==================== pc_unit_flat
`src/rtl/pc_unit_if.sv`:
```
// Fetch-stage control/status bundle for pc_unit: the master side drives the
// control inputs and observes the fetch address and status.
interface pc_unit_if #(
    parameter int unsigned ADDR_W = 32,
    parameter int unsigned CNT_W  = 16
) ();
    logic              stall;
    logic              halt;
    logic              resume;
    logic              redirect_valid;
    logic [ADDR_W-1:0] redirect_addr;
    logic              trap;
    logic              ras_push;
    logic              ras_pop;
    logic [ADDR_W-1:0] pc_out;
    logic [ADDR_W-1:0] pc_next;
    logic              fetch_valid;
    logic              halted;
    logic              misalign_err;
    logic [CNT_W-1:0]  fetch_cnt;
    logic              ras_empty;

    modport master (
        output stall, halt, resume, redirect_valid, redirect_addr, trap,
               ras_push, ras_pop,
        input  pc_out, pc_next, fetch_valid, halted, misalign_err,
               fetch_cnt, ras_empty
    );

    modport slave (
        input  stall, halt, resume, redirect_valid, redirect_addr, trap,
               ras_push, ras_pop,
        output pc_out, pc_next, fetch_valid, halted, misalign_err,
               fetch_cnt, ras_empty
    );
endinterface

```
`src/rtl/pc_unit.sv`:
```
// Program-counter unit for the fetch stage: BOOT/RUN/HALT control, prioritised
// redirects, trap vector, saturating fetch counter. PC_UNIT_RAS_EN adds a return-address stack.
module pc_unit #(
    parameter int unsigned       ADDR_W    = 32,
    parameter logic [ADDR_W-1:0] RESET_VEC = ADDR_W'(32'h0000_0000),
    parameter logic [ADDR_W-1:0] TRAP_VEC  = ADDR_W'(32'h0000_0080),
    parameter int unsigned       INC       = 4,
    parameter int unsigned       CNT_W     = 16,
    parameter int unsigned       RAS_DEPTH = 4
) (
    input  logic       clk,
    input  logic       rst,
    pc_unit_if.slave   bus
);

    typedef enum logic [1:0] {
        BOOT,
        RUN,
        HALT
    } state_t;

    state_t            r_state;
    state_t            w_state_nxt;
    logic [ADDR_W-1:0] r_pc;
    logic [ADDR_W-1:0] w_pc_nxt;
    logic [ADDR_W-1:0] w_pc_inc;
    logic              r_mis;
    logic              w_mis_nxt;
    logic [CNT_W-1:0]  r_cnt;
    logic              w_fetch_valid;
    logic              w_stall_win;
    logic              w_pop_ok;
    logic              w_push;
    logic              w_pop;
    logic              w_ras_empty;
    logic [ADDR_W-1:0] w_ras_top;

    assign w_pc_inc = r_pc + ADDR_W'(INC);
    assign w_pop_ok = bus.ras_pop & ~w_ras_empty;

`ifdef PC_UNIT_RAS_EN
    localparam int unsigned       PTR_W      = $clog2(RAS_DEPTH);
    localparam logic [PTR_W:0]    DEPTH_FULL = (PTR_W + 1)'(RAS_DEPTH);

    logic [ADDR_W-1:0] r_ras [RAS_DEPTH];
    logic [PTR_W-1:0]  r_top;
    logic [PTR_W:0]    r_depth;

    assign w_ras_empty = (r_depth == '0);
    assign w_ras_top   = r_ras[r_top];

    // Circular buffer: a push onto a full stack lands on the oldest slot.
    always_ff @(posedge clk) begin
        if (rst) begin
            r_top   <= '0;
            r_depth <= '0;
        end else if (w_push && !w_pop) begin
            r_top <= r_top + 1'b1;
            if (r_depth != DEPTH_FULL) begin
                r_depth <= r_depth + 1'b1;
            end
        end else if (w_pop && !w_push) begin
            r_top   <= r_top - 1'b1;
            r_depth <= r_depth - 1'b1;
        end
    end

    // Push with pop replaces the old top in place, so depth is unchanged.
    always_ff @(posedge clk) begin
        if (!rst && w_push) begin
            if (w_pop) begin
                r_ras[r_top] <= w_pc_inc;
            end else begin
                r_ras[r_top + 1'b1] <= w_pc_inc;
            end
        end
    end
`else
    logic w_unused_ras;

    assign w_ras_empty  = 1'b1;
    assign w_ras_top    = '0;
    assign w_unused_ras = &{1'b0, w_push, w_pop, (RAS_DEPTH != 0)};
`endif

    always_comb begin
        w_state_nxt   = r_state;
        w_pc_nxt      = r_pc;
        w_mis_nxt     = r_mis;
        w_stall_win   = 1'b0;
        w_fetch_valid = 1'b0;
        w_push        = 1'b0;
        w_pop         = 1'b0;
        case (r_state)
            BOOT: begin
                w_pc_nxt    = w_pc_inc;
                w_state_nxt = RUN;
            end
            RUN: begin
                w_stall_win   = bus.stall & ~bus.trap & ~bus.redirect_valid & ~w_pop_ok;
                w_fetch_valid = ~w_stall_win;
                if (bus.trap) begin
                    w_pc_nxt = TRAP_VEC;
                end else if (bus.halt) begin
                    w_state_nxt = HALT;
                end else if (bus.redirect_valid) begin
                    w_pc_nxt = {bus.redirect_addr[ADDR_W-1:2], 2'b00};
                    if (bus.redirect_addr[1:0] != 2'b00) begin
                        w_mis_nxt = 1'b1;
                    end
                end else if (w_pop_ok) begin
                    w_pc_nxt = w_ras_top;
                    w_pop    = 1'b1;
                    w_push   = bus.ras_push;
                end else if (!bus.stall) begin
                    w_pc_nxt = w_pc_inc;
                    w_push   = bus.ras_push;
                end
            end
            HALT: begin
                if (bus.trap) begin
                    w_pc_nxt    = TRAP_VEC;
                    w_state_nxt = RUN;
                end else if (bus.resume) begin
                    w_state_nxt = RUN;
                end
            end
            default: begin
                w_state_nxt = BOOT;
            end
        endcase
    end

    always_ff @(posedge clk) begin
        if (rst) begin
            r_state <= BOOT;
            r_pc    <= RESET_VEC;
            r_mis   <= 1'b0;
            r_cnt   <= '0;
        end else begin
            r_state <= w_state_nxt;
            r_pc    <= w_pc_nxt;
            r_mis   <= w_mis_nxt;
            if (w_fetch_valid && (r_cnt != '1)) begin
                r_cnt <= r_cnt + 1'b1;
            end
        end
    end

    assign bus.pc_out       = r_pc;
    assign bus.pc_next      = w_pc_inc;
    assign bus.fetch_valid  = w_fetch_valid;
    assign bus.halted       = (r_state == HALT);
    assign bus.misalign_err = r_mis;
    assign bus.fetch_cnt    = r_cnt;
    assign bus.ras_empty    = w_ras_empty;

endmodule

```
`src/flat_wrapper.sv`:
```
// flat-port wrapper written by rule: the top's interface ports become plain ports
module pc_unit_flat 
#(
    parameter int unsigned       ADDR_W    = 32,
    parameter logic [ADDR_W-1:0] RESET_VEC = ADDR_W'(32'h0000_0000),
    parameter logic [ADDR_W-1:0] TRAP_VEC  = ADDR_W'(32'h0000_0080),
    parameter int unsigned       INC       = 4,
    parameter int unsigned       CNT_W     = 16,
    parameter int unsigned       RAS_DEPTH = 4
)
  (clk, rst, bus_stall, bus_halt, bus_resume, bus_redirect_valid, bus_redirect_addr, bus_trap, bus_ras_push, bus_ras_pop, bus_pc_out, bus_pc_next, bus_fetch_valid, bus_halted, bus_misalign_err, bus_fetch_cnt, bus_ras_empty);
  pc_unit_if #(.ADDR_W(ADDR_W), .CNT_W(CNT_W)) bus_i ();
  input  logic clk;
  input  logic rst;
  input wire logic [$bits(bus_i.stall)-1:0] bus_stall;
  input wire logic [$bits(bus_i.halt)-1:0] bus_halt;
  input wire logic [$bits(bus_i.resume)-1:0] bus_resume;
  input wire logic [$bits(bus_i.redirect_valid)-1:0] bus_redirect_valid;
  input wire logic [$bits(bus_i.redirect_addr)-1:0] bus_redirect_addr;
  input wire logic [$bits(bus_i.trap)-1:0] bus_trap;
  input wire logic [$bits(bus_i.ras_push)-1:0] bus_ras_push;
  input wire logic [$bits(bus_i.ras_pop)-1:0] bus_ras_pop;
  output wire logic [$bits(bus_i.pc_out)-1:0] bus_pc_out;
  output wire logic [$bits(bus_i.pc_next)-1:0] bus_pc_next;
  output wire logic [$bits(bus_i.fetch_valid)-1:0] bus_fetch_valid;
  output wire logic [$bits(bus_i.halted)-1:0] bus_halted;
  output wire logic [$bits(bus_i.misalign_err)-1:0] bus_misalign_err;
  output wire logic [$bits(bus_i.fetch_cnt)-1:0] bus_fetch_cnt;
  output wire logic [$bits(bus_i.ras_empty)-1:0] bus_ras_empty;
  assign bus_i.stall = bus_stall;
  assign bus_i.halt = bus_halt;
  assign bus_i.resume = bus_resume;
  assign bus_i.redirect_valid = bus_redirect_valid;
  assign bus_i.redirect_addr = bus_redirect_addr;
  assign bus_i.trap = bus_trap;
  assign bus_i.ras_push = bus_ras_push;
  assign bus_i.ras_pop = bus_ras_pop;
  assign bus_pc_out = bus_i.pc_out;
  assign bus_pc_next = bus_i.pc_next;
  assign bus_fetch_valid = bus_i.fetch_valid;
  assign bus_halted = bus_i.halted;
  assign bus_misalign_err = bus_i.misalign_err;
  assign bus_fetch_cnt = bus_i.fetch_cnt;
  assign bus_ras_empty = bus_i.ras_empty;
  pc_unit #(.ADDR_W(ADDR_W), .RESET_VEC(RESET_VEC), .TRAP_VEC(TRAP_VEC), .INC(INC), .CNT_W(CNT_W), .RAS_DEPTH(RAS_DEPTH)) u_core (.clk(clk), .rst(rst), .bus(bus_i));
endmodule
```
`config.mk`:
```
export PLATFORM = sky130hd
export DESIGN_NAME = pc_unit_flat
export DESIGN_NICKNAME = d
export VERILOG_FILES = /design/src/rtl/pc_unit_if.sv /design/src/rtl/pc_unit.sv /design/src/flat_wrapper.sv
export SDC_FILE = /design/constraint.sdc
export NUM_CORES = 1
export LEC_CHECK = 0
export CAP_MARGIN = 30
export CELL_PAD_IN_SITES_DETAIL_PLACEMENT = 0
export CELL_PAD_IN_SITES_GLOBAL_PLACEMENT = 1
export CORE_ASPECT_RATIO = 1.1
export CORE_MARGIN = 3
export CORE_UTILIZATION = 33
export CTS_CLUSTER_SIZE = 10
export DETAILED_ROUTE_END_ITERATION = 16
export GPL_TIMING_DRIVEN = 0
export PLACE_DENSITY_LB_ADDON = 0.1
export REMOVE_ABC_BUFFERS = 1
export SKIP_LAST_GASP = 1
export SLEW_MARGIN = 40
export SYNTH_ARGS = -nofsm -noshare
export SYNTH_HDL_FRONTEND = slang
export SYNTH_SLANG_ARGS = --single-unit
export TNS_END_PERCENT = 10
```
`constraint.sdc`:
```
create_clock -name clk -period 2.5 [get_ports clk]
set_clock_uncertainty 0.15 [all_clocks]
set_input_delay 0.5 -clock clk [delete_from_list [all_inputs] [get_ports clk]]
set_output_delay 0.5 -clock clk [all_outputs]
set_load 0.02 [all_outputs]
```
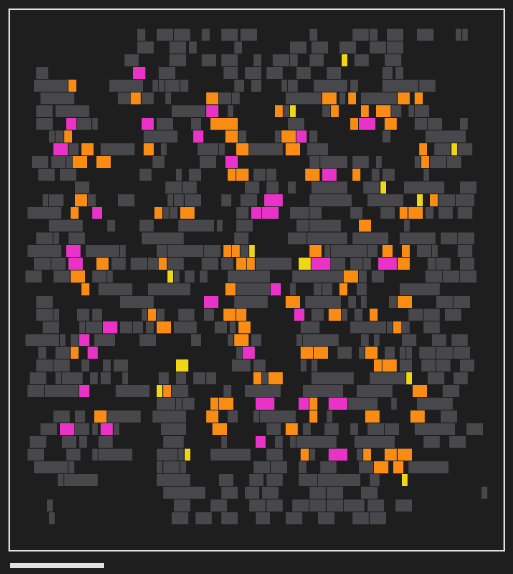
pc_unit_flat/logic_types.png
The bar under the picture is 20 µm long.
inverters -> yellow  # cells 13, most used inv_1
AND and OR gates -> magenta  # cells 33, most used and3_1
inverting AOI/OAI gates -> orange  # cells 89, most used o21ai_0
logic share of the area: 0.4934
Non-Filler Instances: 701
Top cell excl fill/tap: clkdlybuf4s50_1

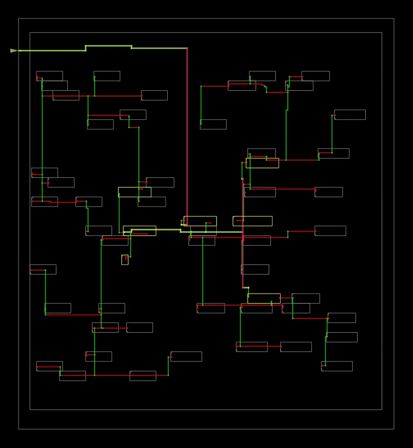
pc_unit_flat/clocks.png
flop count: 49
clock buffer count in the final layout: 5
Clock Power: 0.000782 W

==> impl_metrics.csv <==
group,metric,value,unit
setup_path,crit_path_max_fanout,8,
cts,cts_tree,"done",
grt,grt_usage,0.2059,
power,vdd_drop_max,0.3713,mV
power,clockPowerShare,0.181,
power,pg_seq,0.00115,W
finish,fin_area,5216,µm²
setup_path,start_kind,"register",
setup_path,path_depth,5,
setup_path,worstPathRequired,1.85,ns
drt,finalWirelength,12.94,mm
status,violations,"negative setup slack",
power,p_leak,2.002,nW
setup_path,path_buffers,3,
power,power_switching,0.001976,W
placement,place_hpwl,9.008,mm
power,p_comb,0.00238,W
cts,post_cts_resized,111,
setup_path,path_delay_family,"buffers and inverters",
power,comb_power_share,0.552,
setup_path,worstSetupEndpointType,"output port",
timing,setup_slack,-0.08591,ns
logic_synthesis,simple_gate_area_frac,0.3011,
timing,period_minus_slack,2.586,ns
worst_hold_path,min_to,"u_core.bus.misalign_err",
setup_path,critPathLaunch,"u_core.bus.pc_out[10]",
setup_path,crit_chain,"clkinvlp_4, buf_4, nor4_4, xor2_1, dlygate4sd2_1",
cts,cts-root-buf,"clkbuf_16",
grt,use_met3,0.05125,
grt,use_met1,0.2429,
logic_synthesis,ys_seq_frac,0.2729,
status,status,"finished with violations",
drt,vias_per_cell,5.576,
placement,placed_area,4775,µm²
timing,tns,-0.5120,ns
cts,clk_pin_slew,0.07,ns
finish,fin_util,0.4972,
logic_synthesis,syn_area,3595,µm²
drt,topRoutingLayerUsed,"met4",
timing,post-route-period-util,1.034,
drt,drc,0,
logic_synthesis,syn_area_per_cell,8.078,µm²
power,p_sw_frac,0.4574,
cts,htreeDepth,2,
drt,drtIter0Drc,213,
logic_synthesis,edf_count,0,
cts,clock_latency,0.29,ns
logic_synthesis,fa_ha_area_frac,0.02088,
cts,cts_buffers,5,
timing,setup_violations,13,
run,warnings,32,
floorplanning,io_pins,125,
timing,holdWs,0.3560,ns
timing,drv_slew,0,
logic_synthesis,ys_top_logic_family,"simple AND/OR/NAND/NOR gates",
grt,antenna_found_initial,0,
timing,max_slew_margin,0.5613,
setup_path,reg2reg_depth,7,
finish,antenna_cells,0,
placement,routabilityCongestion,0.8674,
power,seqPwrFrac,0.267,
setup_path,cp_slowest_cell,"dfxtp_4",
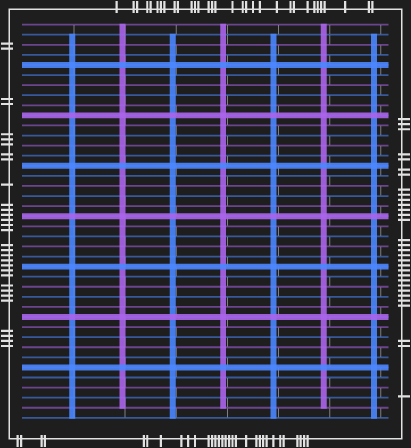
pc_unit_flat/power_grid.png
Pins as bars on the die edge. Tap cells in gray.
VDD -> purple
VSS -> blue
met1 rails = 40
rows = 39
signal pins = 125
Chip Height: 115.5 µm
Placeable Area: 10490 µm²
Die Span X: 105.5 µm

## synth_stat cells (all sizes together), types with 3 or more instances
library cell   n  area (µm²)
nor3           9       45.04
xor2          16       140.1
mux2i         10       100.1
clkbuf        11       71.32
dfxtp         49       980.9
a221oi         6       52.55
and4           8       70.07
and2           6       37.54
a21boi         8       60.06
a21oi         17       85.08
nor2          45       168.9
xnor2         23       201.4
o211ai         8       60.06
nor2b          3       18.77
and3          10       62.56
nor4           5       46.29
o31ai          3       22.52
a31oi          7       43.79
a32o           4       40.04
ha             6       75.07
nand3         31       155.2
inv           12       45.04
o221ai         4       35.03
nand3b         3       22.52
buf           19       116.4
o2bb2ai        4       35.03
o2111ai        3       26.28
nor3b          4       41.29
o21ai         20       100.1
nand2         26       97.59
or4            5       37.54
nand2b        11       68.82
nand4         18       170.2
## area by class of cell
class                      count  area, µm²
clock buffer                   5      125.1
inverter                      13      56.30
fill                        1076       5275
timing repair buffer         132       1212
sequential                    49       1035
tap                          143      178.9
clock inverter                 2      35.03
multi-input combinational    357       2574
## tightest hold or removal path, stage by stage, from the launching register on
cell	delay, ns
dfxtp_1	0.35
a21oi_1	0.05
nor2_1	0.08

==================== hack_quadrature_encoder
### config.mk
export PLATFORM = sky130hd
export DESIGN_NAME = hack_quadrature_encoder
export DESIGN_NICKNAME = d
export VERILOG_FILES = /design/src/rtl/hack_quadrature_encoder.sv
export SDC_FILE = /design/constraint.sdc
export NUM_CORES = 1
export LEC_CHECK = 0
export CORE_MARGIN = 3
export CORE_UTILIZATION = 50
export DETAILED_ROUTE_END_ITERATION = 10
export PLACE_DENSITY = 0.87
export SETUP_SLACK_MARGIN = 0.02
export SYNTH_ARGS = -nofsm -noshare
export SYNTH_HDL_FRONTEND = slang
export SYNTH_SLANG_ARGS = --single-unit
### constraint.sdc
create_clock -name clock -period 2 [get_ports clock]
set_input_delay 0.3 -clock clock [delete_from_list [all_inputs] [get_ports clock]]
set_output_delay 0.3 -clock clock [all_outputs]
set_load 0.005 [all_outputs]
### src/rtl/hack_quadrature_encoder.sv
// Quadrature signal generator: emits a commanded number of Gray-code edges
// on out_a/out_b at one edge per STEP_DIV clocks, tracking a net position.
module hack_quadrature_encoder #(
  parameter int unsigned STEP_DIV  = 1000,
  parameter int unsigned DIV_WIDTH = 16,
  parameter int unsigned CNT_WIDTH = 8
) (
  input  logic                 clock,
  input  logic                 reset_n,
  input  logic                 cmd_valid,
  output logic                 cmd_ready,
  input  logic                 cmd_dir,
  input  logic [CNT_WIDTH-1:0] cmd_count,
  output logic                 out_a,
  output logic                 out_b,
  output logic                 busy,
  output logic [CNT_WIDTH-1:0] position
);

  localparam logic [DIV_WIDTH-1:0] DIV_LAST = DIV_WIDTH'(STEP_DIV - 1);
  localparam logic [DIV_WIDTH-1:0] DIV_ONE  = DIV_WIDTH'(1);
  localparam logic [CNT_WIDTH-1:0] CNT_ONE  = CNT_WIDTH'(1);

  typedef enum logic {
    IDLE,
    RUN
  } state_t;

  state_t               state, state_nx;
  logic [1:0]           phase, phase_nx;
  logic                 dir, dir_nx;
  logic [CNT_WIDTH-1:0] remaining, remaining_nx;
  logic [DIV_WIDTH-1:0] divider, divider_nx;
  logic [CNT_WIDTH-1:0] position_nx;
  logic                 a_nx, b_nx;

  always_ff @(posedge clock) begin
    if (!reset_n) begin
      state     <= IDLE;
      phase     <= 2'd0;
      dir       <= 1'b0;
      remaining <= '0;
      divider   <= '0;
      position  <= '0;
      out_a     <= 1'b0;
      out_b     <= 1'b0;
    end else begin
      state     <= state_nx;
      phase     <= phase_nx;
      dir       <= dir_nx;
      remaining <= remaining_nx;
      divider   <= divider_nx;
      position  <= position_nx;
      out_a     <= a_nx;
      out_b     <= b_nx;
    end
  end

  always_comb begin
    state_nx     = state;
    phase_nx     = phase;
    dir_nx       = dir;
    remaining_nx = remaining;
    divider_nx   = divider;
    position_nx  = position;
    cmd_ready    = (state == IDLE);

    case (state)
      IDLE: begin
        // A zero-count command is consumed here without leaving IDLE.
        if (cmd_valid && (cmd_count != '0)) begin
          dir_nx       = cmd_dir;
          remaining_nx = cmd_count;
          divider_nx   = '0;
          state_nx     = RUN;
        end
      end
      RUN: begin
        if (divider == DIV_LAST) begin
          divider_nx   = '0;
          phase_nx     = dir ? phase + 2'd1 : phase - 2'd1;
          position_nx  = dir ? position + CNT_ONE : position - CNT_ONE;
          remaining_nx = remaining - CNT_ONE;
          if (remaining == CNT_ONE) state_nx = IDLE;
        end else begin
          divider_nx = divider + DIV_ONE;
        end
      end
      default: state_nx = IDLE;
    endcase

    // Outputs are registered from the next phase so no decode sits after the flops.
    case (phase_nx)
      2'd0:    {a_nx, b_nx} = 2'b00;
      2'd1:    {a_nx, b_nx} = 2'b10;
      2'd2:    {a_nx, b_nx} = 2'b11;
      default: {a_nx, b_nx} = 2'b01;
    endcase
  end

  assign busy = ~cmd_ready;

endmodule

==> impl_metrics.csv <==
group,metric,value,unit
placement,routabilityCongestion,0.8470,
finish,regArea,760.7,µm²
logic_synthesis,ys_seq_frac,0.3545,
logic_synthesis,syn_area_per_cell,8.253,µm²
grt,first_global_vias,2082,
setup_path,crit_chain,"or4_4, buf_4, o41ai_2, o21ai_1, buf_4, buf_4, o221a_2",
status,violations,"negative setup slack",
logic_synthesis,synth_top_area_share,0.3545,
cts,clk_pin_slew,0.08,ns
logic_synthesis,ys.warnings.count,0,
drt,drc,0,
setup_path,rr_startpoint,"divider[10]",
placement,portBuffers,23,
timing,setup_slack,-0.1501,ns
setup_path,path_delay_family,"AND-OR/OR-AND gates",
timing,hold_viol,0,
logic_synthesis,top_cells_by_area,"dfxtp_1, ha_1, a21oi_1",
setup_path,crit_end,"remaining[3]",
worst_hold_path,hp-class,"reg -> reg",
logic_synthesis,ys_sh_xor,0.03673,
cts,clock_path_buffers,2,
timing,max_slew_margin,0.7199,
timing,setup_violations,12,
power,p_leak,1.099,nW
drt,vias_per_cell,6.085,
cts,cts_buffers,5,
setup_path,start_kind,"register",
finish,reg_top3,"divider x16, position x8, remaining x8",
grt,grt_first_pass_wirelength,9.108,mm
power,power.density,603.4,nW/µm²
status,status,"finished with violations",
timing,post-route-period-util,1.075,
logic_synthesis,top_cell,"dfxtp_1",
final cells by class:
cell class | count | share of cell area
clock buffers | 5 | 0.02427
flip-flops and latches | 38 | 0.2683
well taps | 50 | 0.02207
multi-input cells | 200 | 0.4762
repair buffers | 62 | 0.1858
inverters | 7 | 0.009267
clock inverters | 3 | 0.01412
per-stage QoR:
stage,instance area (µm²),setup TNS (ns),hold slack (ns),total power [W]
5_1_grt,2835,-2.218,0.5027,0.001779
6_report,2835,-0.9881,0.4781,0.001711
3_3_place_gp,2649,-0.4969,0.4615,0.001064
4_1_cts,2785,-0.5835,0.4780,0.001714
3_5_place_dp,2649,-1.830,0.4684,0.001073
2_1_floorplan,2171,-0.4782,0.4515,0.0009726
worst register-to-register path: cells and delay by family, from the launching register on:
family	cells	cell delay (ns)
flip-flops	1	0.32
AND/OR/NAND/NOR	1	0.57
AND-OR/OR-AND	3	0.67
buffers and inverters	3	0.49
routing by layer:
layer,GRT usage,vias to the layer above,routed length [µm]
met5,0,-,0
met3,0.05189,11,241
met4,0.09603,0,84
li1,-,1081,-
met2,0.3816,68,2873
met1,0.2603,1061,2320
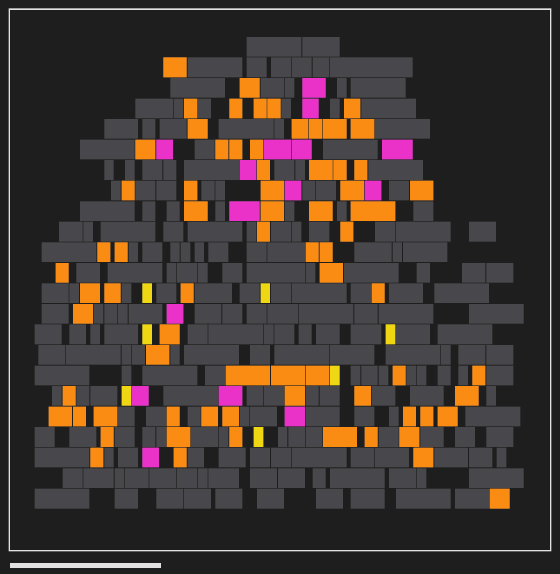
hack_quadrature_encoder/logic_types.png
The bar under the picture is 20 µm long.
inverting AOI/OAI gates -> orange  # cells 72, most used a21oi_1
inverters -> yellow  # cells 7, most used inv_1
AND and OR gates -> magenta  # cells 15, most used and3_1
Non-Filler Instances: 365
logic share of the area: 0.4762

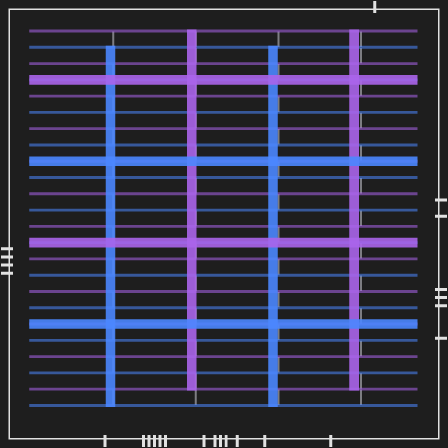
hack_quadrature_encoder/power_grid.png
Pins as bars on the die edge. Tap cells in gray.
VDD -> purple
VSS -> blue
met1 rails = 24
tap cells = 50
met4 straps = 4
rows = 23
Peak VDD IR: 0.3936 mV
Die Span X: 71.51 µm
Placeable Area: 4058 µm²
Chip Height: 71.51 µm


==================== wide_add_seq_flat
## config.mk

```make
export PLATFORM = sky130hd
export DESIGN_NAME = wide_add_seq_flat
export DESIGN_NICKNAME = d
export VERILOG_FILES = /design/src/rtl/wide_add_seq_if.sv /design/src/rtl/wide_add_seq.sv /design/src/flat_wrapper.sv
export SDC_FILE = /design/constraint.sdc
export NUM_CORES = 1
export LEC_CHECK = 0
export ABC_AREA = 1
export CELL_PAD_IN_SITES_DETAIL_PLACEMENT = 1
export CELL_PAD_IN_SITES_GLOBAL_PLACEMENT = 1
export CORE_MARGIN = 8
export CORE_UTILIZATION = 28
export CTS_BUF_LIST = sky130_fd_sc_hd__clkbuf_16
export CTS_CLUSTER_SIZE = 16
export DETAILED_ROUTE_END_ITERATION = 10
export GPL_ROUTABILITY_DRIVEN = 0
export GPL_TIMING_DRIVEN = 0
export PLACE_DENSITY_LB_ADDON = 0.15
export RECOVER_POWER = 50
export SKIP_LAST_GASP = 1
export SLEW_MARGIN = 25
export SYNTH_ARGS = -nofsm -noshare
export SYNTH_HDL_FRONTEND = slang
export SYNTH_SLANG_ARGS = --single-unit
```

## constraint.sdc

```tcl
create_clock -name clk -period 6.43 [get_ports clk]
set_input_delay 0.9645 -clock clk [delete_from_list [all_inputs] [get_ports clk]]
set_output_delay 0.9645 -clock clk [all_outputs]
set_load 0.02 [all_outputs]
```

## src/rtl/wide_add_seq_if.sv

```systemverilog
// Requester, response and shared-adder signals of wide_add_seq.
// The slave modport is the sequencer; the master modport is its environment.
interface wide_add_seq_if #(
   parameter int unsigned WORDS = 4
);
   localparam int unsigned W = 16 * WORDS;

   logic         req0_valid;
   logic         req0_ready;
   logic [W-1:0] req0_a;
   logic [W-1:0] req0_b;
   logic         req0_sub;

   logic         req1_valid;
   logic         req1_ready;
   logic [W-1:0] req1_a;
   logic [W-1:0] req1_b;
   logic         req1_sub;

   logic         rsp_valid;
   logic         rsp_ready;
   logic [W-1:0] rsp_sum;
   logic         rsp_cout;
   logic         rsp_ovf;
   logic         rsp_id;

   logic [15:0]  add_a;
   logic [15:0]  add_b;
   logic         add_cin;
   logic [15:0]  add_s;
   logic         add_cout;

   modport slave (
      input  req0_valid, req0_a, req0_b, req0_sub,
      output req0_ready,
      input  req1_valid, req1_a, req1_b, req1_sub,
      output req1_ready,
      output rsp_valid, rsp_sum, rsp_cout, rsp_ovf, rsp_id,
      input  rsp_ready,
      output add_a, add_b, add_cin,
      input  add_s, add_cout
   );

   modport master (
      output req0_valid, req0_a, req0_b, req0_sub,
      input  req0_ready,
      output req1_valid, req1_a, req1_b, req1_sub,
      input  req1_ready,
      input  rsp_valid, rsp_sum, rsp_cout, rsp_ovf, rsp_id,
      output rsp_ready,
      input  add_a, add_b, add_cin,
      output add_s, add_cout
   );
endinterface

```

## src/rtl/wide_add_seq.sv

```systemverilog
// Multi-precision add/subtract sequencer: two requesters share one external 16-bit adder,
// processing one beat per cycle, LSB beat first, with the carry chained through a register.
module wide_add_seq #(
   parameter int unsigned WORDS = 4
) (
   input logic           clk,
   input logic           rst,
   wide_add_seq_if.slave bus
);
   localparam int unsigned W  = 16 * WORDS;
   localparam int unsigned KW = $clog2(WORDS);

   localparam logic [1:0] StIdle = 2'd0;
   localparam logic [1:0] StRun  = 2'd1;
   localparam logic [1:0] StDone = 2'd2;

   logic [1:0]    state_q;
   logic [KW-1:0] k_q;
   logic          carry_q;
   logic          last_grant_q;
   logic [W-1:0]  a_q;
   logic [W-1:0]  b_q;
   logic          sub_q;
   logic [W-1:0]  sum_q;
   logic          cout_q;
   logic          ovf_q;
   logic          id_q;

   logic          gnt0;
   logic          gnt1;
   logic          acc0;
   logic          acc1;
   logic          last_beat;
   logic [15:0]   a_beat;
   logic [15:0]   b_beat;

   // On a tie the requester not served last wins; last_grant resets to 1 so req0 wins first.
   always_comb begin
      gnt0 = bus.req0_valid && (!bus.req1_valid || last_grant_q);
      gnt1 = bus.req1_valid && (!bus.req0_valid || !last_grant_q);
   end

   assign bus.req0_ready = (state_q == StIdle) && gnt0 && !rst;
   assign bus.req1_ready = (state_q == StIdle) && gnt1 && !rst;
   assign acc0           = bus.req0_valid && bus.req0_ready;
   assign acc1           = bus.req1_valid && bus.req1_ready;

   always_comb begin
      a_beat = a_q[{k_q, 4'b0000} +: 16];
      b_beat = b_q[{k_q, 4'b0000} +: 16];
      if (sub_q) begin
         b_beat = ~b_beat;
      end
   end

   assign last_beat = (k_q == KW'(WORDS - 1));

   always_comb begin
      bus.add_a   = '0;
      bus.add_b   = '0;
      bus.add_cin = 1'b0;
      if (state_q == StRun) begin
         bus.add_a   = a_beat;
         bus.add_b   = b_beat;
         bus.add_cin = (k_q == '0) ? sub_q : carry_q;
      end
   end

   always_ff @(posedge clk or posedge rst) begin
      if (rst) begin
         state_q      <= StIdle;
         k_q          <= '0;
         carry_q      <= 1'b0;
         last_grant_q <= 1'b1;
         a_q          <= '0;
         b_q          <= '0;
         sub_q        <= 1'b0;
         sum_q        <= '0;
         cout_q       <= 1'b0;
         ovf_q        <= 1'b0;
         id_q         <= 1'b0;
      end else begin
         case (state_q)
            StIdle: begin
               if (acc0 || acc1) begin
                  a_q          <= acc0 ? bus.req0_a : bus.req1_a;
                  b_q          <= acc0 ? bus.req0_b : bus.req1_b;
                  sub_q        <= acc0 ? bus.req0_sub : bus.req1_sub;
                  id_q         <= acc1;
                  last_grant_q <= acc1;
                  k_q          <= '0;
                  state_q      <= StRun;
               end
            end
            StRun: begin
               sum_q[{k_q, 4'b0000} +: 16] <= bus.add_s;
               carry_q                     <= bus.add_cout;
               if (last_beat) begin
                  cout_q  <= bus.add_cout;
                  // Signed overflow: operands agree in sign but the result does not.
                  ovf_q   <= (a_beat[15] == b_beat[15]) && (bus.add_s[15] != a_beat[15]);
                  state_q <= StDone;
               end else begin
                  k_q <= k_q + KW'(1);
               end
            end
            StDone: begin
               if (bus.rsp_ready) begin
                  state_q <= StIdle;
               end
            end
            default: state_q <= StIdle;
         endcase
      end
   end

   assign bus.rsp_valid = (state_q == StDone);
   assign bus.rsp_sum   = sum_q;
   assign bus.rsp_cout  = cout_q;
   assign bus.rsp_ovf   = ovf_q;
   assign bus.rsp_id    = id_q;

endmodule

```

## src/flat_wrapper.sv

```systemverilog
// flat-port wrapper written by rule: the top's interface ports become plain ports
module wide_add_seq_flat 
#(
   parameter int unsigned WORDS = 4
)
  (clk, rst, bus_req0_valid, bus_req0_a, bus_req0_b, bus_req0_sub, bus_req0_ready, bus_req1_valid, bus_req1_a, bus_req1_b, bus_req1_sub, bus_req1_ready, bus_rsp_valid, bus_rsp_sum, bus_rsp_cout, bus_rsp_ovf, bus_rsp_id, bus_rsp_ready, bus_add_a, bus_add_b, bus_add_cin, bus_add_s, bus_add_cout);
  wide_add_seq_if #(.WORDS(WORDS)) bus_i ();
  input logic clk;
  input logic rst;
  input wire logic [$bits(bus_i.req0_valid)-1:0] bus_req0_valid;
  input wire logic [$bits(bus_i.req0_a)-1:0] bus_req0_a;
  input wire logic [$bits(bus_i.req0_b)-1:0] bus_req0_b;
  input wire logic [$bits(bus_i.req0_sub)-1:0] bus_req0_sub;
  output wire logic [$bits(bus_i.req0_ready)-1:0] bus_req0_ready;
  input wire logic [$bits(bus_i.req1_valid)-1:0] bus_req1_valid;
  input wire logic [$bits(bus_i.req1_a)-1:0] bus_req1_a;
  input wire logic [$bits(bus_i.req1_b)-1:0] bus_req1_b;
  input wire logic [$bits(bus_i.req1_sub)-1:0] bus_req1_sub;
  output wire logic [$bits(bus_i.req1_ready)-1:0] bus_req1_ready;
  output wire logic [$bits(bus_i.rsp_valid)-1:0] bus_rsp_valid;
  output wire logic [$bits(bus_i.rsp_sum)-1:0] bus_rsp_sum;
  output wire logic [$bits(bus_i.rsp_cout)-1:0] bus_rsp_cout;
  output wire logic [$bits(bus_i.rsp_ovf)-1:0] bus_rsp_ovf;
  output wire logic [$bits(bus_i.rsp_id)-1:0] bus_rsp_id;
  input wire logic [$bits(bus_i.rsp_ready)-1:0] bus_rsp_ready;
  output wire logic [$bits(bus_i.add_a)-1:0] bus_add_a;
  output wire logic [$bits(bus_i.add_b)-1:0] bus_add_b;
  output wire logic [$bits(bus_i.add_cin)-1:0] bus_add_cin;
  input wire logic [$bits(bus_i.add_s)-1:0] bus_add_s;
  input wire logic [$bits(bus_i.add_cout)-1:0] bus_add_cout;
  assign bus_i.req0_valid = bus_req0_valid;
  assign bus_i.req0_a = bus_req0_a;
  assign bus_i.req0_b = bus_req0_b;
  assign bus_i.req0_sub = bus_req0_sub;
  assign bus_req0_ready = bus_i.req0_ready;
  assign bus_i.req1_valid = bus_req1_valid;
  assign bus_i.req1_a = bus_req1_a;
  assign bus_i.req1_b = bus_req1_b;
  assign bus_i.req1_sub = bus_req1_sub;
  assign bus_req1_ready = bus_i.req1_ready;
  assign bus_rsp_valid = bus_i.rsp_valid;
  assign bus_rsp_sum = bus_i.rsp_sum;
  assign bus_rsp_cout = bus_i.rsp_cout;
  assign bus_rsp_ovf = bus_i.rsp_ovf;
  assign bus_rsp_id = bus_i.rsp_id;
  assign bus_i.rsp_ready = bus_rsp_ready;
  assign bus_add_a = bus_i.add_a;
  assign bus_add_b = bus_i.add_b;
  assign bus_add_cin = bus_i.add_cin;
  assign bus_i.add_s = bus_add_s;
  assign bus_i.add_cout = bus_add_cout;
  wide_add_seq #(.WORDS(WORDS)) u_core (.clk(clk), .rst(rst), .bus(bus_i));
endmodule
```

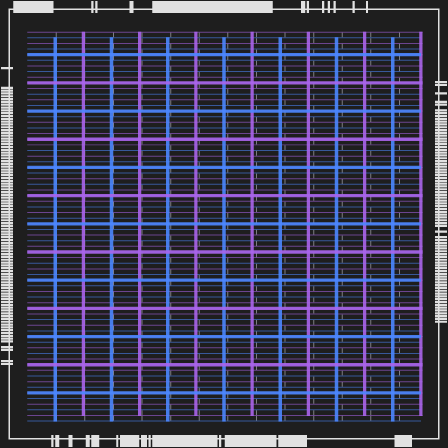
wide_add_seq_flat/power_grid.png
Pins as bars on the die edge. Tap cells in gray.
VSS -> blue
VDD -> purple
met1 rails = 70
tap cells = 461
rows = 69
Die Span X: 206.5 µm
Peak VDD IR: 0.2041 mV
Placeable Area: 35660 µm²
Chip Height: 206.5 µm

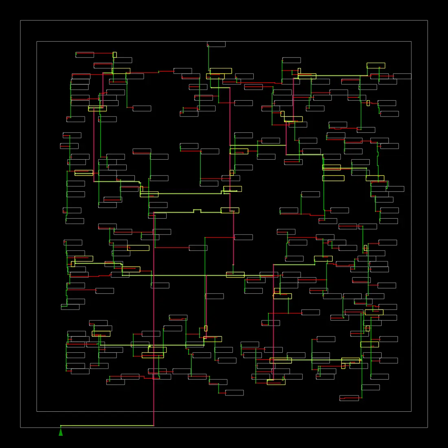
wide_add_seq_flat/clocks.png
Insertion Delay late pin: 0.53 ns
Layout Skew: 0.01402 ns
Sink Count: 202

==> impl_metrics.csv <==
group,metric,value,unit
logic_synthesis,ys.flops,202,
finish,inverters,22,
run,cap_violations,3,
timing,drv_slew,90,
status,status,"finished with violations",
logic_synthesis,ys_sh_xor,0,
finish,fin_area,15450,µm²
drt,drtIter0Drc,524,
drt,met1Wirelength,21.32,mm
setup_path,path_class,"in -> async",
grt,use_met3,0.04624,
drt,topRoutingLayerUsed,"met5",
status,violations,"max-capacitance violations, max-slew violations",
timing,post-route-period-util,0.7100,
drt,ant_nets,0,
finish,seq-cell-share,0.3273,
setup_path,worstSetupEndpointType,"async pin",
floorplanning,io_pins,383,
power,p_leak,6.774,nW
==> through the flow <==
step / cells / hold WS [ns] / setup WS (ns) / util / power (W)
6_report: 2238 / 0.4819 / 1.865 / 0.4332 / 0.007650
5_1_grt: 2235 / 0.5166 / 1.165 / 0.4330 / 0.008173
4_1_cts: 2228 / 0.4886 / 1.972 / 0.4370 / 0.007797
3_3_place_gp: 2178 / 0.4659 / 0.9099 / 0.4086 / 0.006192
2_1_floorplan: 1335 / 0.4478 / 2.850 / - / 0.004350
3_5_place_dp: 2186 / 0.4726 / 1.981 / 0.4137 / 0.006289
==> synthesized netlist by cell type <==
master and n:
dfrtp_1 201, nor3_1 1, nor2_2 3, nand3_1 38, nand2_1 351, dfstp_2 1, a21oi_1 16, clkbuf_1 52
inv_2 2, nor2_1 260, o21ai_0 154, o21ai_1 5, nand4_1 20, buf_1 4, buf_2 39, a21boi_0 2
nor3_2 1, buf_4 12, inv_1 20, a31oi_1 129, nand2_2 2, o22ai_1 15, ha_1 6, o31ai_1 1
==> worst max-delay path, stage by stage <==
cell and delay (ns):
dlygate4sd3_1 0.61, clkinvlp_2 0.46, clkbuf_1 0.79, clkbuf_1 0.98
clkbuf_1 1.11

==================== johnson_phase_decoder
johnson_phase_decoder/clocks.png
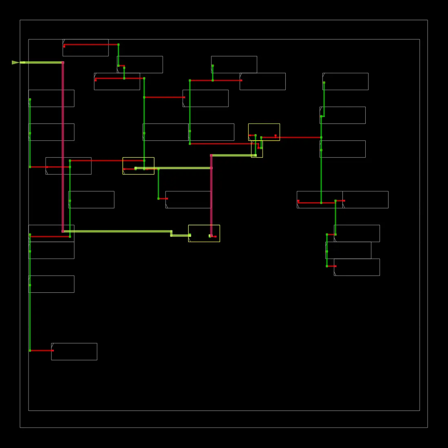
johnson_phase_decoder/logic_types.png
The bar under the picture is 20 µm long.
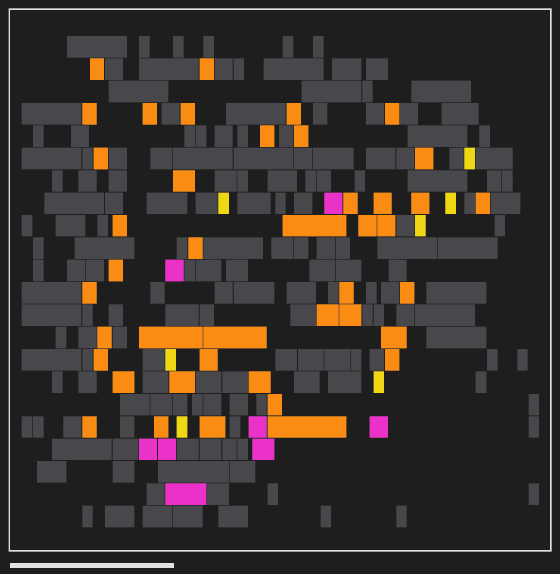
File: src/rtl/johnson_pkg.sv
// Shared definitions for the Johnson phase decoder: FSM state type,
// default ring width and a combinational code-to-phase decoder.
package johnson_pkg;

    localparam int JOHNSON_W_DEFAULT = 5;

    // Widest ring the decode helper handles; callers zero-extend into it.
    localparam int JOHNSON_W_MAX = 16;

    typedef enum logic [1:0] {
        UNLOCKED = 2'd0,
        ACQUIRE  = 2'd1,
        LOCKED   = 2'd2,
        ERROR    = 2'd3
    } jpd_state_t;

    typedef struct packed {
        logic       legal;
        logic [7:0] idx;
    } jpd_decode_t;

    // Twisted-ring code of phase k on a w-bit register: k ones filling in
    // from the LSB for k <= w, then zeros filling in from the LSB.
    function automatic logic [JOHNSON_W_MAX-1:0] johnson_code(input int k, input int w);
        logic [JOHNSON_W_MAX-1:0] c;
        c = '0;
        for (int i = 0; i < JOHNSON_W_MAX; i++) begin
            if (i >= w) begin
                c[i] = 1'b0;
            end else if (k <= w) begin
                c[i] = (i < k);
            end else begin
                c[i] = (i >= (k - w));
            end
        end
        return c;
    endfunction

    // Match the code against every legal phase; no match means illegal.
    function automatic jpd_decode_t johnson_decode(input logic [JOHNSON_W_MAX-1:0] code,
                                                   input int w);
        jpd_decode_t d;
        d.legal = 1'b0;
        d.idx   = 8'd0;
        for (int k = 0; k < 2 * JOHNSON_W_MAX; k++) begin
            if ((k < 2 * w) && (code == johnson_code(k, w))) begin
                d.legal = 1'b1;
                d.idx   = 8'(k);
            end
        end
        return d;
    endfunction

endpackage

File: src/rtl/johnson_code_check.sv
// Combinational legality check and phase-index decode of one Johnson code.
module johnson_code_check
    import johnson_pkg::*;
#(
    parameter  int W  = JOHNSON_W_DEFAULT,
    localparam int IW = $clog2(2 * W)
) (
    input  logic [W-1:0]  code,
    output logic          legal,
    output logic [IW-1:0] idx
);

    logic [JOHNSON_W_MAX-1:0] code_ext_s;
    jpd_decode_t              dec_s;

    // Zero-extend the sampled code into the decoder's fixed width
    always_comb begin
        code_ext_s         = '0;
        code_ext_s[W-1:0]  = code;
    end

    assign dec_s = johnson_decode(code_ext_s, W);

    // The range guard rejects any decode index that could not fit 0..2W-1
    assign legal = dec_s.legal && (dec_s.idx < 8'(2 * W));
    assign idx   = dec_s.idx[IW-1:0];

endmodule

File: src/rtl/johnson_phase_decoder.sv
// Johnson phase decoder: registers the decoded phase of the counter's
// twisted-ring code, checks step continuity, tracks lock and requests a
// counter resync on lock loss.
// Optional feature macro: JOHNSON_DEC_ERR_COUNT_EN (saturating error counter).
module johnson_phase_decoder
    import johnson_pkg::*;
#(
    parameter  int W        = JOHNSON_W_DEFAULT,
    parameter  int LOCK_CNT = 4,
    localparam int IW       = $clog2(2 * W)
) (
    input  logic            clk,
    input  logic            rst,
    input  logic [W-1:0]    q_in,
    input  logic            q_valid,
    output logic [IW-1:0]   phase_idx,
    output logic [2*W-1:0]  phase_onehot,
    output logic            phase_valid,
    output logic            illegal,
    output logic            step_err,
    output logic            locked,
    output logic            resync_req,
    output logic [7:0]      err_cnt
);

    localparam int            NPH      = 2 * W;
    localparam logic [IW-1:0] LAST_IDX = IW'(NPH - 1);
    localparam logic [3:0]    LOCK_TGT = 4'(LOCK_CNT);

    logic           legal_s;
    logic [IW-1:0]  k_s;
    logic [IW-1:0]  next_s;
    logic           hold_s;
    logic           adv_s;
    logic           bad_step_s;
    logic           illegal_s;
    logic [3:0]     good_inc_s;
    logic [NPH-1:0] onehot_s;

    jpd_state_t     state_r;
    logic [3:0]     good_cnt_r;
    logic [IW-1:0]  prev_r;
    logic [IW-1:0]  phase_idx_r;
    logic [NPH-1:0] phase_onehot_r;
    logic           phase_valid_r;
    logic           illegal_r;
    logic           step_err_r;
    logic           locked_r;
    logic           resync_r;

    johnson_code_check #(.W(W)) u_check (
        .code  (q_in),
        .legal (legal_s),
        .idx   (k_s)
    );

    // Classify the sample against the last legal phase (hold, advance, bad)
    always_comb begin
        if (prev_r == LAST_IDX) begin
            next_s = '0;
        end else begin
            next_s = prev_r + IW'(1);
        end
        hold_s     = legal_s && (k_s == prev_r);
        adv_s      = legal_s && (k_s == next_s);
        bad_step_s = legal_s && !(hold_s || adv_s);
        illegal_s  = !legal_s;
        good_inc_s = good_cnt_r + 4'd1;
    end

    // One-hot image of the decoded phase, empty for an illegal code
    always_comb begin
        onehot_s = '0;
        for (int i = 0; i < NPH; i++) begin
            onehot_s[i] = legal_s && (k_s == IW'(i));
        end
    end

    // Output registers, phase history and the lock FSM
    always_ff @(posedge clk) begin
        if (rst) begin
            state_r        <= UNLOCKED;
            good_cnt_r     <= 4'd0;
            prev_r         <= '0;
            phase_idx_r    <= '0;
            phase_onehot_r <= '0;
            phase_valid_r  <= 1'b0;
            illegal_r      <= 1'b0;
            step_err_r     <= 1'b0;
            locked_r       <= 1'b0;
            resync_r       <= 1'b0;
        end else if (!q_valid) begin
            // Everything holds; only the event pulses drop.
            illegal_r  <= 1'b0;
            step_err_r <= 1'b0;
            resync_r   <= 1'b0;
        end else begin
            illegal_r      <= illegal_s;
            step_err_r     <= bad_step_s;
            resync_r       <= 1'b0;
            phase_onehot_r <= onehot_s;
            phase_valid_r  <= legal_s;
            if (legal_s) begin
                phase_idx_r <= k_s;
                prev_r      <= k_s;
            end
            case (state_r)
                UNLOCKED: begin
                    if (legal_s) begin
                        state_r    <= ACQUIRE;
                        good_cnt_r <= 4'd0;
                    end
                end
                ACQUIRE: begin
                    if (illegal_s || bad_step_s) begin
                        state_r    <= UNLOCKED;
                        good_cnt_r <= 4'd0;
                    end else if (adv_s) begin
                        // A hold neither advances nor clears the count.
                        good_cnt_r <= good_inc_s;
                        if (good_inc_s == LOCK_TGT) begin
                            state_r  <= LOCKED;
                            locked_r <= 1'b1;
                        end
                    end
                end
                LOCKED: begin
                    if (illegal_s || bad_step_s) begin
                        state_r  <= ERROR;
                        locked_r <= 1'b0;
                        resync_r <= 1'b1;
                    end
                end
                ERROR: begin
                    // The counter is being reset; the code is ignored here.
                    state_r    <= UNLOCKED;
                    good_cnt_r <= 4'd0;
                end
                default: begin
                    state_r    <= UNLOCKED;
                    good_cnt_r <= 4'd0;
                    locked_r   <= 1'b0;
                end
            endcase
        end
    end

`ifdef JOHNSON_DEC_ERR_COUNT_EN
    logic       err_event_s;
    logic [7:0] err_cnt_r;

    assign err_event_s = q_valid && (illegal_s || bad_step_s);

    // Saturating count of illegal-code and bad-step events
    always_ff @(posedge clk) begin
        if (rst) begin
            err_cnt_r <= 8'd0;
        end else if (err_event_s && (err_cnt_r != 8'hFF)) begin
            err_cnt_r <= err_cnt_r + 8'd1;
        end
    end

    assign err_cnt = err_cnt_r;
`else
    assign err_cnt = 8'd0;
`endif

    assign phase_idx    = phase_idx_r;
    assign phase_onehot = phase_onehot_r;
    assign phase_valid  = phase_valid_r;
    assign illegal      = illegal_r;
    assign step_err     = step_err_r;
    assign locked       = locked_r;
    assign resync_req   = resync_r;

endmodule

File: config.mk
export PLATFORM = sky130hd
export DESIGN_NAME = johnson_phase_decoder
export DESIGN_NICKNAME = d
export VERILOG_FILES = /design/src/rtl/johnson_pkg.sv /design/src/rtl/johnson_code_check.sv /design/src/rtl/johnson_phase_decoder.sv
export SDC_FILE = /design/constraint.sdc
export NUM_CORES = 1
export LEC_CHECK = 0
export CAP_MARGIN = 15
export CORE_MARGIN = 1
export CORE_UTILIZATION = 40
export CTS_BUF_LIST = sky130_fd_sc_hd__clkbuf_8
export DETAILED_ROUTE_END_ITERATION = 10
export PLACE_DENSITY = 0.65
export RECOVER_POWER = 50
export SLEW_MARGIN = 20
export SYNTH_ARGS = -nofsm -noshare
export SYNTH_HDL_FRONTEND = slang
export SYNTH_SLANG_ARGS = --single-unit
File: constraint.sdc
create_clock -name clk -period 3 [get_ports clk]
set_clock_uncertainty 0.15 [all_clocks]
set_input_delay 0.3 -clock clk [delete_from_list [all_inputs] [get_ports clk]]
set_output_delay 0.3 -clock clk [all_outputs]
set_load 0.1 [all_outputs]
==> impl_metrics.csv <==
group,metric,value,unit
logic_synthesis,ys_cells,194,
placement,routabilityCongestion,0.8397,
power,p_sw_frac,0.3547,
finish,seq-cell-share,0.2706,
status,status,"finished, final reports clean",
logic_synthesis,async_reset_ff_frac,0,
grt,grt_first_pass_wirelength,5.595,mm
drt,vias_per_cell,5.166,
setup_path,path_buffers,1,
cts,clk_pin_slew,0.09,ns
logic_synthesis,simple_gate_area_frac,0.2824,
setup_path,rr_startpoint,"phase_idx[0]",
drt,topRoutingLayerUsed,"met4",
timing,worstMarginPinSlew,1.173,ns
finish,logic_gate_count,151,
timing,period_minus_slack,2.600,ns
drt,drt-pass1-iter-count,4,
logic_synthesis,syn_area,1622,µm²
cts,clock_path_buffers,2,
cts,cts-root-buf,"clkbuf_8",
worst_hold_path,min_to,"phase_onehot[8]",
finish,fin_area,1849,µm²
setup_path,cp_slowest_cell,"dlygate4sd3_1",
drt,vias,1400,
finish,buffers_excl_clock,36,
power,power_switching,0.0002716,W
power,clockPowerShare,0.257,
setup_path,reg2reg_depth,7,
logic_synthesis,synth-main-ff-cell,"dfxtp_1",
worst_hold_path,hp-class,"reg -> reg",
logic_synthesis,synth_top_area_share,0.3086,
logic_synthesis,synthCells,194,
drt,wl_per_cell,12.30,µm
cts,hold_buffers,0,
drt,dr_wl_met2,1.458,mm
cts,htreeDepth,1,
timing,fmax,384.6,MHz
setup_path,crit_chain,"dlygate4sd3_1, nor2_1, a31oi_4, xor2_1, nand3_2, o31ai_4, mux2i_1, a21oi_1",
setup_path,worstPathRequired,3.01,ns
cts,postCtsSetupBuffers,0,
logic_synthesis,ys.warnings.count,0,
## Picture notes: johnson_phase_decoder/clocks.png
Clock Power: 0.000197 W
Sink Count: 25
clock buffer count in the final layout: 3
Insertion Delay late pin: 0.27 ns
CTS Buf Count: 3

## Picture notes: johnson_phase_decoder/logic_types.png
inverters -> yellow  # cells 7, most used inv_1
inverting AOI/OAI gates -> orange  # cells 42, most used a21oi_1
AND and OR gates -> magenta  # cells 8, most used and3_1
logic share of the area: 0.5406
Non-Filler Instances: 271
Top cell excl fill/tap: dfxtp_1

==> cell usage after synthesis, drive strengths merged, types with 2 or more instances <==
cell	instances
dfxtp	25
xor2	3
nand2b	16
nand2	12
o22ai	3
ha	2
nor2b	7
nor3	6
o21ai	6
nor2	14
a31oi	4
or2	2
o21a	2
o31ai	2
clkbuf	5
inv	7
nand3	10
and3	2
a21oi	18
a21boi	2
xnor2	6
buf	13
nor4b	2
nand4	4
a22oi	3
o221a	2
==> flip-flops by register name, indices dropped and copies added, names as in the netlist, named ones only <==
name and cells:
phase_idx 4, step_err 1, resync_req 1, phase_valid 1, illegal 1, good_cnt_r 4
locked 1, phase_onehot 10, state_r 1
==> per-stage QoR <==
step | std cells | total power [W] | hold slack [ns] | setup WS, ns
2_1_floorplan | 201 | 0.0005467 | 0.3128 | 0.3440
3_3_place_gp | 267 | 0.0005809 | 0.3095 | 0.2341
3_5_place_dp | 267 | 0.0005810 | 0.3088 | 0.1770
4_1_cts | 271 | 0.0007780 | 0.3301 | 0.4670
5_1_grt | 271 | 0.0008050 | 0.3401 | 0.2352
6_report | 271 | 0.0007657 | 0.3246 | 0.3999

==================== ru_wb_arbiter
ru_wb_arbiter/placement_by_type.png
The bar under the picture is 50 µm long.
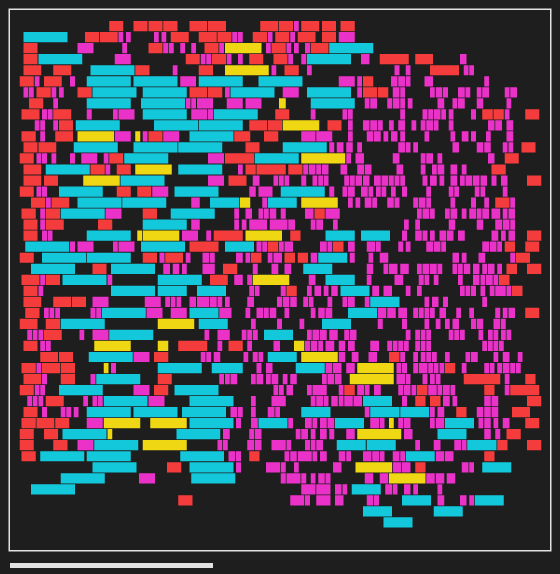
==> config.mk <==
export PLATFORM = sky130hd
export DESIGN_NAME = ru_wb_arbiter
export DESIGN_NICKNAME = d
export VERILOG_FILES = /design/src/rtl/ru_wb_pkg.sv /design/src/rtl/wb_fifo.sv /design/src/rtl/ru_wb_arbiter.sv
export SDC_FILE = /design/constraint.sdc
export NUM_CORES = 1
export LEC_CHECK = 0
export ABC_AREA = 1
export CORE_MARGIN = 2
export CORE_UTILIZATION = 40
export CTS_BUF_LIST = sky130_fd_sc_hd__clkbuf_16
export DETAILED_ROUTE_END_ITERATION = 12
export PLACE_DENSITY = 0.62
export SYNTH_ARGS = -nofsm -noshare
export SYNTH_HDL_FRONTEND = slang
export SYNTH_SLANG_ARGS = --single-unit
==> constraint.sdc <==
create_clock -name clk -period 3.4 [get_ports clk]
set_input_delay 0.34 -clock clk [delete_from_list [all_inputs] [get_ports clk]]
set_output_delay 0.34 -clock clk [all_outputs]
set_load 0.01 [all_outputs]
==> src/rtl/ru_wb_pkg.sv <==
// Shared constants and the write-back entry type for the register-unit write arbiter.
package ru_wb_pkg;

    localparam int XLEN = 32;
    localparam int RA_W = 5;

    typedef struct packed {
        logic [RA_W-1:0] rd;
        logic [XLEN-1:0] data;
    } wb_entry_t;

endpackage

==> src/rtl/wb_fifo.sv <==
// Small synchronous FIFO holding MDU results until the register-unit port is free.
module wb_fifo
    import ru_wb_pkg::*;
#(
    parameter int DEPTH = 2
) (
    input  logic      clk,
    input  logic      rst_n,
    input  logic      push,
    input  logic      pop,
    input  wb_entry_t din,
    output wb_entry_t head,
    output logic      full,
    output logic      empty
);

    localparam int AW = $clog2(DEPTH);

    wb_entry_t      mem [DEPTH];
    logic [AW:0]    wr_ptr;
    logic [AW:0]    rd_ptr;

    // Pointers carry one extra wrap bit so full and empty are distinguishable.
    always_ff @(posedge clk) begin
        if (!rst_n) begin
            wr_ptr <= '0;
            rd_ptr <= '0;
        end else begin
            if (push && !full) begin
                wr_ptr <= wr_ptr + (AW+1)'(1);
            end
            if (pop && !empty) begin
                rd_ptr <= rd_ptr + (AW+1)'(1);
            end
        end
    end

    always_ff @(posedge clk) begin
        if (push && !full) begin
            mem[wr_ptr[AW-1:0]] <= din;
        end
    end

    always_comb begin
        empty = (wr_ptr == rd_ptr);
        full  = (wr_ptr[AW] != rd_ptr[AW]) && (wr_ptr[AW-1:0] == rd_ptr[AW-1:0]);
        head  = mem[rd_ptr[AW-1:0]];
    end

endmodule

==> src/rtl/ru_wb_arbiter.sv <==
// Shares the single register-unit write port between core writeback and buffered MDU results,
// tracking outstanding MDU destinations and stalling the core on hazards or MDU starvation.
module ru_wb_arbiter
    import ru_wb_pkg::*;
#(
    parameter int FIFO_DEPTH   = 2,
    parameter int STARVE_LIMIT = 4
) (
    input  logic            clk,
    input  logic            rst_n,
    input  logic            core_wr_en,
    input  logic [RA_W-1:0] core_rd,
    input  logic [XLEN-1:0] core_wrdata,
    input  logic            rs1_used,
    input  logic            rs2_used,
    input  logic [RA_W-1:0] rs1_addr,
    input  logic [RA_W-1:0] rs2_addr,
    input  logic            mdu_issue,
    input  logic [RA_W-1:0] mdu_issue_rd,
    input  logic            mdu_valid,
    output logic            mdu_ready,
    input  logic [RA_W-1:0] mdu_rd,
    input  logic [XLEN-1:0] mdu_data,
    output logic            stall,
    output logic            ru_we,
    output logic [RA_W-1:0] ru_addr,
    output logic [XLEN-1:0] ru_wrdata,
    output logic            busy
);

    localparam int NREG = 1 << RA_W;
    localparam int CW   = $clog2(STARVE_LIMIT) + 1;

    logic [NREG-1:0] pend;
    logic [NREG-1:0] pend_nxt;
    logic [CW-1:0]   starve_cnt;

    wb_entry_t head;
    wb_entry_t push_entry;
    logic      full;
    logic      empty;
    logic      push;
    logic      pop;
    logic      force_drain;
    logic      hazard;
    logic      stall_int;
    logic      core_go;

    always_comb begin
        push_entry.rd   = mdu_rd;
        push_entry.data = mdu_data;
    end

    wb_fifo #(
        .DEPTH (FIFO_DEPTH)
    ) u_fifo (
        .clk   (clk),
        .rst_n (rst_n),
        .push  (push),
        .pop   (pop),
        .din   (push_entry),
        .head  (head),
        .full  (full),
        .empty (empty)
    );

    always_comb begin
        force_drain = !empty && (starve_cnt >= CW'(STARVE_LIMIT - 1));
        hazard      = (rs1_used   && pend[rs1_addr])
                   || (rs2_used   && pend[rs2_addr])
                   || (core_wr_en && pend[core_rd])
                   || (mdu_issue  && pend[mdu_issue_rd]);
        stall_int   = hazard || force_drain;
        core_go     = core_wr_en && !stall_int && (core_rd != '0);
        // The head drains on any cycle the core leaves the port free.
        pop         = rst_n && !empty && !core_go;
        push        = rst_n && mdu_valid && !full;
    end

    always_comb begin
        stall     = 1'b0;
        mdu_ready = 1'b0;
        busy      = 1'b0;
        ru_we     = 1'b0;
        ru_addr   = '0;
        ru_wrdata = '0;
        if (rst_n) begin
            stall     = stall_int;
            mdu_ready = !full;
            busy      = !empty || (|pend);
            if (core_go) begin
                ru_we     = 1'b1;
                ru_addr   = core_rd;
                ru_wrdata = core_wrdata;
            end else if (!empty) begin
                ru_we     = (head.rd != '0);
                ru_addr   = head.rd;
                ru_wrdata = head.data;
            end
        end
    end

    always_comb begin
        pend_nxt = pend;
        if (pop) begin
            pend_nxt[head.rd] = 1'b0;
        end
        if (mdu_issue && !stall_int && (mdu_issue_rd != '0)) begin
            pend_nxt[mdu_issue_rd] = 1'b1;
        end
        pend_nxt[0] = 1'b0;
    end

    // Force-drain guarantees a pop at LIMIT-1, so the counter never needs saturation.
    always_ff @(posedge clk) begin
        if (!rst_n) begin
            pend       <= '0;
            starve_cnt <= '0;
        end else begin
            pend <= pend_nxt;
            if (empty || pop) begin
                starve_cnt <= '0;
            end else begin
                starve_cnt <= starve_cnt + CW'(1);
            end
        end
    end

endmodule

==> impl_metrics.csv <==
group,metric,value,unit
grt,first_global_vias,6122,
setup_path,cp_slowest_cell,"clkdlybuf4s50_1",
power,total_power,0.004219,W
grt,grt_overflow_total,0,
finish,regArea,3004,µm²
cts,postCtsSetupBuffers,0,
floorplanning,die_w,133.2,µm
finish,inverters,72,
finish,combAreaFraction,0.3424,
grt,grt_max_degree,39,
finish,nets,1126,
timing,fmax,305.4,MHz
setup_path,crit_chain,"clkdlybuf4s50_1, inv_1, nor3_1, nand2_1, nand2_1, nor2_1, nand2_1, nand2_1, nand2_1, nor2_1, nand3_2, nand2_2, inv_2, buf_12, nand2_1, nand2_1, clkdlybuf4s50_1",
drt,ant_nets,0,
finish,nFillCells,1561,
drt,vias,6540,
setup_path,critPathMaxStageDelay,0.54,ns
setup_path,arrival,2.93,ns
logic_synthesis,synth_top_area_share,0.3329,
setup_path,crit_end,"ru_wrdata[20]",
worst_hold_path,hold_start,"starve_cnt[0]",
cts,htreeDepth,4,
placement,placed_area,8452,µm²
floorplanning,io_pins,137,
finish,dominant_cells,"multi-input combinational cells",
logic_synthesis,ys.warnings.count,0,
cts,clock_path_buffers,2,
setup_path,critPathLaunch,"mdu_issue_rd[4]",
setup_path,start_kind,"input port",
drt,drt-pass1-iter-count,5,
setup_path,r2r_end,"pend[9]",
finish,drive_above_1_share,0.1231,
finish,area_delta_synth_final,37.86,%
setup_path,path_depth,17,
finish,final_cells,1260,
timing,setup_slack,0.1253,ns
finish,final_layout_top_logic_cells,"nand2_1, nand3_1, clkdlybuf4s50_1",
setup_path,cp_common_cell,"nand2_1",
cts,post_cts_resized,0,
timing,period_minus_slack,3.275,ns
setup_path,worstPathRequired,3.06,ns
cts,cts-root-buf,"clkbuf_16",
drt,wl_per_cell,16.23,µm
placement,routabilityCongestion,0.9010,
setup_path,reg2reg_depth,15,
cts,clock_latency,0.41,ns
grt,antenna_found_initial,0,
placement,preCtsSetupSlack,0.1067,ns
setup_path,worstSetupEndpointType,"output port",
setup_path,crit_path_max_fanout,18,
placement,placedCellCount,1228,
finish,logic_gate_count,648,
setup_path,rr_startpoint,"pend[13]",
logic_synthesis,yosysTopAreaCell,"edfxtp_1",
grt,grt_first_pass_wirelength,32.13,mm
logic_synthesis,syn_area_per_cell,7.637,µm²
power,p_leak,4.247,nW
status,status,"finished, final reports clean",
power,power.density,458.4,nW/µm²
floorplanning,tapCellCount,220,
About ru_wb_arbiter/placement_by_type.png:
flops -> cyan  # cells 113
clock drivers and dummy loads -> yellow  # cells 31
other buffers and delay cells -> red  # cells 176
combinational and other logic -> magenta  # cells 720
Placeable Area: 16470 µm²
design area: 9203 µm²
Core Util, Final: 0.5589
fraction of area in registers: 0.3264

## metal layers
layer | part of all wire | GRT usage | wire, µm | up-vias
li1 | - | - | - | 3234
met1 | 0.43 | 0.3053 | 8852 | 2984
met2 | 0.46 | 0.3647 | 9340 | 279
met3 | 0.079 | 0.05784 | 1614 | 43
met4 | 0.032 | 0.09811 | 646 | 0
met5 | 0 | 0 | 0 | -
## state kept, by name, indices dropped and copies added, names as in the netlist, named ones only
name           cells
pend              31
u_fifo.wr_ptr      2
u_fifo.mem        74
u_fifo.rd_ptr      2
starve_cnt         3
## power by group
| group | switching (W) | leakage (nW) | internal (W) |
|---|---|---|---|
| sequential | 0.0000200 | 0.994 | 0.00151 |
| clock | 0.000601 | 0.296 | 0.00128 |
| combinational | 0.000435 | 2.96 | 0.000373 |
| total | 0.00106 | 4.25 | 0.00316 |
## cell families after synthesis
logic type               count (synthesis)  synth area share
AND/OR/NAND/NOR                        549            0.3608
buffers and inverters                  113           0.08004
flip-flops                             113            0.4499
AND-OR/OR-AND                           61           0.04630
multiplexers                            32           0.05398
XOR/XNOR                                 4          0.005249
adder cells (fa/ha/maj)                  2          0.003748

==================== vga_sync_receiver_flat
vga_sync_receiver_flat/clk_routes.png
The bar under the picture is 50 µm long.
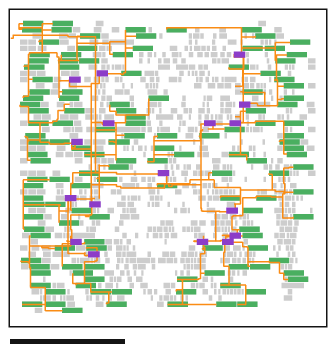
vga_sync_receiver_flat/clocks.png
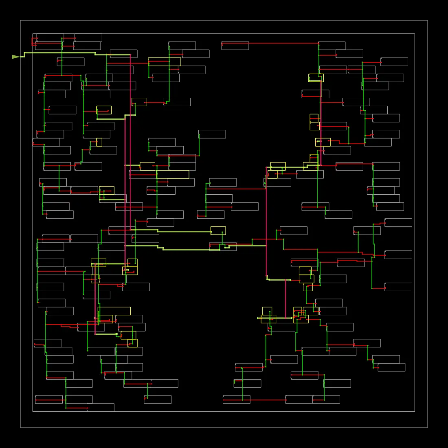
vga_sync_receiver_flat/logic_types.png
The bar under the picture is 50 µm long.
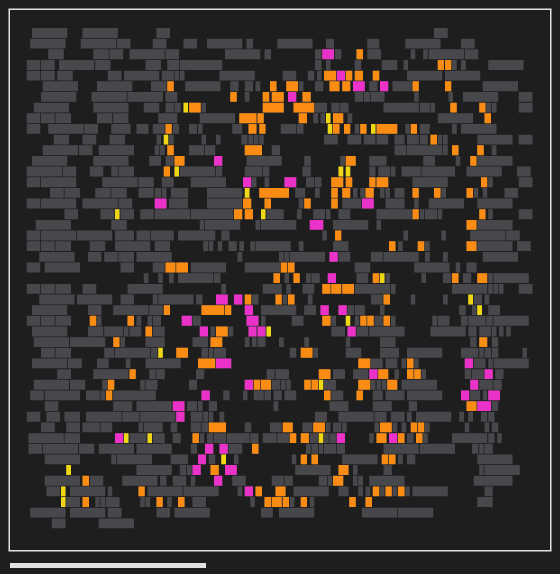
`src/rtl/vga_rx_if.sv`:
```
// Bundle between a VGA sync/colour source and the receiver: raw stream in, recovered pixels and status out.
interface vga_rx_if;
  // No ready/backpressure: the stream advances every clk; pixel_valid qualifies x/y/color_out for that one cycle only.
  logic        hsync;
  logic        vsync;
  logic [11:0] color_in;
  logic        pixel_valid;
  logic [9:0]  x;
  logic [9:0]  y;
  logic [11:0] color_out;
  logic        frame_start;
  logic        locked;
  logic [10:0] h_total;
  logic [9:0]  v_total;

  modport master (
    output hsync, vsync, color_in,
    input  pixel_valid, x, y, color_out, frame_start, locked, h_total, v_total
  );

  modport slave (
    input  hsync, vsync, color_in,
    output pixel_valid, x, y, color_out, frame_start, locked, h_total, v_total
  );
endinterface

```
`src/rtl/vga_sync_receiver.sv`:
```
// Recovers pixel coordinates from an hsync/vsync/colour stream, measures line/frame totals
// and qualifies the stream with a SEARCH/TRAIN/LOCKED state machine.
module vga_sync_receiver #(
  parameter int H_START     = 144,
  parameter int H_ACTIVE    = 640,
  parameter int V_START     = 35,
  parameter int V_ACTIVE    = 480,
  parameter int H_MAX       = 1023,
  parameter int V_MAX       = 1023,
  parameter int LOCK_FRAMES = 2
) (
  input  logic       clk,
  input  logic       rst,
  vga_rx_if.slave    vga,
  output logic [1:0] dbg_state
);

  localparam logic [1:0]  S_SEARCH = 2'd0;
  localparam logic [1:0]  S_TRAIN  = 2'd1;
  localparam logic [1:0]  S_LOCKED = 2'd2;

  localparam logic [10:0] H_SAT  = 11'h7ff;
  localparam logic [9:0]  V_SAT  = 10'h3ff;
  localparam logic [10:0] H_LO   = 11'(H_START);
  localparam logic [10:0] H_HI   = 11'(H_START + H_ACTIVE);
  localparam logic [9:0]  V_LO   = 10'(V_START);
  localparam logic [9:0]  V_HI   = 10'(V_START + V_ACTIVE);
  localparam logic [10:0] H_TMO  = 11'(H_MAX);
  localparam logic [9:0]  V_TMO  = 10'(V_MAX);
  localparam logic [7:0]  LOCK_N = 8'(LOCK_FRAMES);

  logic        hs1, hs1_d, vs1, vs_ls;
  logic [11:0] col1;
  logic [10:0] h_cnt, ref_h, prev_h;
  logic [9:0]  v_cnt, prev_v;
  logic        frame_ok;
  logic [7:0]  match_cnt, match_nxt;
  logic [1:0]  state, state_nxt;

  logic        line_start, fs_det, h_tmo, v_tmo, line_bad, frame_cons, active;
  logic [10:0] line_len, h_idx, frame_h;
  logic [9:0]  frame_len, v_idx;

  assign dbg_state = state;

  always_comb begin
    line_start = hs1_d & ~hs1;
    // vs_ls holds vsync as seen at the previous line start, so a frame begins on its first low line
    fs_det     = line_start & ~vs1 & vs_ls;
    line_len   = (h_cnt == H_SAT) ? H_SAT : h_cnt + 11'd1;
    frame_len  = (v_cnt == V_SAT) ? V_SAT : v_cnt + 10'd1;
    h_idx      = line_start ? 11'd0 : line_len;
    if (fs_det)          v_idx = 10'd0;
    else if (line_start) v_idx = frame_len;
    else                 v_idx = v_cnt;
    h_tmo      = !line_start && (h_idx == H_TMO);
    v_tmo      = line_start && !fs_det && (v_idx == V_TMO);
    // The first line of a frame sets the reference length the rest of the frame must match
    line_bad   = line_start && (v_cnt != 10'd0) && (line_len != ref_h);
    frame_cons = frame_ok && !line_bad;
    frame_h    = (v_cnt == 10'd0) ? line_len : ref_h;

    state_nxt = state;
    match_nxt = match_cnt;
    case (state)
      S_SEARCH: begin
        if (fs_det) begin
          state_nxt = S_TRAIN;
          match_nxt = 8'd0;
        end
      end
      S_TRAIN: begin
        if (fs_det) begin
          if (frame_cons && ((match_cnt == 8'd0) || ((frame_h == prev_h) && (frame_len == prev_v))))
            match_nxt = match_cnt + 8'd1;
          else
            match_nxt = frame_cons ? 8'd1 : 8'd0;
          if (match_nxt == LOCK_N) state_nxt = S_LOCKED;
        end
      end
      S_LOCKED: begin
        if ((line_start && (line_len != prev_h)) || (fs_det && (frame_len != prev_v)) || h_tmo || v_tmo)
          state_nxt = S_SEARCH;
      end
      default: state_nxt = S_SEARCH;
    endcase

    active = (state_nxt == S_LOCKED) &&
             (h_idx >= H_LO) && (h_idx < H_HI) &&
             (v_idx >= V_LO) && (v_idx < V_HI);
  end

  always_ff @(posedge clk or negedge rst) begin
    if (!rst) begin
      hs1             <= 1'b0;
      hs1_d           <= 1'b0;
      vs1             <= 1'b1;
      vs_ls           <= 1'b0;
      col1            <= '0;
      h_cnt           <= '0;
      v_cnt           <= '0;
      ref_h           <= '0;
      prev_h          <= '0;
      prev_v          <= '0;
      frame_ok        <= 1'b0;
      match_cnt       <= '0;
      state           <= S_SEARCH;
      vga.pixel_valid <= 1'b0;
      vga.frame_start <= 1'b0;
      vga.locked      <= 1'b0;
      vga.x           <= '0;
      vga.y           <= '0;
      vga.color_out   <= '0;
      vga.h_total     <= '0;
      vga.v_total     <= '0;
    end else begin
      hs1       <= vga.hsync;
      hs1_d     <= hs1;
      vs1       <= vga.vsync;
      col1      <= vga.color_in;
      h_cnt     <= h_idx;
      v_cnt     <= v_idx;
      state     <= state_nxt;
      match_cnt <= match_nxt;

      if (line_start) begin
        vs_ls       <= vs1;
        vga.h_total <= line_len;
        if (v_cnt == 10'd0) ref_h <= line_len;
      end

      if (fs_det) begin
        vga.v_total <= frame_len;
        frame_ok    <= 1'b1;
      end else if (line_bad || h_tmo || v_tmo) begin
        frame_ok <= 1'b0;
      end

      if ((state == S_TRAIN) && fs_det) begin
        prev_h <= frame_h;
        prev_v <= frame_len;
      end

      vga.locked      <= (state_nxt == S_LOCKED);
      vga.pixel_valid <= active;
      vga.frame_start <= active && (h_idx == H_LO) && (v_idx == V_LO);
      if (active) begin
        vga.x         <= 10'(h_idx - H_LO);
        vga.y         <= v_idx - V_LO;
        vga.color_out <= col1;
      end
    end
  end

endmodule

```
`src/flat_wrapper.sv`:
```
// flat-port wrapper written by rule: the top's interface ports become plain ports
module vga_sync_receiver_flat 
#(
  parameter int H_START     = 144,
  parameter int H_ACTIVE    = 640,
  parameter int V_START     = 35,
  parameter int V_ACTIVE    = 480,
  parameter int H_MAX       = 1023,
  parameter int V_MAX       = 1023,
  parameter int LOCK_FRAMES = 2
)
  (clk, rst, dbg_state, vga_hsync, vga_vsync, vga_color_in, vga_pixel_valid, vga_x, vga_y, vga_color_out, vga_frame_start, vga_locked, vga_h_total, vga_v_total);
  vga_rx_if vga_i ();
  input  logic clk;
  input  logic rst;
  output logic [1:0] dbg_state;
  input wire logic [$bits(vga_i.hsync)-1:0] vga_hsync;
  input wire logic [$bits(vga_i.vsync)-1:0] vga_vsync;
  input wire logic [$bits(vga_i.color_in)-1:0] vga_color_in;
  output wire logic [$bits(vga_i.pixel_valid)-1:0] vga_pixel_valid;
  output wire logic [$bits(vga_i.x)-1:0] vga_x;
  output wire logic [$bits(vga_i.y)-1:0] vga_y;
  output wire logic [$bits(vga_i.color_out)-1:0] vga_color_out;
  output wire logic [$bits(vga_i.frame_start)-1:0] vga_frame_start;
  output wire logic [$bits(vga_i.locked)-1:0] vga_locked;
  output wire logic [$bits(vga_i.h_total)-1:0] vga_h_total;
  output wire logic [$bits(vga_i.v_total)-1:0] vga_v_total;
  assign vga_i.hsync = vga_hsync;
  assign vga_i.vsync = vga_vsync;
  assign vga_i.color_in = vga_color_in;
  assign vga_pixel_valid = vga_i.pixel_valid;
  assign vga_x = vga_i.x;
  assign vga_y = vga_i.y;
  assign vga_color_out = vga_i.color_out;
  assign vga_frame_start = vga_i.frame_start;
  assign vga_locked = vga_i.locked;
  assign vga_h_total = vga_i.h_total;
  assign vga_v_total = vga_i.v_total;
  vga_sync_receiver #(.H_START(H_START), .H_ACTIVE(H_ACTIVE), .V_START(V_START), .V_ACTIVE(V_ACTIVE), .H_MAX(H_MAX), .V_MAX(V_MAX), .LOCK_FRAMES(LOCK_FRAMES)) u_core (.clk(clk), .rst(rst), .vga(vga_i), .dbg_state(dbg_state));
endmodule
```
`config.mk`:
```
export PLATFORM = sky130hd
export DESIGN_NAME = vga_sync_receiver_flat
export DESIGN_NICKNAME = d
export VERILOG_FILES = /design/src/rtl/vga_rx_if.sv /design/src/rtl/vga_sync_receiver.sv /design/src/flat_wrapper.sv
export SDC_FILE = /design/constraint.sdc
export NUM_CORES = 1
export LEC_CHECK = 0
export CAP_MARGIN = 10
export CORE_MARGIN = 4
export CORE_UTILIZATION = 44
export CTS_BUF_LIST = sky130_fd_sc_hd__clkbuf_8
export DETAILED_ROUTE_END_ITERATION = 8
export GPL_TIMING_DRIVEN = 0
export SYNTH_ARGS = -nofsm -noshare
export SYNTH_HDL_FRONTEND = slang
export SYNTH_SLANG_ARGS = --single-unit
```
`constraint.sdc`:
```
create_clock -name clk -period 5.5 [get_ports clk]
set_input_delay 0.825 -clock clk [delete_from_list [all_inputs] [get_ports clk]]
set_output_delay 0.825 -clock clk [all_outputs]
set_load 0.05 [all_outputs]
```
==> impl_metrics.csv <==
group,metric,value,unit
cts,cts-root-buf,"clkbuf_8",
finish,fin_area,8869,µm²
cts,clock_path_buffers,2,
logic_synthesis,ys.flops,136,
finish,drive_above_1_share,0.1188,
setup_path,worst-r2r-setup-slack,1.01,ns
power,p_sw_frac,0.3718,
setup_path,crit_end,"u_core.vga.color_out[10]",
floorplanning,core,16520,µm²
finish,buffers_excl_clock,120,
finish,fin_util,0.5367,
setup_path,crit_path_max_fanout,10,
finish,area_delta_synth_final,19.67,%
drt,vias_per_cell,5.719,
setup_path,rr_startpoint,"u_core.hs1",
finish,final_layout_top_logic_cells,"dfrtp_1, nand2_1, clkdlybuf4s50_1",
power,seqPwrFrac,0.398,
setup_path,crit_chain,"nor2b_1, clkbuf_1, clkbuf_1, clkbuf_1, or2_2, inv_1, ha_1, nand4_1, or3_1, or4_1, o41ai_1, nand3b_2, nor3_4, buf_6, mux2_2",
finish,nFillCells,1523,
power,p_int,0.001925,W
cts,postCtsSetupBuffers,0,
timing,max_slew_margin,0.4416,
placement,place_hpwl,15.55,mm
status,status,"finished, final reports clean",
logic_synthesis,ys.warnings.count,0,
run,cap_violations,0,
drt,drc,0,
drt,ant_nets,0,
setup_path,critPathLaunch,"u_core.hs1",
setup_path,path_depth,15,
cts,cts_tree,"done",
logic_synthesis,async_reset_ff_frac,1.000,
grt,first_global_vias,6202,
floorplanning,floorplan.core_util,0.4485,
finish,logic_gate_count,579,
finish,regArea,3405,µm²
grt,antenna_found_initial,0,
power,power_switching,0.001139,W
timing,post-route-period-util,0.8168,
finish,logic_area,3681,µm²
logic_synthesis,ys_types,76,
timing,fmax,222.6,MHz
timing,tns,0,ns
power,p_comb,0.000952,W
power,power.group.top,"sequential cells",
floorplanning,die_w,137.8,µm
finish,antenna_cells,0,
setup_path,cp_common_cell,"clkbuf_1",
floorplanning,io_pins,74,
logic_synthesis,edf_count,0,
logic_synthesis,yosys_area,7411,µm²
timing,setup_violations,0,
timing,drv_slew,0,
logic_synthesis,top_cells_by_area,"dfrtp_1, nand2_1, o21ai_0",
grt,grt_usage,0.2357,
power,p_leak,3.867,nW
## Picture notes: vga_sync_receiver_flat/clk_routes.png
flip-flops -> green  # count 136
clock drivers -> purple  # count 17
clock wires -> orange  # length 1820 µm
routed clock nets = 18
flops lie = all over the die
Clock Power: 0.000893 W
Insertion Delay late pin: 0.46 ns
Clk pwr share: 0.291
Layout Skew: 0.01465 ns

## Picture notes: vga_sync_receiver_flat/clocks.png
CTS Buf Count: 17
clock buffer count in the final layout: 17

## Picture notes: vga_sync_receiver_flat/logic_types.png
inverting AOI/OAI gates -> orange  # cells 157, most used o21ai_0
inverters -> yellow  # cells 25, most used inv_1
AND and OR gates -> magenta  # cells 46, most used and3_1
Top cell excl fill/tap: dfrtp_1
Non-Filler Instances: 1112
logic share of the area: 0.4151

layer usage:
layer	routed length, µm	GRT usage	up-vias
met4	326	0.06641	0
met5	0	0	-
met2	9560	0.3647	210
li1	-	-	3011
met1	9818	0.3317	3105
met3	1362	0.05551	33
logic make-up (layout without fill, tap and decap cells):
group | after synthesis | after routing | share of synthesized area
simple gates | 315 | 315 | 0.2158
compound gates | 179 | 179 | 0.1617
mux | 40 | 40 | 0.05943
fa+ha+maj | 9 | 9 | 0.01520
buf+inv | 71 | 177 | 0.04390
flops | 136 | 136 | 0.4594
xor+xnor | 36 | 36 | 0.04457
state kept, by name (all words and copies together), names as in the netlist, 11 cells and up:
name                  count
u_core.vga.h_total       11
u_core.ref_h             11
u_core.prev_h            11
u_core.h_cnt             11
u_core.col1              12
u_core.vga.color_out     12
how the worst min path moves through the flow:
stage          cells past startpoint               to
2_1_floorplan                      0     u_core.hs1_d
5_1_grt                            1  u_core.ref_h[3]
4_1_cts                            1  u_core.ref_h[3]
3_3_place_gp                       0     u_core.hs1_d
3_5_place_dp                       0     u_core.hs1_d
6_report                           1  u_core.ref_h[3]

==================== ycrcb_stream_ctrl
ycrcb_stream_ctrl/clocks.png
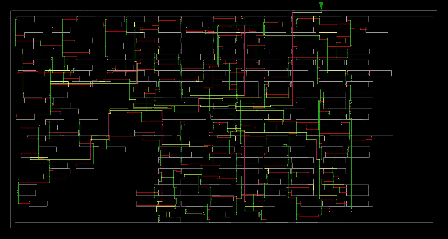
ycrcb_stream_ctrl/clk_routes.png
The bar under the picture is 50 µm long.
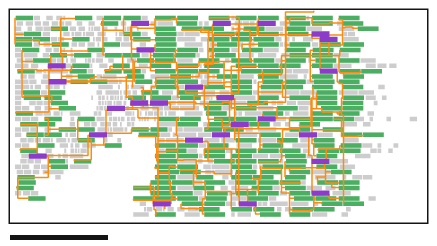
ycrcb_stream_ctrl/power_grid.png
Pins as bars on the die edge. Tap cells in gray.
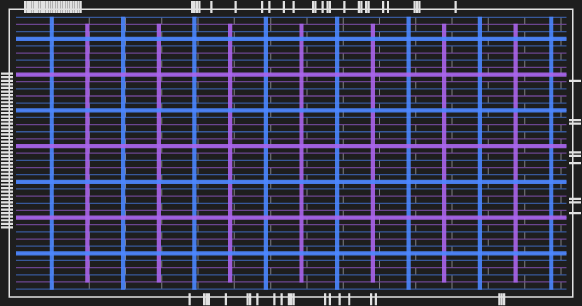
==> src/rtl/ycrcb_pkg.sv <==
// Shared constants and pixel/sideband types for the YCrCb conversion path.
package ycrcb_pkg;

    // Bits per colour component, both RGB in and YCrCb out.
    localparam int DATA_W   = 8;
    // Converter latency in clock edges from input sample to valid result.
    localparam int CONV_LAT = 3;

    typedef struct packed {
        logic [DATA_W-1:0] r;
        logic [DATA_W-1:0] g;
        logic [DATA_W-1:0] b;
    } rgb_t;

    typedef struct packed {
        logic [DATA_W-1:0] y;
        logic [DATA_W-1:0] cr;
        logic [DATA_W-1:0] cb;
    } ycrcb_t;

    typedef struct packed {
        logic sof;
        logic eol;
    } sb_t;

endpackage

==> src/rtl/sync_fifo_fwft.sv <==
// Synchronous first-word-fall-through FIFO. The head entry is always visible
// on rd_data while not empty. DEPTH must be a power of two so the pointers
// wrap naturally. A write is accepted when not full, or when full and a read
// happens on the same edge.
module sync_fifo_fwft #(
    parameter int WIDTH = 8,
    parameter int DEPTH = 8
) (
    input  logic                           clk,
    input  logic                           rst_n,
    input  logic                           wr_en,
    input  logic [WIDTH-1:0]               wr_data,
    input  logic                           rd_en,
    output logic [WIDTH-1:0]               rd_data,
    output logic                           full,
    output logic                           empty,
    output logic [$clog2(DEPTH+1)-1:0]     count
);

    localparam int AW = (DEPTH > 1) ? $clog2(DEPTH) : 1;
    localparam int CW = $clog2(DEPTH + 1);

    logic [WIDTH-1:0] mem [DEPTH];
    logic [AW-1:0]    wr_ptr;
    logic [AW-1:0]    rd_ptr;
    logic             do_wr;
    logic             do_rd;

    assign empty   = (count == '0);
    assign full    = (count == CW'(DEPTH));
    assign do_rd   = rd_en & ~empty;
    assign do_wr   = wr_en & (~full | do_rd);
    assign rd_data = mem[rd_ptr];

    // Storage array: data only, no reset needed.
    always_ff @(posedge clk) begin
        if (do_wr) begin
            mem[wr_ptr] <= wr_data;
        end
    end

    // Pointer and occupancy bookkeeping.
    always_ff @(posedge clk or negedge rst_n) begin
        if (!rst_n) begin
            wr_ptr <= '0;
            rd_ptr <= '0;
            count  <= '0;
        end else begin
            if (do_wr) begin
                wr_ptr <= wr_ptr + AW'(1);
            end
            if (do_rd) begin
                rd_ptr <= rd_ptr + AW'(1);
            end
            case ({do_wr, do_rd})
                2'b10:   count <= count + CW'(1);
                2'b01:   count <= count - CW'(1);
                default: count <= count;
            endcase
        end
    end

endmodule

==> src/rtl/ycrcb_stream_ctrl.sv <==
// Stream controller around the fixed-latency, non-stallable RGB->YCrCb
// converter. A credit counter reserves an output FIFO slot for every accepted
// pixel, so results emerging from the converter always have somewhere to go
// even while the consumer stalls. Valid/sideband ride alongside the converter
// in a delay line.
//
// Handshake: a transfer happens on an edge where valid and ready are both
// high; a producer holding valid keeps its data stable until that edge, and
// ready never depends combinationally on the partner's valid.
module ycrcb_stream_ctrl #(
    parameter int DATA_W     = ycrcb_pkg::DATA_W,
    parameter int CONV_LAT   = ycrcb_pkg::CONV_LAT,
    parameter int FIFO_DEPTH = 8
) (
    input  logic              clk,
    input  logic              rst_n,
    input  logic              enable,
    input  logic              s_valid,
    output logic              s_ready,
    input  logic [DATA_W-1:0] s_r,
    input  logic [DATA_W-1:0] s_g,
    input  logic [DATA_W-1:0] s_b,
    input  logic              s_sof,
    input  logic              s_eol,
    output logic [DATA_W-1:0] conv_r,
    output logic [DATA_W-1:0] conv_g,
    output logic [DATA_W-1:0] conv_b,
    input  logic [DATA_W-1:0] conv_y,
    input  logic [DATA_W-1:0] conv_cr,
    input  logic [DATA_W-1:0] conv_cb,
    output logic              m_valid,
    input  logic              m_ready,
    output logic [DATA_W-1:0] m_y,
    output logic [DATA_W-1:0] m_cr,
    output logic [DATA_W-1:0] m_cb,
    output logic              m_sof,
    output logic              m_eol,
    output logic [15:0]       frame_cnt,
    output logic              idle,
    output logic              ovf_err
);

    import ycrcb_pkg::*;

    localparam int FW    = 3 * DATA_W + 2;
    localparam int CNT_W = $clog2(FIFO_DEPTH + 1);
    localparam logic [CNT_W-1:0] DEPTH_C = CNT_W'(FIFO_DEPTH);

    logic              in_fire;
    logic              m_fire;
    logic [CNT_W-1:0]  reserved;
    logic [CONV_LAT:0] dl_valid;
    sb_t  [CONV_LAT:0] dl_sb;
    logic              fifo_wr;
    logic [FW-1:0]     fifo_wdata;
    logic [FW-1:0]     fifo_rdata;
    logic              fifo_full;
    logic              fifo_empty;
    logic [CNT_W-1:0]  fifo_count;

    // Ready is a function of registered state only. Holding it low while
    // rst_n is low keeps every output at zero during reset; the full term is
    // implied by the credit limit and only acts as a backstop.
    assign s_ready = rst_n & enable & (reserved < DEPTH_C) & ~fifo_full;
    assign in_fire = s_valid & s_ready;
    assign m_valid = ~fifo_empty;
    assign m_fire  = m_valid & m_ready;
    assign idle    = (reserved == '0);

    // Head-of-FIFO presentation; zeroed when nothing is buffered.
    assign {m_y, m_cr, m_cb, m_sof, m_eol} = m_valid ? fifo_rdata : '0;

    assign fifo_wr    = dl_valid[CONV_LAT];
    assign fifo_wdata = {conv_y, conv_cr, conv_cb, dl_sb[CONV_LAT]};

    // Credit counter: one slot per pixel from acceptance until it leaves.
    always_ff @(posedge clk or negedge rst_n) begin
        if (!rst_n) begin
            reserved <= '0;
        end else begin
            case ({in_fire, m_fire})
                2'b10:   reserved <= reserved + CNT_W'(1);
                2'b01:   reserved <= reserved - CNT_W'(1);
                default: reserved <= reserved;
            endcase
        end
    end

    // Converter drive registers: updated only when a pixel is accepted.
    always_ff @(posedge clk or negedge rst_n) begin
        if (!rst_n) begin
            conv_r <= '0;
            conv_g <= '0;
            conv_b <= '0;
        end else if (in_fire) begin
            conv_r <= s_r;
            conv_g <= s_g;
            conv_b <= s_b;
        end
    end

    // Valid/sideband delay line matching converter latency; never stalls.
    always_ff @(posedge clk or negedge rst_n) begin
        if (!rst_n) begin
            dl_valid <= '0;
            dl_sb    <= '0;
        end else begin
            dl_valid <= {dl_valid[CONV_LAT-1:0], in_fire};
            dl_sb    <= {dl_sb[CONV_LAT-1:0], sb_t'{sof: s_sof, eol: s_eol}};
        end
    end

    // Frame counter and sticky overflow flag.
    always_ff @(posedge clk or negedge rst_n) begin
        if (!rst_n) begin
            frame_cnt <= '0;
            ovf_err   <= 1'b0;
        end else begin
            if (m_fire && m_sof) begin
                frame_cnt <= frame_cnt + 16'd1;
            end
            if (fifo_wr && (fifo_count == DEPTH_C)) begin
                ovf_err <= 1'b1;
            end
        end
    end

    sync_fifo_fwft #(
        .WIDTH (FW),
        .DEPTH (FIFO_DEPTH)
    ) u_fifo (
        .clk     (clk),
        .rst_n   (rst_n),
        .wr_en   (fifo_wr),
        .wr_data (fifo_wdata),
        .rd_en   (m_ready),
        .rd_data (fifo_rdata),
        .full    (fifo_full),
        .empty   (fifo_empty),
        .count   (fifo_count)
    );

endmodule

==> config.mk <==
export PLATFORM = sky130hd
export DESIGN_NAME = ycrcb_stream_ctrl
export DESIGN_NICKNAME = d
export VERILOG_FILES = /design/src/rtl/ycrcb_pkg.sv /design/src/rtl/sync_fifo_fwft.sv /design/src/rtl/ycrcb_stream_ctrl.sv
export SDC_FILE = /design/constraint.sdc
export NUM_CORES = 1
export LEC_CHECK = 0
export ABC_AREA = 0
export CAP_MARGIN = 20
export CORE_ASPECT_RATIO = 0.5
export CORE_MARGIN = 2
export CORE_UTILIZATION = 51
export DETAILED_ROUTE_END_ITERATION = 7
export GPL_TIMING_DRIVEN = 0
export PLACE_DENSITY = 0.87
export SETUP_SLACK_MARGIN = 0.1
export SLEW_MARGIN = 15
export SYNTH_ARGS = -nofsm -noshare
export SYNTH_HDL_FRONTEND = slang
export SYNTH_HIERARCHICAL = 1
export SYNTH_SLANG_ARGS = --single-unit
==> constraint.sdc <==
create_clock -name clk -period 3.49 [get_ports clk]
set_clock_uncertainty 0.1 [all_clocks]
set_input_delay 0.8725 -clock clk [delete_from_list [all_inputs] [get_ports clk]]
set_output_delay 0.8725 -clock clk [all_outputs]
set_load 0.03 [all_outputs]
==> impl_metrics.csv <==
group,metric,value,unit
placement,preCtsSetupSlack,-0.7226,ns
setup_path,reg2reg_depth,12,
logic_synthesis,yosys_area,11220,µm²
grt,busiest_layer,"met2",
setup_path,worstPathRequired,2.52,ns
finish,nFillCells,1357,
power,p_comb,0.00511,W
finish,nets,820,
grt,grt_overflow_total,0,
run,warnings,28,
timing,drv_slew,0,
timing,setup_slack,-0.007186,ns
setup_path,crit_chain,"buf_12, buf_12, buf_12, mux4_2, mux2_4, nor2b_2, buf_6",
placement,place_hpwl,14.90,mm
power,total_power,0.01221,W
finish,reg_top3,"u_fifo/mem x208, frame_cnt x16",
timing,post-route-period-util,1.002,
timing,setup_violations,2,
status,violations,"negative setup slack",
setup_path,rr_startpoint,"u_fifo/count[2]",
finish,lay_top_count,"edfxtp_1",
finish,regArea,7925,µm²
finish,regMostFlops,"u_fifo/mem",
setup_path,critPathMaxStageDelay,0.53,ns
timing,fmax,285.9,MHz
drt,vias_per_cell,5.728,
timing,rsz0062_at_grt,"yes",
logic_synthesis,ys_seq_frac,0.7063,
timing,max_slew_margin,0.6102,
status,status,"finished with violations",
finish,dominant_cells,"flip-flops and latches",
setup_path,cp_slowest_cell,"mux4_2",
finish,final_layout_top_logic_cells,"edfxtp_1, clkdlybuf4s50_1, dfrtp_1",
setup_path,arrival,2.52,ns
drt,wl_met3,1.686,mm
logic_synthesis,syn_area,11220,µm²
finish,inverters,15,
setup_path,worstSetupEndpointType,"output port",
worst_hold_path,hp-class,"in -> async",
placement,portBuffers,124,
drt,topRoutingLayerUsed,"met4",
timing,holdWs,0.1774,ns
finish,antenna_cells,0,
floorplanning,tapCellCount,300,
setup_path,critPathLaunch,"u_fifo/rd_ptr[0]",
logic_synthesis,synth-main-ff-cell,"edfxtp_1",
finish,area_delta_synth_final,27.61,%
logic_synthesis,ys.warnings.count,6,
finish,fin_util,0.6617,
logic_synthesis,syn_area_per_cell,19.34,µm²
power,seqPwrFrac,0.340,
cts,clock_path_buffers,3,
cts,cts-root-buf,"clkbuf_16",
finish,clock_area_frac,0.06119,
logic_synthesis,edf_count,208,
drt,drc,0,
setup_path,r2r_end,"reserved[3]",
About ycrcb_stream_ctrl/clocks.png:
Clock Power: 0.00295 W
CTS Buf Count: 25
flop count: 275
Sink Count: 275

About ycrcb_stream_ctrl/clk_routes.png:
clock drivers -> purple  # count 25
flip-flops -> green  # count 275
clock wires -> orange  # length 3130 µm
routed clock nets = 26
Insertion Delay late pin: 0.53 ns
Clk pwr share: 0.241

About ycrcb_stream_ctrl/power_grid.png:
VSS -> blue
VDD -> purple
met4 straps = 15
signal pins = 125
rows = 38
Placeable Area: 21630 µm²
Peak VDD IR: 0.5403 mV
Die Span X: 213.7 µm
Chip Height: 108.9 µm

## repair_timing
| item | 4_1_cts | 5_1_grt |
|---|---|---|
| resized | 210 | 71 |
| setup buffers | 7 | 3 |
| setup endpoints to repair | 31 | 41 |
| gates cloned | 2 | 2 |
| pin swaps | 1 | 1 |
## Yosys cell counts (all sizes together) (2+ instances only)
master / number / area share
xnor2: 10 / 0.0078
nand2: 22 / 0.0076
dfrtp: 67 / 0.15
fa: 2 / 0.0036
nor2: 18 / 0.0060
inv: 15 / 0.0050
mux2i: 2 / 0.0018
o21ai: 9 / 0.0050
nor4: 5 / 0.0045
nor2b: 27 / 0.015
a21oi: 5 / 0.0022
o211ai: 2 / 0.0013
or3: 5 / 0.0032
mux4: 52 / 0.12
ha: 8 / 0.0089
xor2: 11 / 0.0086
nor3: 9 / 0.0064
edfxtp: 208 / 0.56
nand2b: 5 / 0.0028
o221ai: 2 / 0.0016
buf: 14 / 0.0099
clkbuf: 10 / 0.0035
nand3: 6 / 0.0031
mux2: 52 / 0.052
## critical path, delay by kind of cell, from the launching register on
family                 cells  cell delay, ns
multiplexers               2            0.82
buffers and inverters      4            0.56
flip-flops                 1            0.44
AND/OR/NAND/NOR            1            0.16

==================== pc_fetch
pc_fetch/clk_routes.png
The bar under the picture is 10 µm long.
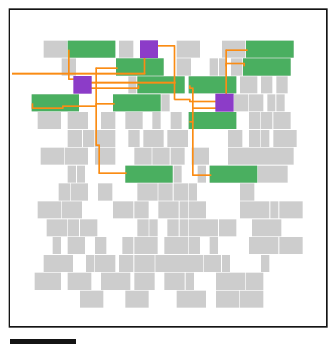
pc_fetch/logic_types.png
The bar under the picture is 10 µm long.
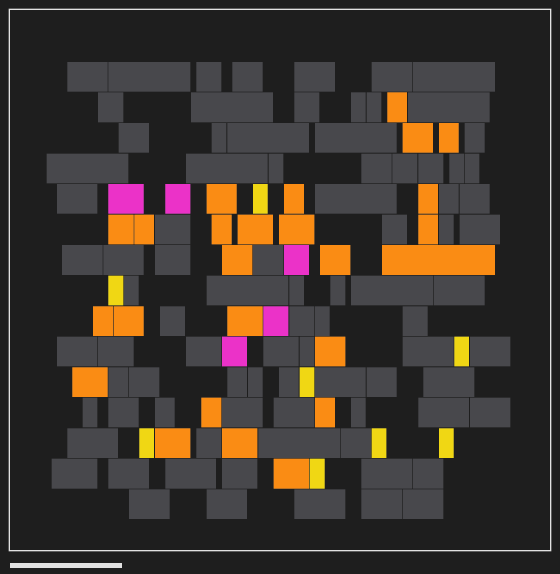
[config.mk]
export PLATFORM = sky130hd
export DESIGN_NAME = pc_fetch
export DESIGN_NICKNAME = d
export VERILOG_FILES = /design/src/rtl/pc_pkg.sv /design/src/rtl/go_sync.sv /design/src/rtl/pc_fetch.sv
export SDC_FILE = /design/constraint.sdc
export NUM_CORES = 1
export LEC_CHECK = 0
export CAP_MARGIN = 20
export CORE_MARGIN = 2
export CORE_UTILIZATION = 45
export DETAILED_ROUTE_END_ITERATION = 10
export PLACE_DENSITY = 0.76
export RECOVER_POWER = 100
export SYNTH_ARGS = -nofsm -noshare
export SYNTH_HDL_FRONTEND = slang
export SYNTH_SLANG_ARGS = --single-unit
export TNS_END_PERCENT = 30
[constraint.sdc]
create_clock -name clock -period 2.25 [get_ports clock]
set_input_delay 0.225 -clock clock [delete_from_list [all_inputs] [get_ports clock]]
set_output_delay 0.225 -clock clock [all_outputs]
set_load 0.005 [all_outputs]
[src/rtl/pc_pkg.sv]
// pc_pkg: next-PC select codes, fetch FSM states and default widths shared by the fetch stage and decoder.
package pc_pkg;
    typedef enum logic [1:0] {PC_INC, PC_JMP, PC_BEQ, PC_WAIT} pc_ctrl_t;
    typedef enum logic [1:0] {RUN, WAIT_HI, WAIT_LO} fsm_t;
    localparam int ADDR_W_DEF = 5;
endpackage

[src/rtl/go_sync.sv]
// go_sync: multi-flop synchroniser bringing the asynchronous go push-button into the clock domain.
module go_sync #(
    parameter int SYNC_STAGES = 2
) (
    input  logic clock,
    input  logic rst,
    input  logic go,
    output logic go_s
);
    logic [SYNC_STAGES-1:0] sync;
    always_ff @(posedge clock) begin
        if (rst) sync <= '0;
        else     sync <= {sync[SYNC_STAGES-2:0], go};
    end
    assign go_s = sync[SYNC_STAGES-1];
endmodule

[src/rtl/pc_fetch.sv]
// pc_fetch: program counter and fetch sequencer with increment, jump, relative branch and go-button wait.
module pc_fetch
    import pc_pkg::*;
#(
    parameter int ADDR_W      = ADDR_W_DEF,
    parameter int RESET_ADDR  = 0,
    parameter int SYNC_STAGES = 2
) (
    input  logic              clock,
    input  logic              rst,
    input  logic              stall,
    input  pc_ctrl_t          pc_ctrl,
    input  logic [ADDR_W-1:0] target,
    input  logic              flag_z,
    input  logic              go,
    output logic [ADDR_W-1:0] addr,
    output logic              waiting
);
    fsm_t state, state_n;
    logic [ADDR_W-1:0] addr_n, seq, branch;
    logic go_s, go_d;

    go_sync #(.SYNC_STAGES(SYNC_STAGES)) u_sync (
        .clock(clock),
        .rst  (rst),
        .go   (go),
        .go_s (go_s)
    );

    // Retiming flop keeps sampling through stalls so a release seen while stalled acts immediately after.
    always_ff @(posedge clock) begin
        if (rst) go_d <= 1'b0;
        else     go_d <= go_s;
    end

    // Same-width add wraps modulo 2^ADDR_W, which equals adding the sign-extended offset.
    assign seq    = addr + 1'b1;
    assign branch = addr + target;

    always_comb begin
        state_n = state;
        addr_n  = addr;
        case (state)
            RUN: begin
                case (pc_ctrl)
                    PC_INC:  addr_n = seq;
                    PC_JMP:  addr_n = target;
                    PC_BEQ:  addr_n = flag_z ? branch : seq;
                    default: state_n = WAIT_HI;
                endcase
            end
            WAIT_HI: state_n = go_d ? WAIT_LO : WAIT_HI;
            WAIT_LO: begin
                state_n = go_d ? WAIT_LO : RUN;
                addr_n  = go_d ? addr : seq;
            end
            default: state_n = RUN;
        endcase
    end

    always_ff @(posedge clock) begin
        if (rst) begin
            state   <= RUN;
            addr    <= ADDR_W'(RESET_ADDR);
            waiting <= 1'b0;
        end else if (!stall) begin
            state   <= state_n;
            addr    <= addr_n;
            waiting <= state_n != RUN;
        end
    end
endmodule

==> impl_metrics.csv <==
group,metric,value,unit
finish,final_layout_top_logic_cells,"dfxtp_1, ha_1, dlygate4sd3_1",
cts,cts-root-buf,"clkbuf_4",
setup_path,crit_path_max_fanout,3,
setup_path,path_class,"in -> reg",
timing,setup_violations,0,
finish,buf_share,0.1758,
timing,rsz0062_at_grt,"no",
setup_path,path_depth,8,
setup_path,cp_common_cell,"a31o_1",
placement,routabilityCongestion,0.8272,
timing,worstMarginPinSlew,0.4682,ns
setup_path,cp_slowest_cell,"dlygate4sd3_1",
power,seqPwrFrac,0.441,
logic_synthesis,syn_area,875.8,µm²
timing,tns,0,ns
setup_path,start_kind,"input port",
finish,area_delta_synth_final,25.14,%
drt,wl_per_cell,12.65,µm
power,total_power,0.0004986,W
timing,holdWs,0.4365,ns
grt,grt_max_degree,13,
cts,cts_buffers,3,
floorplanning,tapCellCount,25,
logic_synthesis,top_cells_by_area,"dfxtp_1, ha_1, a21oi_1",
finish,drive_above_1_share,0.06452,
logic_synthesis,ys_types,41,
placement,place_hpwl,1.477,mm
cts,cts_tree,"done",
status,status,"finished, final reports clean",
power,p_sw_frac,0.2947,
timing,setup_slack,0.2391,ns
About pc_fetch/clk_routes.png:
flip-flops -> green  # count 11
clock wires -> orange  # length 145 µm
clock drivers -> purple  # count 3
routed clock nets = 4
Layout Skew: 0.003982 ns
Clk pwr share: 0.266
Clock Power: 0.000132 W

About pc_fetch/logic_types.png:
inverters -> yellow  # cells 8, most used inv_1
AND and OR gates -> magenta  # cells 5, where center
inverting AOI/OAI gates -> orange  # cells 25, most used a21oi_1
Non-Filler Instances: 149
logic share of the area: 0.5434

## power groups by stage
stage	Sequential [W]	Clock, W	Combinational [W]
final	0.000220	0.000132	0.000146
after global routing	0.000222	0.000149	0.000165
after CTS	0.000221	0.000137	0.000154
after detailed placement	0.000225	0	0.000153
after global placement	0.000225	0	0.000149
after floorplan	0.000222	0	0.0000901
## cells by family after synthesis
| family | share of synthesized area |
|---|---|
| adder cells (fa/ha/maj) | 0.1514 |
| AND/OR/NAND/NOR | 0.2600 |
| AND-OR/OR-AND | 0.2557 |
| flip-flops | 0.2514 |
| buffers and inverters | 0.05142 |
| XOR/XNOR | 0.03001 |
## registers in the layout, summed over array words and instances, names as in the netlist
signal,flops
addr,5
state,2
u_sync.sync,2
go_d,1
waiting,1
## layer usage
| metal | vias to the layer above | part of all wire | track usage |
|---|---|---|---|
| met5 | - | 0 | 0 |
| met3 | 0 | 0.040 | 0.05556 |
| met1 | 387 | 0.48 | 0.2455 |
| met2 | 17 | 0.48 | 0.3200 |
| met4 | 0 | 0 | 0.01622 |
| li1 | 423 | - | - |

==================== mem_arbiter
mem_arbiter/placement_by_type.png
The bar under the picture is 50 µm long.
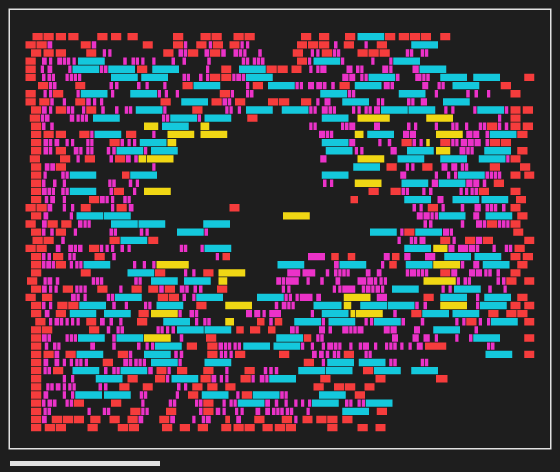
### src/rtl/mem_arbiter_pkg.sv
// Shared types and defaults for the two-master memory arbiter.
package mem_arbiter_pkg;

  typedef enum logic [1:0] {
    IDLE  = 2'd0,
    ISSUE = 2'd1,
    WAIT  = 2'd2,
    RESP  = 2'd3
  } state_t;

  typedef enum logic {
    M0 = 1'b0,
    M1 = 1'b1
  } owner_t;

  localparam int DEFAULT_ACK_TIMEOUT = 15;

endpackage

### src/rtl/mem_arbiter_rr_pick2.sv
// Combinational two-way round-robin picker: on a tie the master not granted last wins.
module rr_pick2
  import mem_arbiter_pkg::*;
(
  input  logic   req0,
  input  logic   req1,
  input  owner_t last,
  output logic   valid,
  output owner_t owner
);

  always_comb begin
    valid = req0 | req1;
    owner = M0;
    if (req0 && req1) begin
      owner = (last == M0) ? M1 : M0;
    end else if (req1) begin
      owner = M1;
    end
  end

endmodule

### src/rtl/mem_arbiter.sv
// Two-master arbiter for a single memory port: one-cycle issue, ack wait with
// timeout, and a registered response pulse to the owning master.
module mem_arbiter
  import mem_arbiter_pkg::*;
#(
  parameter int ADDR_WIDTH  = 32,
  parameter int DATA_WIDTH  = 32,
  parameter int ACK_TIMEOUT = DEFAULT_ACK_TIMEOUT
) (
  input  logic                  clk,
  input  logic                  rst_n,
  input  logic                  m0_req_i,
  input  logic                  m0_we_i,
  input  logic [ADDR_WIDTH-1:0] m0_addr_i,
  input  logic [DATA_WIDTH-1:0] m0_wdata_i,
  output logic                  m0_ack_o,
  output logic                  m0_err_o,
  output logic [DATA_WIDTH-1:0] m0_rdata_o,
  input  logic                  m1_req_i,
  input  logic                  m1_we_i,
  input  logic [ADDR_WIDTH-1:0] m1_addr_i,
  input  logic [DATA_WIDTH-1:0] m1_wdata_i,
  output logic                  m1_ack_o,
  output logic                  m1_err_o,
  output logic [DATA_WIDTH-1:0] m1_rdata_o,
  output logic                  mem_rd_en_o,
  output logic                  mem_wr_en_o,
  output logic [ADDR_WIDTH-1:0] mem_addr_o,
  output logic [DATA_WIDTH-1:0] mem_data_o,
  input  logic [DATA_WIDTH-1:0] mem_data_i,
  input  logic                  mem_ack_i
);

  localparam int CNT_WIDTH = $clog2(ACK_TIMEOUT + 1);
  localparam logic [CNT_WIDTH-1:0] TIMEOUT_CNT = CNT_WIDTH'(ACK_TIMEOUT);
  localparam logic [CNT_WIDTH-1:0] CNT_ONE     = CNT_WIDTH'(1);

  state_t                 state;
  owner_t                 owner;
  owner_t                 last;
  logic                   we;
  logic [CNT_WIDTH-1:0]   cnt;

  logic                   grant_valid;
  owner_t                 grant_owner;
  logic                   sel_we;
  logic [ADDR_WIDTH-1:0]  sel_addr;
  logic [DATA_WIDTH-1:0]  sel_wdata;

  logic                   xfer_done;
  logic                   xfer_err;
  logic                   rdata_upd;
  logic [DATA_WIDTH-1:0]  rdata_val;

  rr_pick2 u_pick (
    .req0  (m0_req_i),
    .req1  (m1_req_i),
    .last  (last),
    .valid (grant_valid),
    .owner (grant_owner)
  );

  assign sel_we    = (grant_owner == M1) ? m1_we_i    : m0_we_i;
  assign sel_addr  = (grant_owner == M1) ? m1_addr_i  : m0_addr_i;
  assign sel_wdata = (grant_owner == M1) ? m1_wdata_i : m0_wdata_i;

  // A real ack wins over a timeout landing on the same edge.
  assign xfer_done = mem_ack_i || (cnt == TIMEOUT_CNT);
  assign xfer_err  = !mem_ack_i;
  assign rdata_upd = xfer_err || !we;
  assign rdata_val = xfer_err ? '0 : mem_data_i;

  always_ff @(posedge clk or negedge rst_n) begin
    if (!rst_n) begin
      state       <= IDLE;
      owner       <= M0;
      last        <= M1;
      we          <= 1'b0;
      cnt         <= '0;
      m0_ack_o    <= 1'b0;
      m0_err_o    <= 1'b0;
      m0_rdata_o  <= '0;
      m1_ack_o    <= 1'b0;
      m1_err_o    <= 1'b0;
      m1_rdata_o  <= '0;
      mem_rd_en_o <= 1'b0;
      mem_wr_en_o <= 1'b0;
      mem_addr_o  <= '0;
      mem_data_o  <= '0;
    end else begin
      m0_ack_o    <= 1'b0;
      m0_err_o    <= 1'b0;
      m1_ack_o    <= 1'b0;
      m1_err_o    <= 1'b0;
      mem_rd_en_o <= 1'b0;
      mem_wr_en_o <= 1'b0;

      case (state)
        IDLE: begin
          if (grant_valid) begin
            owner       <= grant_owner;
            we          <= sel_we;
            mem_addr_o  <= sel_addr;
            mem_data_o  <= sel_wdata;
            mem_rd_en_o <= !sel_we;
            mem_wr_en_o <= sel_we;
            state       <= ISSUE;
          end
        end

        ISSUE: begin
          cnt   <= '0;
          state <= WAIT;
        end

        WAIT: begin
          if (xfer_done) begin
            state <= RESP;
            if (owner == M0) begin
              m0_ack_o <= 1'b1;
              m0_err_o <= xfer_err;
              if (rdata_upd) m0_rdata_o <= rdata_val;
            end else begin
              m1_ack_o <= 1'b1;
              m1_err_o <= xfer_err;
              if (rdata_upd) m1_rdata_o <= rdata_val;
            end
          end else begin
            cnt <= cnt + CNT_ONE;
          end
        end

        RESP: begin
          last  <= owner;
          state <= IDLE;
        end

        default: state <= IDLE;
      endcase
    end
  end

endmodule

### config.mk
export PLATFORM = sky130hd
export DESIGN_NAME = mem_arbiter
export DESIGN_NICKNAME = d
export VERILOG_FILES = /design/src/rtl/mem_arbiter_pkg.sv /design/src/rtl/mem_arbiter_rr_pick2.sv /design/src/rtl/mem_arbiter.sv
export SDC_FILE = /design/constraint.sdc
export NUM_CORES = 1
export LEC_CHECK = 0
export ABC_AREA = 1
export CORE_ASPECT_RATIO = 0.8
export CORE_MARGIN = 5
export CORE_UTILIZATION = 30
export DETAILED_ROUTE_END_ITERATION = 10
export SLEW_MARGIN = 20
export SYNTH_ARGS = -nofsm -noshare
export SYNTH_HDL_FRONTEND = slang
export SYNTH_SLANG_ARGS = --single-unit
### constraint.sdc
create_clock -name clk -period 4.2 [get_ports clk]
set_clock_uncertainty 0.1 [all_clocks]
set_input_delay 0.84 -clock clk [delete_from_list [all_inputs] [get_ports clk]]
set_output_delay 0.84 -clock clk [all_outputs]
set_load 0.01 [all_outputs]
==> impl_metrics.csv <==
group,metric,value,unit
power,clockPowerShare,0.226,
cts,clk_pin_slew,0.06,ns
drt,drtIter0Drc,435,
setup_path,crit_chain,"clkdlybuf4s50_1, inv_1, nand2_2, buf_4, nand3_2, nand2_1, nand2_1",
drt,vias,6807,
power,p_sw_frac,0.3746,
finish,final_layout_top_logic_cells,"nand2_1, clkdlybuf4s50_1, dfrtp_1",
floorplanning,dieArea,26380,µm²
setup_path,worst-r2r-setup-slack,1.68,ns
floorplanning,io_pins,301,
grt,first_global_vias,6911,
logic_synthesis,syn_area_per_cell,7.578,µm²
finish,nFillCells,2240,
drt,finalWirelength,24.90,mm
timing,tns,0,ns
placement,placed_area,10090,µm²
logic_synthesis,fp_nets,1091,
logic_synthesis,ys_cells,919,
power,p_leak,5.511,nW
timing,worstMarginPinSlew,0.8131,ns
logic_synthesis,ys_seq_frac,0.5140,
finish,lay_top_count,"nand2_1",
grt,use_met1,0.2568,
drt,drc,0,
placement,place_hpwl,17.55,mm
setup_path,path_class,"in -> reg",
logic_synthesis,ys.warnings.count,0,
grt,grt_first_pass_wirelength,39.76,mm
power,p_int,0.004416,W
logic_synthesis,compound_area_frac,0.003773,
status,status,"finished, final reports clean",
setup_path,worstPathRequired,4.40,ns
run,warnings,29,
power,power.density,658.9,nW/µm²
power,power.group.top,"combinational cells",
logic_synthesis,synthCells,919,
timing,rsz0062_at_grt,"no",
setup_path,cp_slowest_cell,"clkdlybuf4s50_1",
cts,htreeDepth,4,
logic_synthesis,ys.flops,143,
logic_synthesis,yosys_area,6964,µm²
cts,clock_path_buffers,2,
logic_synthesis,ys_types,22,
finish,nets,1357,
finish,drive_above_1_share,0.04841,
cts,cts_tree,"done",
drt,ant_nets,0,
cts,cts-root-buf,"clkbuf_16",
setup_path,r2r_end,"m1_rdata_o[10]",
logic_synthesis,ys_sh_mux,0,
placement,preCtsSetupSlack,0.7360,ns
timing,hold_viol,0,
drt,wl_met3,2.258,mm
finish,fin_area,10720,µm²
power,p_comb,0.00313,W
drt,drt-pass1-iter-count,5,
power,power_switching,0.002645,W
grt,use_met3,0.07411,
timing,period_minus_slack,3.017,ns
placement,routabilityCongestion,0.8169,
placement,placedCellCount,1472,
power,seqPwrFrac,0.332,
logic_synthesis,simple_gate_area_frac,0.3949,
power,total_power,0.007061,W
grt,grt_usage,0.1879,
cts,postCtsSetupBuffers,0,
setup_path,worstSetupEndpointType,"register",
setup_path,crit_path_max_fanout,34,
run,cap_violations,0,
drt,topRoutingLayerUsed,"met5",
Notes on mem_arbiter/placement_by_type.png above:
clock drivers and dummy loads -> yellow  # cells 32
combinational and other logic -> magenta  # cells 710
flops -> cyan  # cells 143
other buffers and delay cells -> red  # cells 313
fraction of area in registers: 0.3341
Placeable Area: 22680 µm²
# rows: 49

cell usage after synthesis:
library cell	instances	area (µm²)
nor3_1	2	10.01
o21ai_0	1	5.000
a21oi_4	1	16.27
buf_4	10	75.07
inv_1	40	150.1
nand3_2	3	30.03
inv_2	3	11.26
a21oi_1	1	5.000
nand4_1	65	406.6
xor2_1	1	8.760
buf_2	36	180.2
nor2_1	5	18.77
nand2_1	508	1907
ha_1	5	62.56
buf_6	6	67.56
dfstp_2	1	26.28
nand3_1	73	365.4
nand2_2	1	6.260
buf_1	2	7.510
dfrtp_1	142	3553
nor2_2	1	6.260
clkbuf_1	12	45.04
area by class of cell:
| cell class | count | area [µm²] | area share |
|---|---|---|---|
| Clock buffer | 21 | 470.5 | 0.04390 |
| Clock inverter | 11 | 153.9 | 0.01436 |
| Inverter | 43 | 161.4 | 0.01506 |
| Multi-Input combinational cell | 667 | 2858 | 0.2667 |
| Sequential cell | 143 | 3580 | 0.3341 |
| Tap cell | 306 | 382.9 | 0.03573 |
| Timing Repair Buffer | 313 | 3109 | 0.2902 |
worst max-delay path: cells and delay by family:
kind | cells | cell delay, ns
buf+inv | 3 | 1.22
simple gates | 4 | 1.14

==================== irq_pending_ctrl8_flat
==> config.mk <==
export PLATFORM = sky130hd
export DESIGN_NAME = irq_pending_ctrl8_flat
export DESIGN_NICKNAME = d
export VERILOG_FILES = /design/src/rtl/irq_pending_ctrl8_if.sv /design/src/rtl/irq_pending_ctrl8.sv /design/src/flat_wrapper.sv
export SDC_FILE = /design/constraint.sdc
export NUM_CORES = 1
export LEC_CHECK = 0
export ABC_AREA = 1
export CELL_PAD_IN_SITES_DETAIL_PLACEMENT = 0
export CELL_PAD_IN_SITES_GLOBAL_PLACEMENT = 1
export CORE_MARGIN = 3
export CORE_UTILIZATION = 30
export CTS_CLUSTER_DIAMETER = 120
export DETAILED_ROUTE_END_ITERATION = 16
export DONT_BUFFER_PORTS = 1
export HOLD_SLACK_MARGIN = 0.02
export PLACE_DENSITY = 0.68
export RECOVER_POWER = 100
export SLEW_MARGIN = 5
export SYNTH_ARGS = -nofsm -noshare
export SYNTH_HDL_FRONTEND = slang
export SYNTH_SLANG_ARGS = --single-unit
==> constraint.sdc <==
create_clock -name clk -period 1.3 [get_ports clk]
set_clock_uncertainty 0.05 [all_clocks]
set_input_delay 0.13 -clock clk [delete_from_list [all_inputs] [get_ports clk]]
set_output_delay 0.13 -clock clk [all_outputs]
set_load 0.02 [all_outputs]
==> src/rtl/irq_pending_ctrl8_if.sv <==
// Bundle of the request, mask, encoder-loop and handshake signals for
// irq_pending_ctrl8. The slave modport is the controller; the master modport
// is whatever sits around it (request sources, encoder, consumer).
interface irq_pending_ctrl8_if;
    logic [7:0] irq_in;
    logic       mask_we;
    logic [7:0] mask_wdata;
    logic [7:0] pend_vec;
    logic [2:0] enc_id;
    logic       enc_valid;
    logic       irq_req;
    logic [2:0] irq_id;
    logic       irq_ack;
    logic [7:0] pending;

    modport slave (
        input  irq_in,
        input  mask_we,
        input  mask_wdata,
        output pend_vec,
        input  enc_id,
        input  enc_valid,
        output irq_req,
        output irq_id,
        input  irq_ack,
        output pending
    );

    modport master (
        output irq_in,
        output mask_we,
        output mask_wdata,
        input  pend_vec,
        output enc_id,
        output enc_valid,
        input  irq_req,
        input  irq_id,
        output irq_ack,
        input  pending
    );
endinterface

==> src/rtl/irq_pending_ctrl8.sv <==
// Interrupt pending/handshake controller feeding an external 8-input priority
// encoder. Requests are latched into a pending register, hidden by a software
// mask, and the encoder's pick is presented to the consumer with a req/ack
// handshake; the acknowledged bit is cleared.
// Build option: define IRQ_EDGE_DETECT_EN to capture rising edges of irq_in;
// left undefined, every cycle a line is high sets its pending bit (level mode).
module irq_pending_ctrl8 (
    input  logic                    clk,
    input  logic                    rst_n,
    irq_pending_ctrl8_if.slave      bus
);

    typedef enum logic [1:0] {
        S_IDLE = 2'd0,
        S_REQ  = 2'd1,
        S_HOLD = 2'd2
    } state_t;

    state_t     r_state;
    logic [7:0] r_pending;
    logic [7:0] r_mask;
    logic [2:0] r_irq_id;
    logic       r_irq_req;

    logic [7:0] w_set;
    logic [7:0] w_clr;

`ifdef IRQ_EDGE_DETECT_EN
    logic [7:0] r_irq_prev;

    // Remember last cycle's request lines so only 0->1 transitions set pending.
    always_ff @(posedge clk) begin
        if (!rst_n) begin
            r_irq_prev <= 8'h00;
        end else begin
            r_irq_prev <= bus.irq_in;
        end
    end

    assign w_set = bus.irq_in & ~r_irq_prev;
`else
    assign w_set = bus.irq_in;
`endif

    // Acknowledge clears only the bit currently being requested, and only in REQ.
    always_comb begin
        w_clr = 8'h00;
        if (r_state == S_REQ && bus.irq_ack) begin
            w_clr = 8'(1) << r_irq_id;
        end
    end

    // Pending register: a set in the same cycle as a clear wins.
    always_ff @(posedge clk) begin
        if (!rst_n) begin
            r_pending <= 8'h00;
        end else begin
            r_pending <= (r_pending & ~w_clr) | w_set;
        end
    end

    // Software mask; writing it never touches pending.
    always_ff @(posedge clk) begin
        if (!rst_n) begin
            r_mask <= 8'h00;
        end else if (bus.mask_we) begin
            r_mask <= bus.mask_wdata;
        end
    end

    // Handshake FSM: latch the encoder pick, hold it until ack, then give the
    // encoder one cycle to see the cleared vector before choosing again.
    always_ff @(posedge clk) begin
        if (!rst_n) begin
            r_state   <= S_IDLE;
            r_irq_id  <= 3'd0;
            r_irq_req <= 1'b0;
        end else begin
            case (r_state)
                S_IDLE: begin
                    if (bus.enc_valid) begin
                        r_irq_id  <= bus.enc_id;
                        r_irq_req <= 1'b1;
                        r_state   <= S_REQ;
                    end
                end
                S_REQ: begin
                    if (bus.irq_ack) begin
                        r_irq_req <= 1'b0;
                        r_state   <= S_HOLD;
                    end
                end
                S_HOLD: begin
                    r_state <= S_IDLE;
                end
                default: begin
                    r_irq_req <= 1'b0;
                    r_state   <= S_IDLE;
                end
            endcase
        end
    end

    assign bus.pend_vec = r_pending & ~r_mask;
    assign bus.pending  = r_pending;
    assign bus.irq_req  = r_irq_req;
    assign bus.irq_id   = r_irq_id;

endmodule
==> src/flat_wrapper.sv <==
// flat-port wrapper written by rule: the top's interface ports become plain ports
module irq_pending_ctrl8_flat 
  (clk, rst_n, bus_irq_in, bus_mask_we, bus_mask_wdata, bus_pend_vec, bus_enc_id, bus_enc_valid, bus_irq_req, bus_irq_id, bus_irq_ack, bus_pending);
  irq_pending_ctrl8_if bus_i ();
  input  logic clk;
  input  logic rst_n;
  input wire logic [$bits(bus_i.irq_in)-1:0] bus_irq_in;
  input wire logic [$bits(bus_i.mask_we)-1:0] bus_mask_we;
  input wire logic [$bits(bus_i.mask_wdata)-1:0] bus_mask_wdata;
  output wire logic [$bits(bus_i.pend_vec)-1:0] bus_pend_vec;
  input wire logic [$bits(bus_i.enc_id)-1:0] bus_enc_id;
  input wire logic [$bits(bus_i.enc_valid)-1:0] bus_enc_valid;
  output wire logic [$bits(bus_i.irq_req)-1:0] bus_irq_req;
  output wire logic [$bits(bus_i.irq_id)-1:0] bus_irq_id;
  input wire logic [$bits(bus_i.irq_ack)-1:0] bus_irq_ack;
  output wire logic [$bits(bus_i.pending)-1:0] bus_pending;
  assign bus_i.irq_in = bus_irq_in;
  assign bus_i.mask_we = bus_mask_we;
  assign bus_i.mask_wdata = bus_mask_wdata;
  assign bus_pend_vec = bus_i.pend_vec;
  assign bus_i.enc_id = bus_enc_id;
  assign bus_i.enc_valid = bus_enc_valid;
  assign bus_irq_req = bus_i.irq_req;
  assign bus_irq_id = bus_i.irq_id;
  assign bus_i.irq_ack = bus_irq_ack;
  assign bus_pending = bus_i.pending;
  irq_pending_ctrl8 u_core (.clk(clk), .rst_n(rst_n), .bus(bus_i));
endmodule
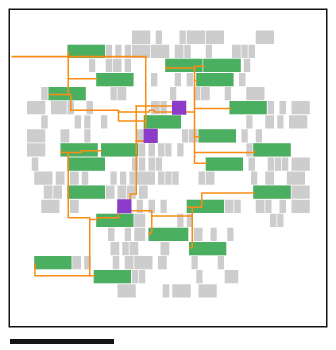
irq_pending_ctrl8_flat/clk_routes.png
The bar under the picture is 20 µm long.
clock drivers -> purple  # count 3
clock wires -> orange  # length 279 µm
flip-flops -> green  # count 22
routed clock nets = 4
Clk pwr share: 0.228
Clock Power: 0.000303 W

==> impl_metrics.csv <==
group,metric,value,unit
status,status,"finished, final reports clean",
logic_synthesis,simple_gate_area_frac,0.2576,
drt,wl_met3,171,µm
logic_synthesis,syn_area_per_cell,6.934,µm²
cts,clk_pin_slew,0.11,ns
finish,buffers_excl_clock,34,
finish,clock_area_frac,0.01837,
grt,busiest_layer,"met2",
timing,fmax,851.2,MHz
finish,inverters,23,
drt,vias,896,
cts,cts-root-buf,"clkbuf_4",
power,vdd_drop_max,0.4810,mV
finish,combAreaFraction,0.2939,
grt,grt_first_pass_wirelength,3.436,mm
power,power.group.top,"sequential cells",
logic_synthesis,fp_nets,155,
worst_hold_path,hold_path_depth,3,
finish,antenna_cells,0,
logic_synthesis,yosys_area,908.4,µm²
drt,vias_per_cell,4.548,
finish,fin_util,0.4334,
setup_path,reg2reg_depth,5,
power,seqPwrFrac,0.570,
logic_synthesis,synth_top_area_share,0.4848,
finish,lay_top_count,"nor2_1",
placement,portBuffers,0,
floorplanning,rows,19,
grt,first_global_vias,769,
setup_path,worst-r2r-setup-slack,0.20,ns
drt,wl_per_cell,11.50,µm
finish,logic_gate_count,84,
logic_synthesis,ys.warnings.count,0,
power,power_switching,0.0003975,W
finish,clkbuf_count,3,
floorplanning,core,2829,µm²
logic_synthesis,yosysTopAreaCell,"dfxtp_1",
setup_path,worstSetupEndpointType,"output port",
timing,drv_slew,0,
finish,nFillCells,322,
worst_hold_path,min_to,"u_core.r_mask[2]",
drt,drt-pass1-iter-count,3,
finish,regArea,441.7,µm²
drt,ant_nets,0,
power,pg_seq,0.000760,W
cts,clock_latency,0.30,ns
floorplanning,die_w,61.03,µm
floorplanning,dieArea,3724,µm²
finish,drive_above_1_share,0.05422,
setup_path,rr_startpoint,"u_core.r_state[0]",
drt,topRoutingLayerUsed,"met4",
finish,area_delta_synth_final,34.99,%
timing,max_slew_margin,0.7282,
logic_synthesis,fa_ha_area_frac,0,
logic_synthesis,ys_top_logic_family,"simple AND/OR/NAND/NOR gates",
drt,dr_wl_met2,1.029,mm
logic_synthesis,ys_types,12,
timing,hold_viol,0,
power,p_sw_frac,0.2982,
power,power.density,1087,nW/µm²
finish,flops,22,
logic_synthesis,synthCells,131,
worst_hold_path,hp-class,"in -> reg",
logic_synthesis,compound_area_frac,0.1515,
power,p_comb,0.000269,W
finish,nets,192,
setup_path,start_kind,"register",
timing,tns,0,ns
grt,use_met1,0.1660,
drt,finalWirelength,2.266,mm
[what timing repair did]
action,in CTS,in global routing
endpoints found under the setup margin,0,1
hold buffers,23,0
resized,0,1
hold endpoints to repair,22,0
[registers in the layout, indices dropped and copies added, names as in the netlist]
signal              flops
u_core.bus.pending      8
u_core.r_mask           8
u_core.bus.irq_id       3
u_core.r_state          2
u_core.bus.irq_req      1
[synth_stat cells]
library cell / instances
o21ai_0: 10
inv_1: 23
dfxtp_1: 22
buf_2: 2
nor2_4: 1
nand2_1: 19
nand3_1: 3
nor2_1: 33
a21oi_1: 11
a21oi_2: 2
nand2_2: 2
o21ai_1: 3
[metrics by stage]
| stage | instance area [µm²] | total power (W) | cells | setup slack, ns |
|---|---|---|---|---|
| after floorplan | 908.4 | 0.0009423 | 131 | 0.2390 |
| after global placement | 1020 | 0.001006 | 171 | 0.3012 |
| after detailed placement | 1020 | 0.001011 | 171 | 0.2874 |
| after CTS | 1272 | 0.001381 | 197 | 0.007870 |
| after global routing | 1226 | 0.001414 | 197 | 0.03530 |
| final | 1226 | 0.001333 | 197 | 0.1252 |
[worst max-delay path: stages, from the launching register on]
cell     delay [ns]
dfxtp_2        0.42
inv_1          0.05
nor2_1         0.08
buf_4          0.14


==> gallery <==
Clock nets.
image #1
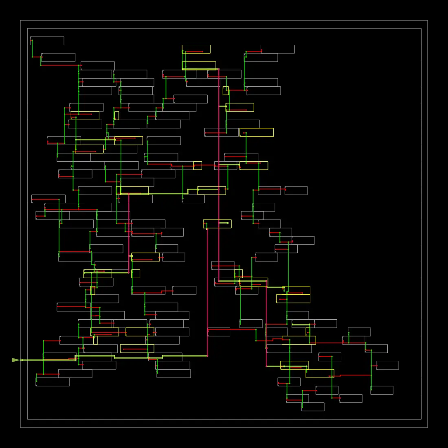
image #2
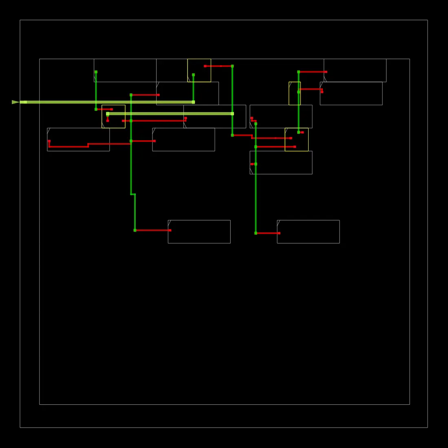
image #3
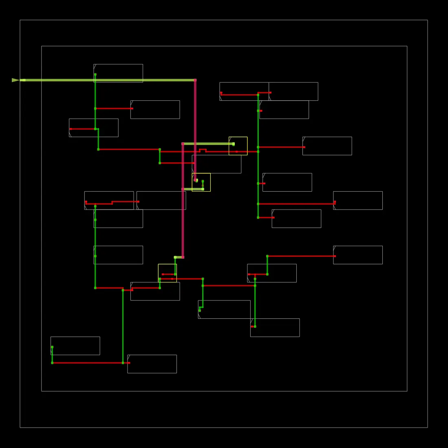
image #4
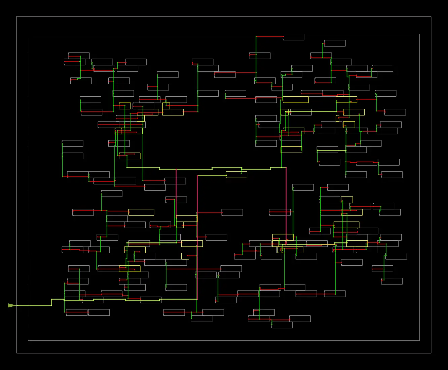
image #5
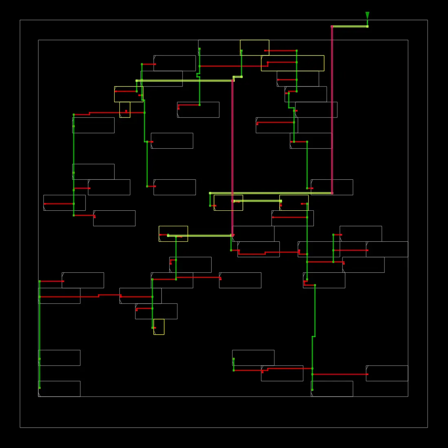
ru_wb_arbiter is image #1.
irq_pending_ctrl8_flat is image #3.
hack_quadrature_encoder is image #5.
mem_arbiter is image #4.
pc_fetch is image #2.
- fewest sequential cells: image #2
- most sequential cells: image #4


==> notes/layouts.md <==
Pictures saved along the way, in no particular order.

Gate families picked out.
panel A
The bar under the picture is 50 µm long.
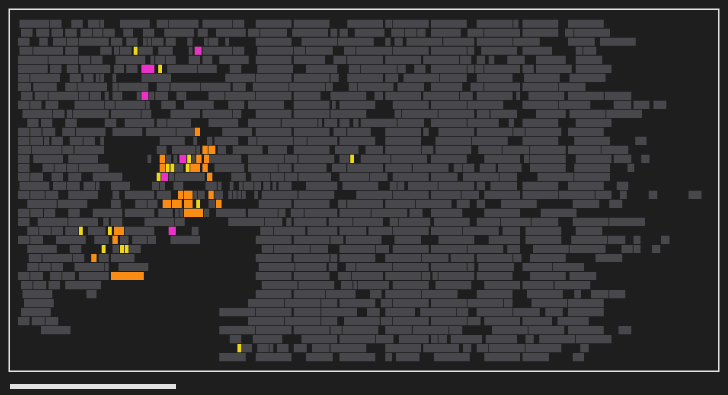
panel B
The bar under the picture is 50 µm long.
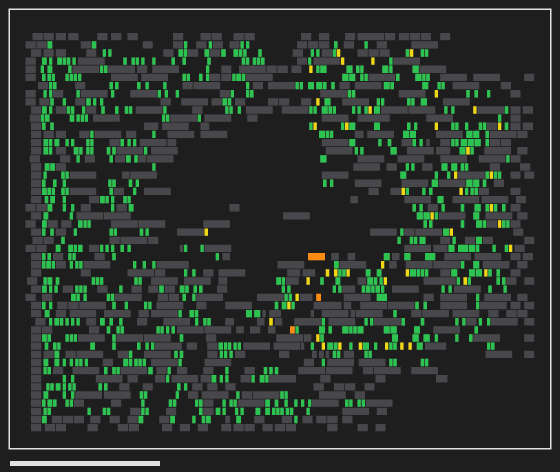
panel C
The bar under the picture is 20 µm long.
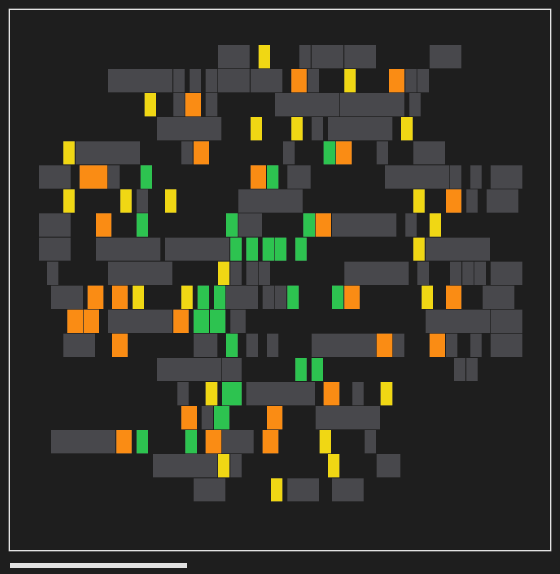
panel D
The bar under the picture is 50 µm long.
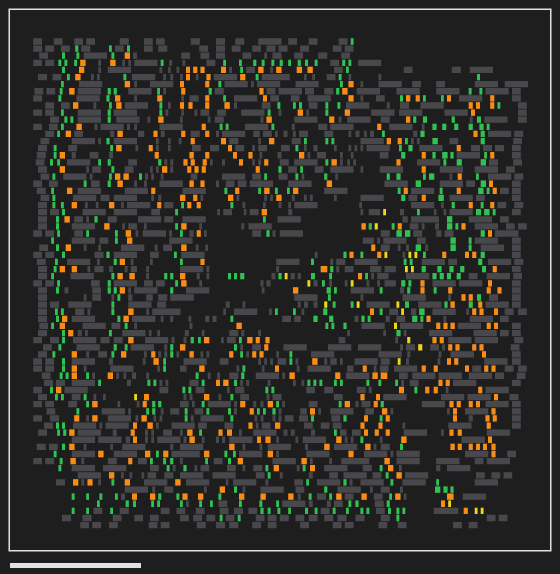
panel E
The bar under the picture is 50 µm long.
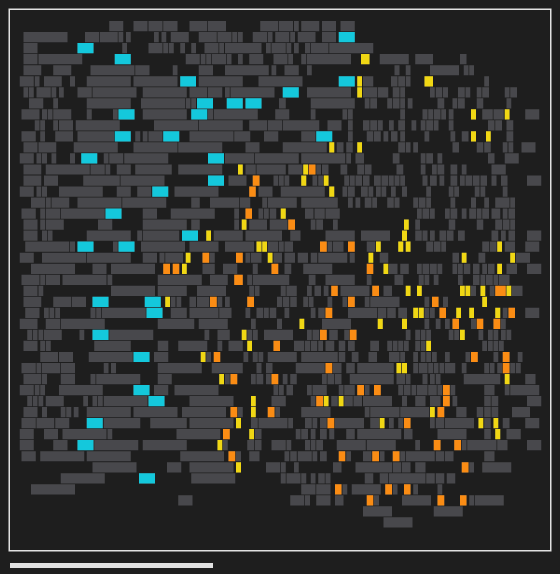
Panel C is irq_pending_ctrl8_flat.
Panel E is ru_wb_arbiter.
Panel D is wide_add_seq_flat.
Panel B is mem_arbiter.
Panel A is ycrcb_stream_ctrl.
- largest die: panel D

Power figures rest on the tool's default switching activity, not on a simulated workload.
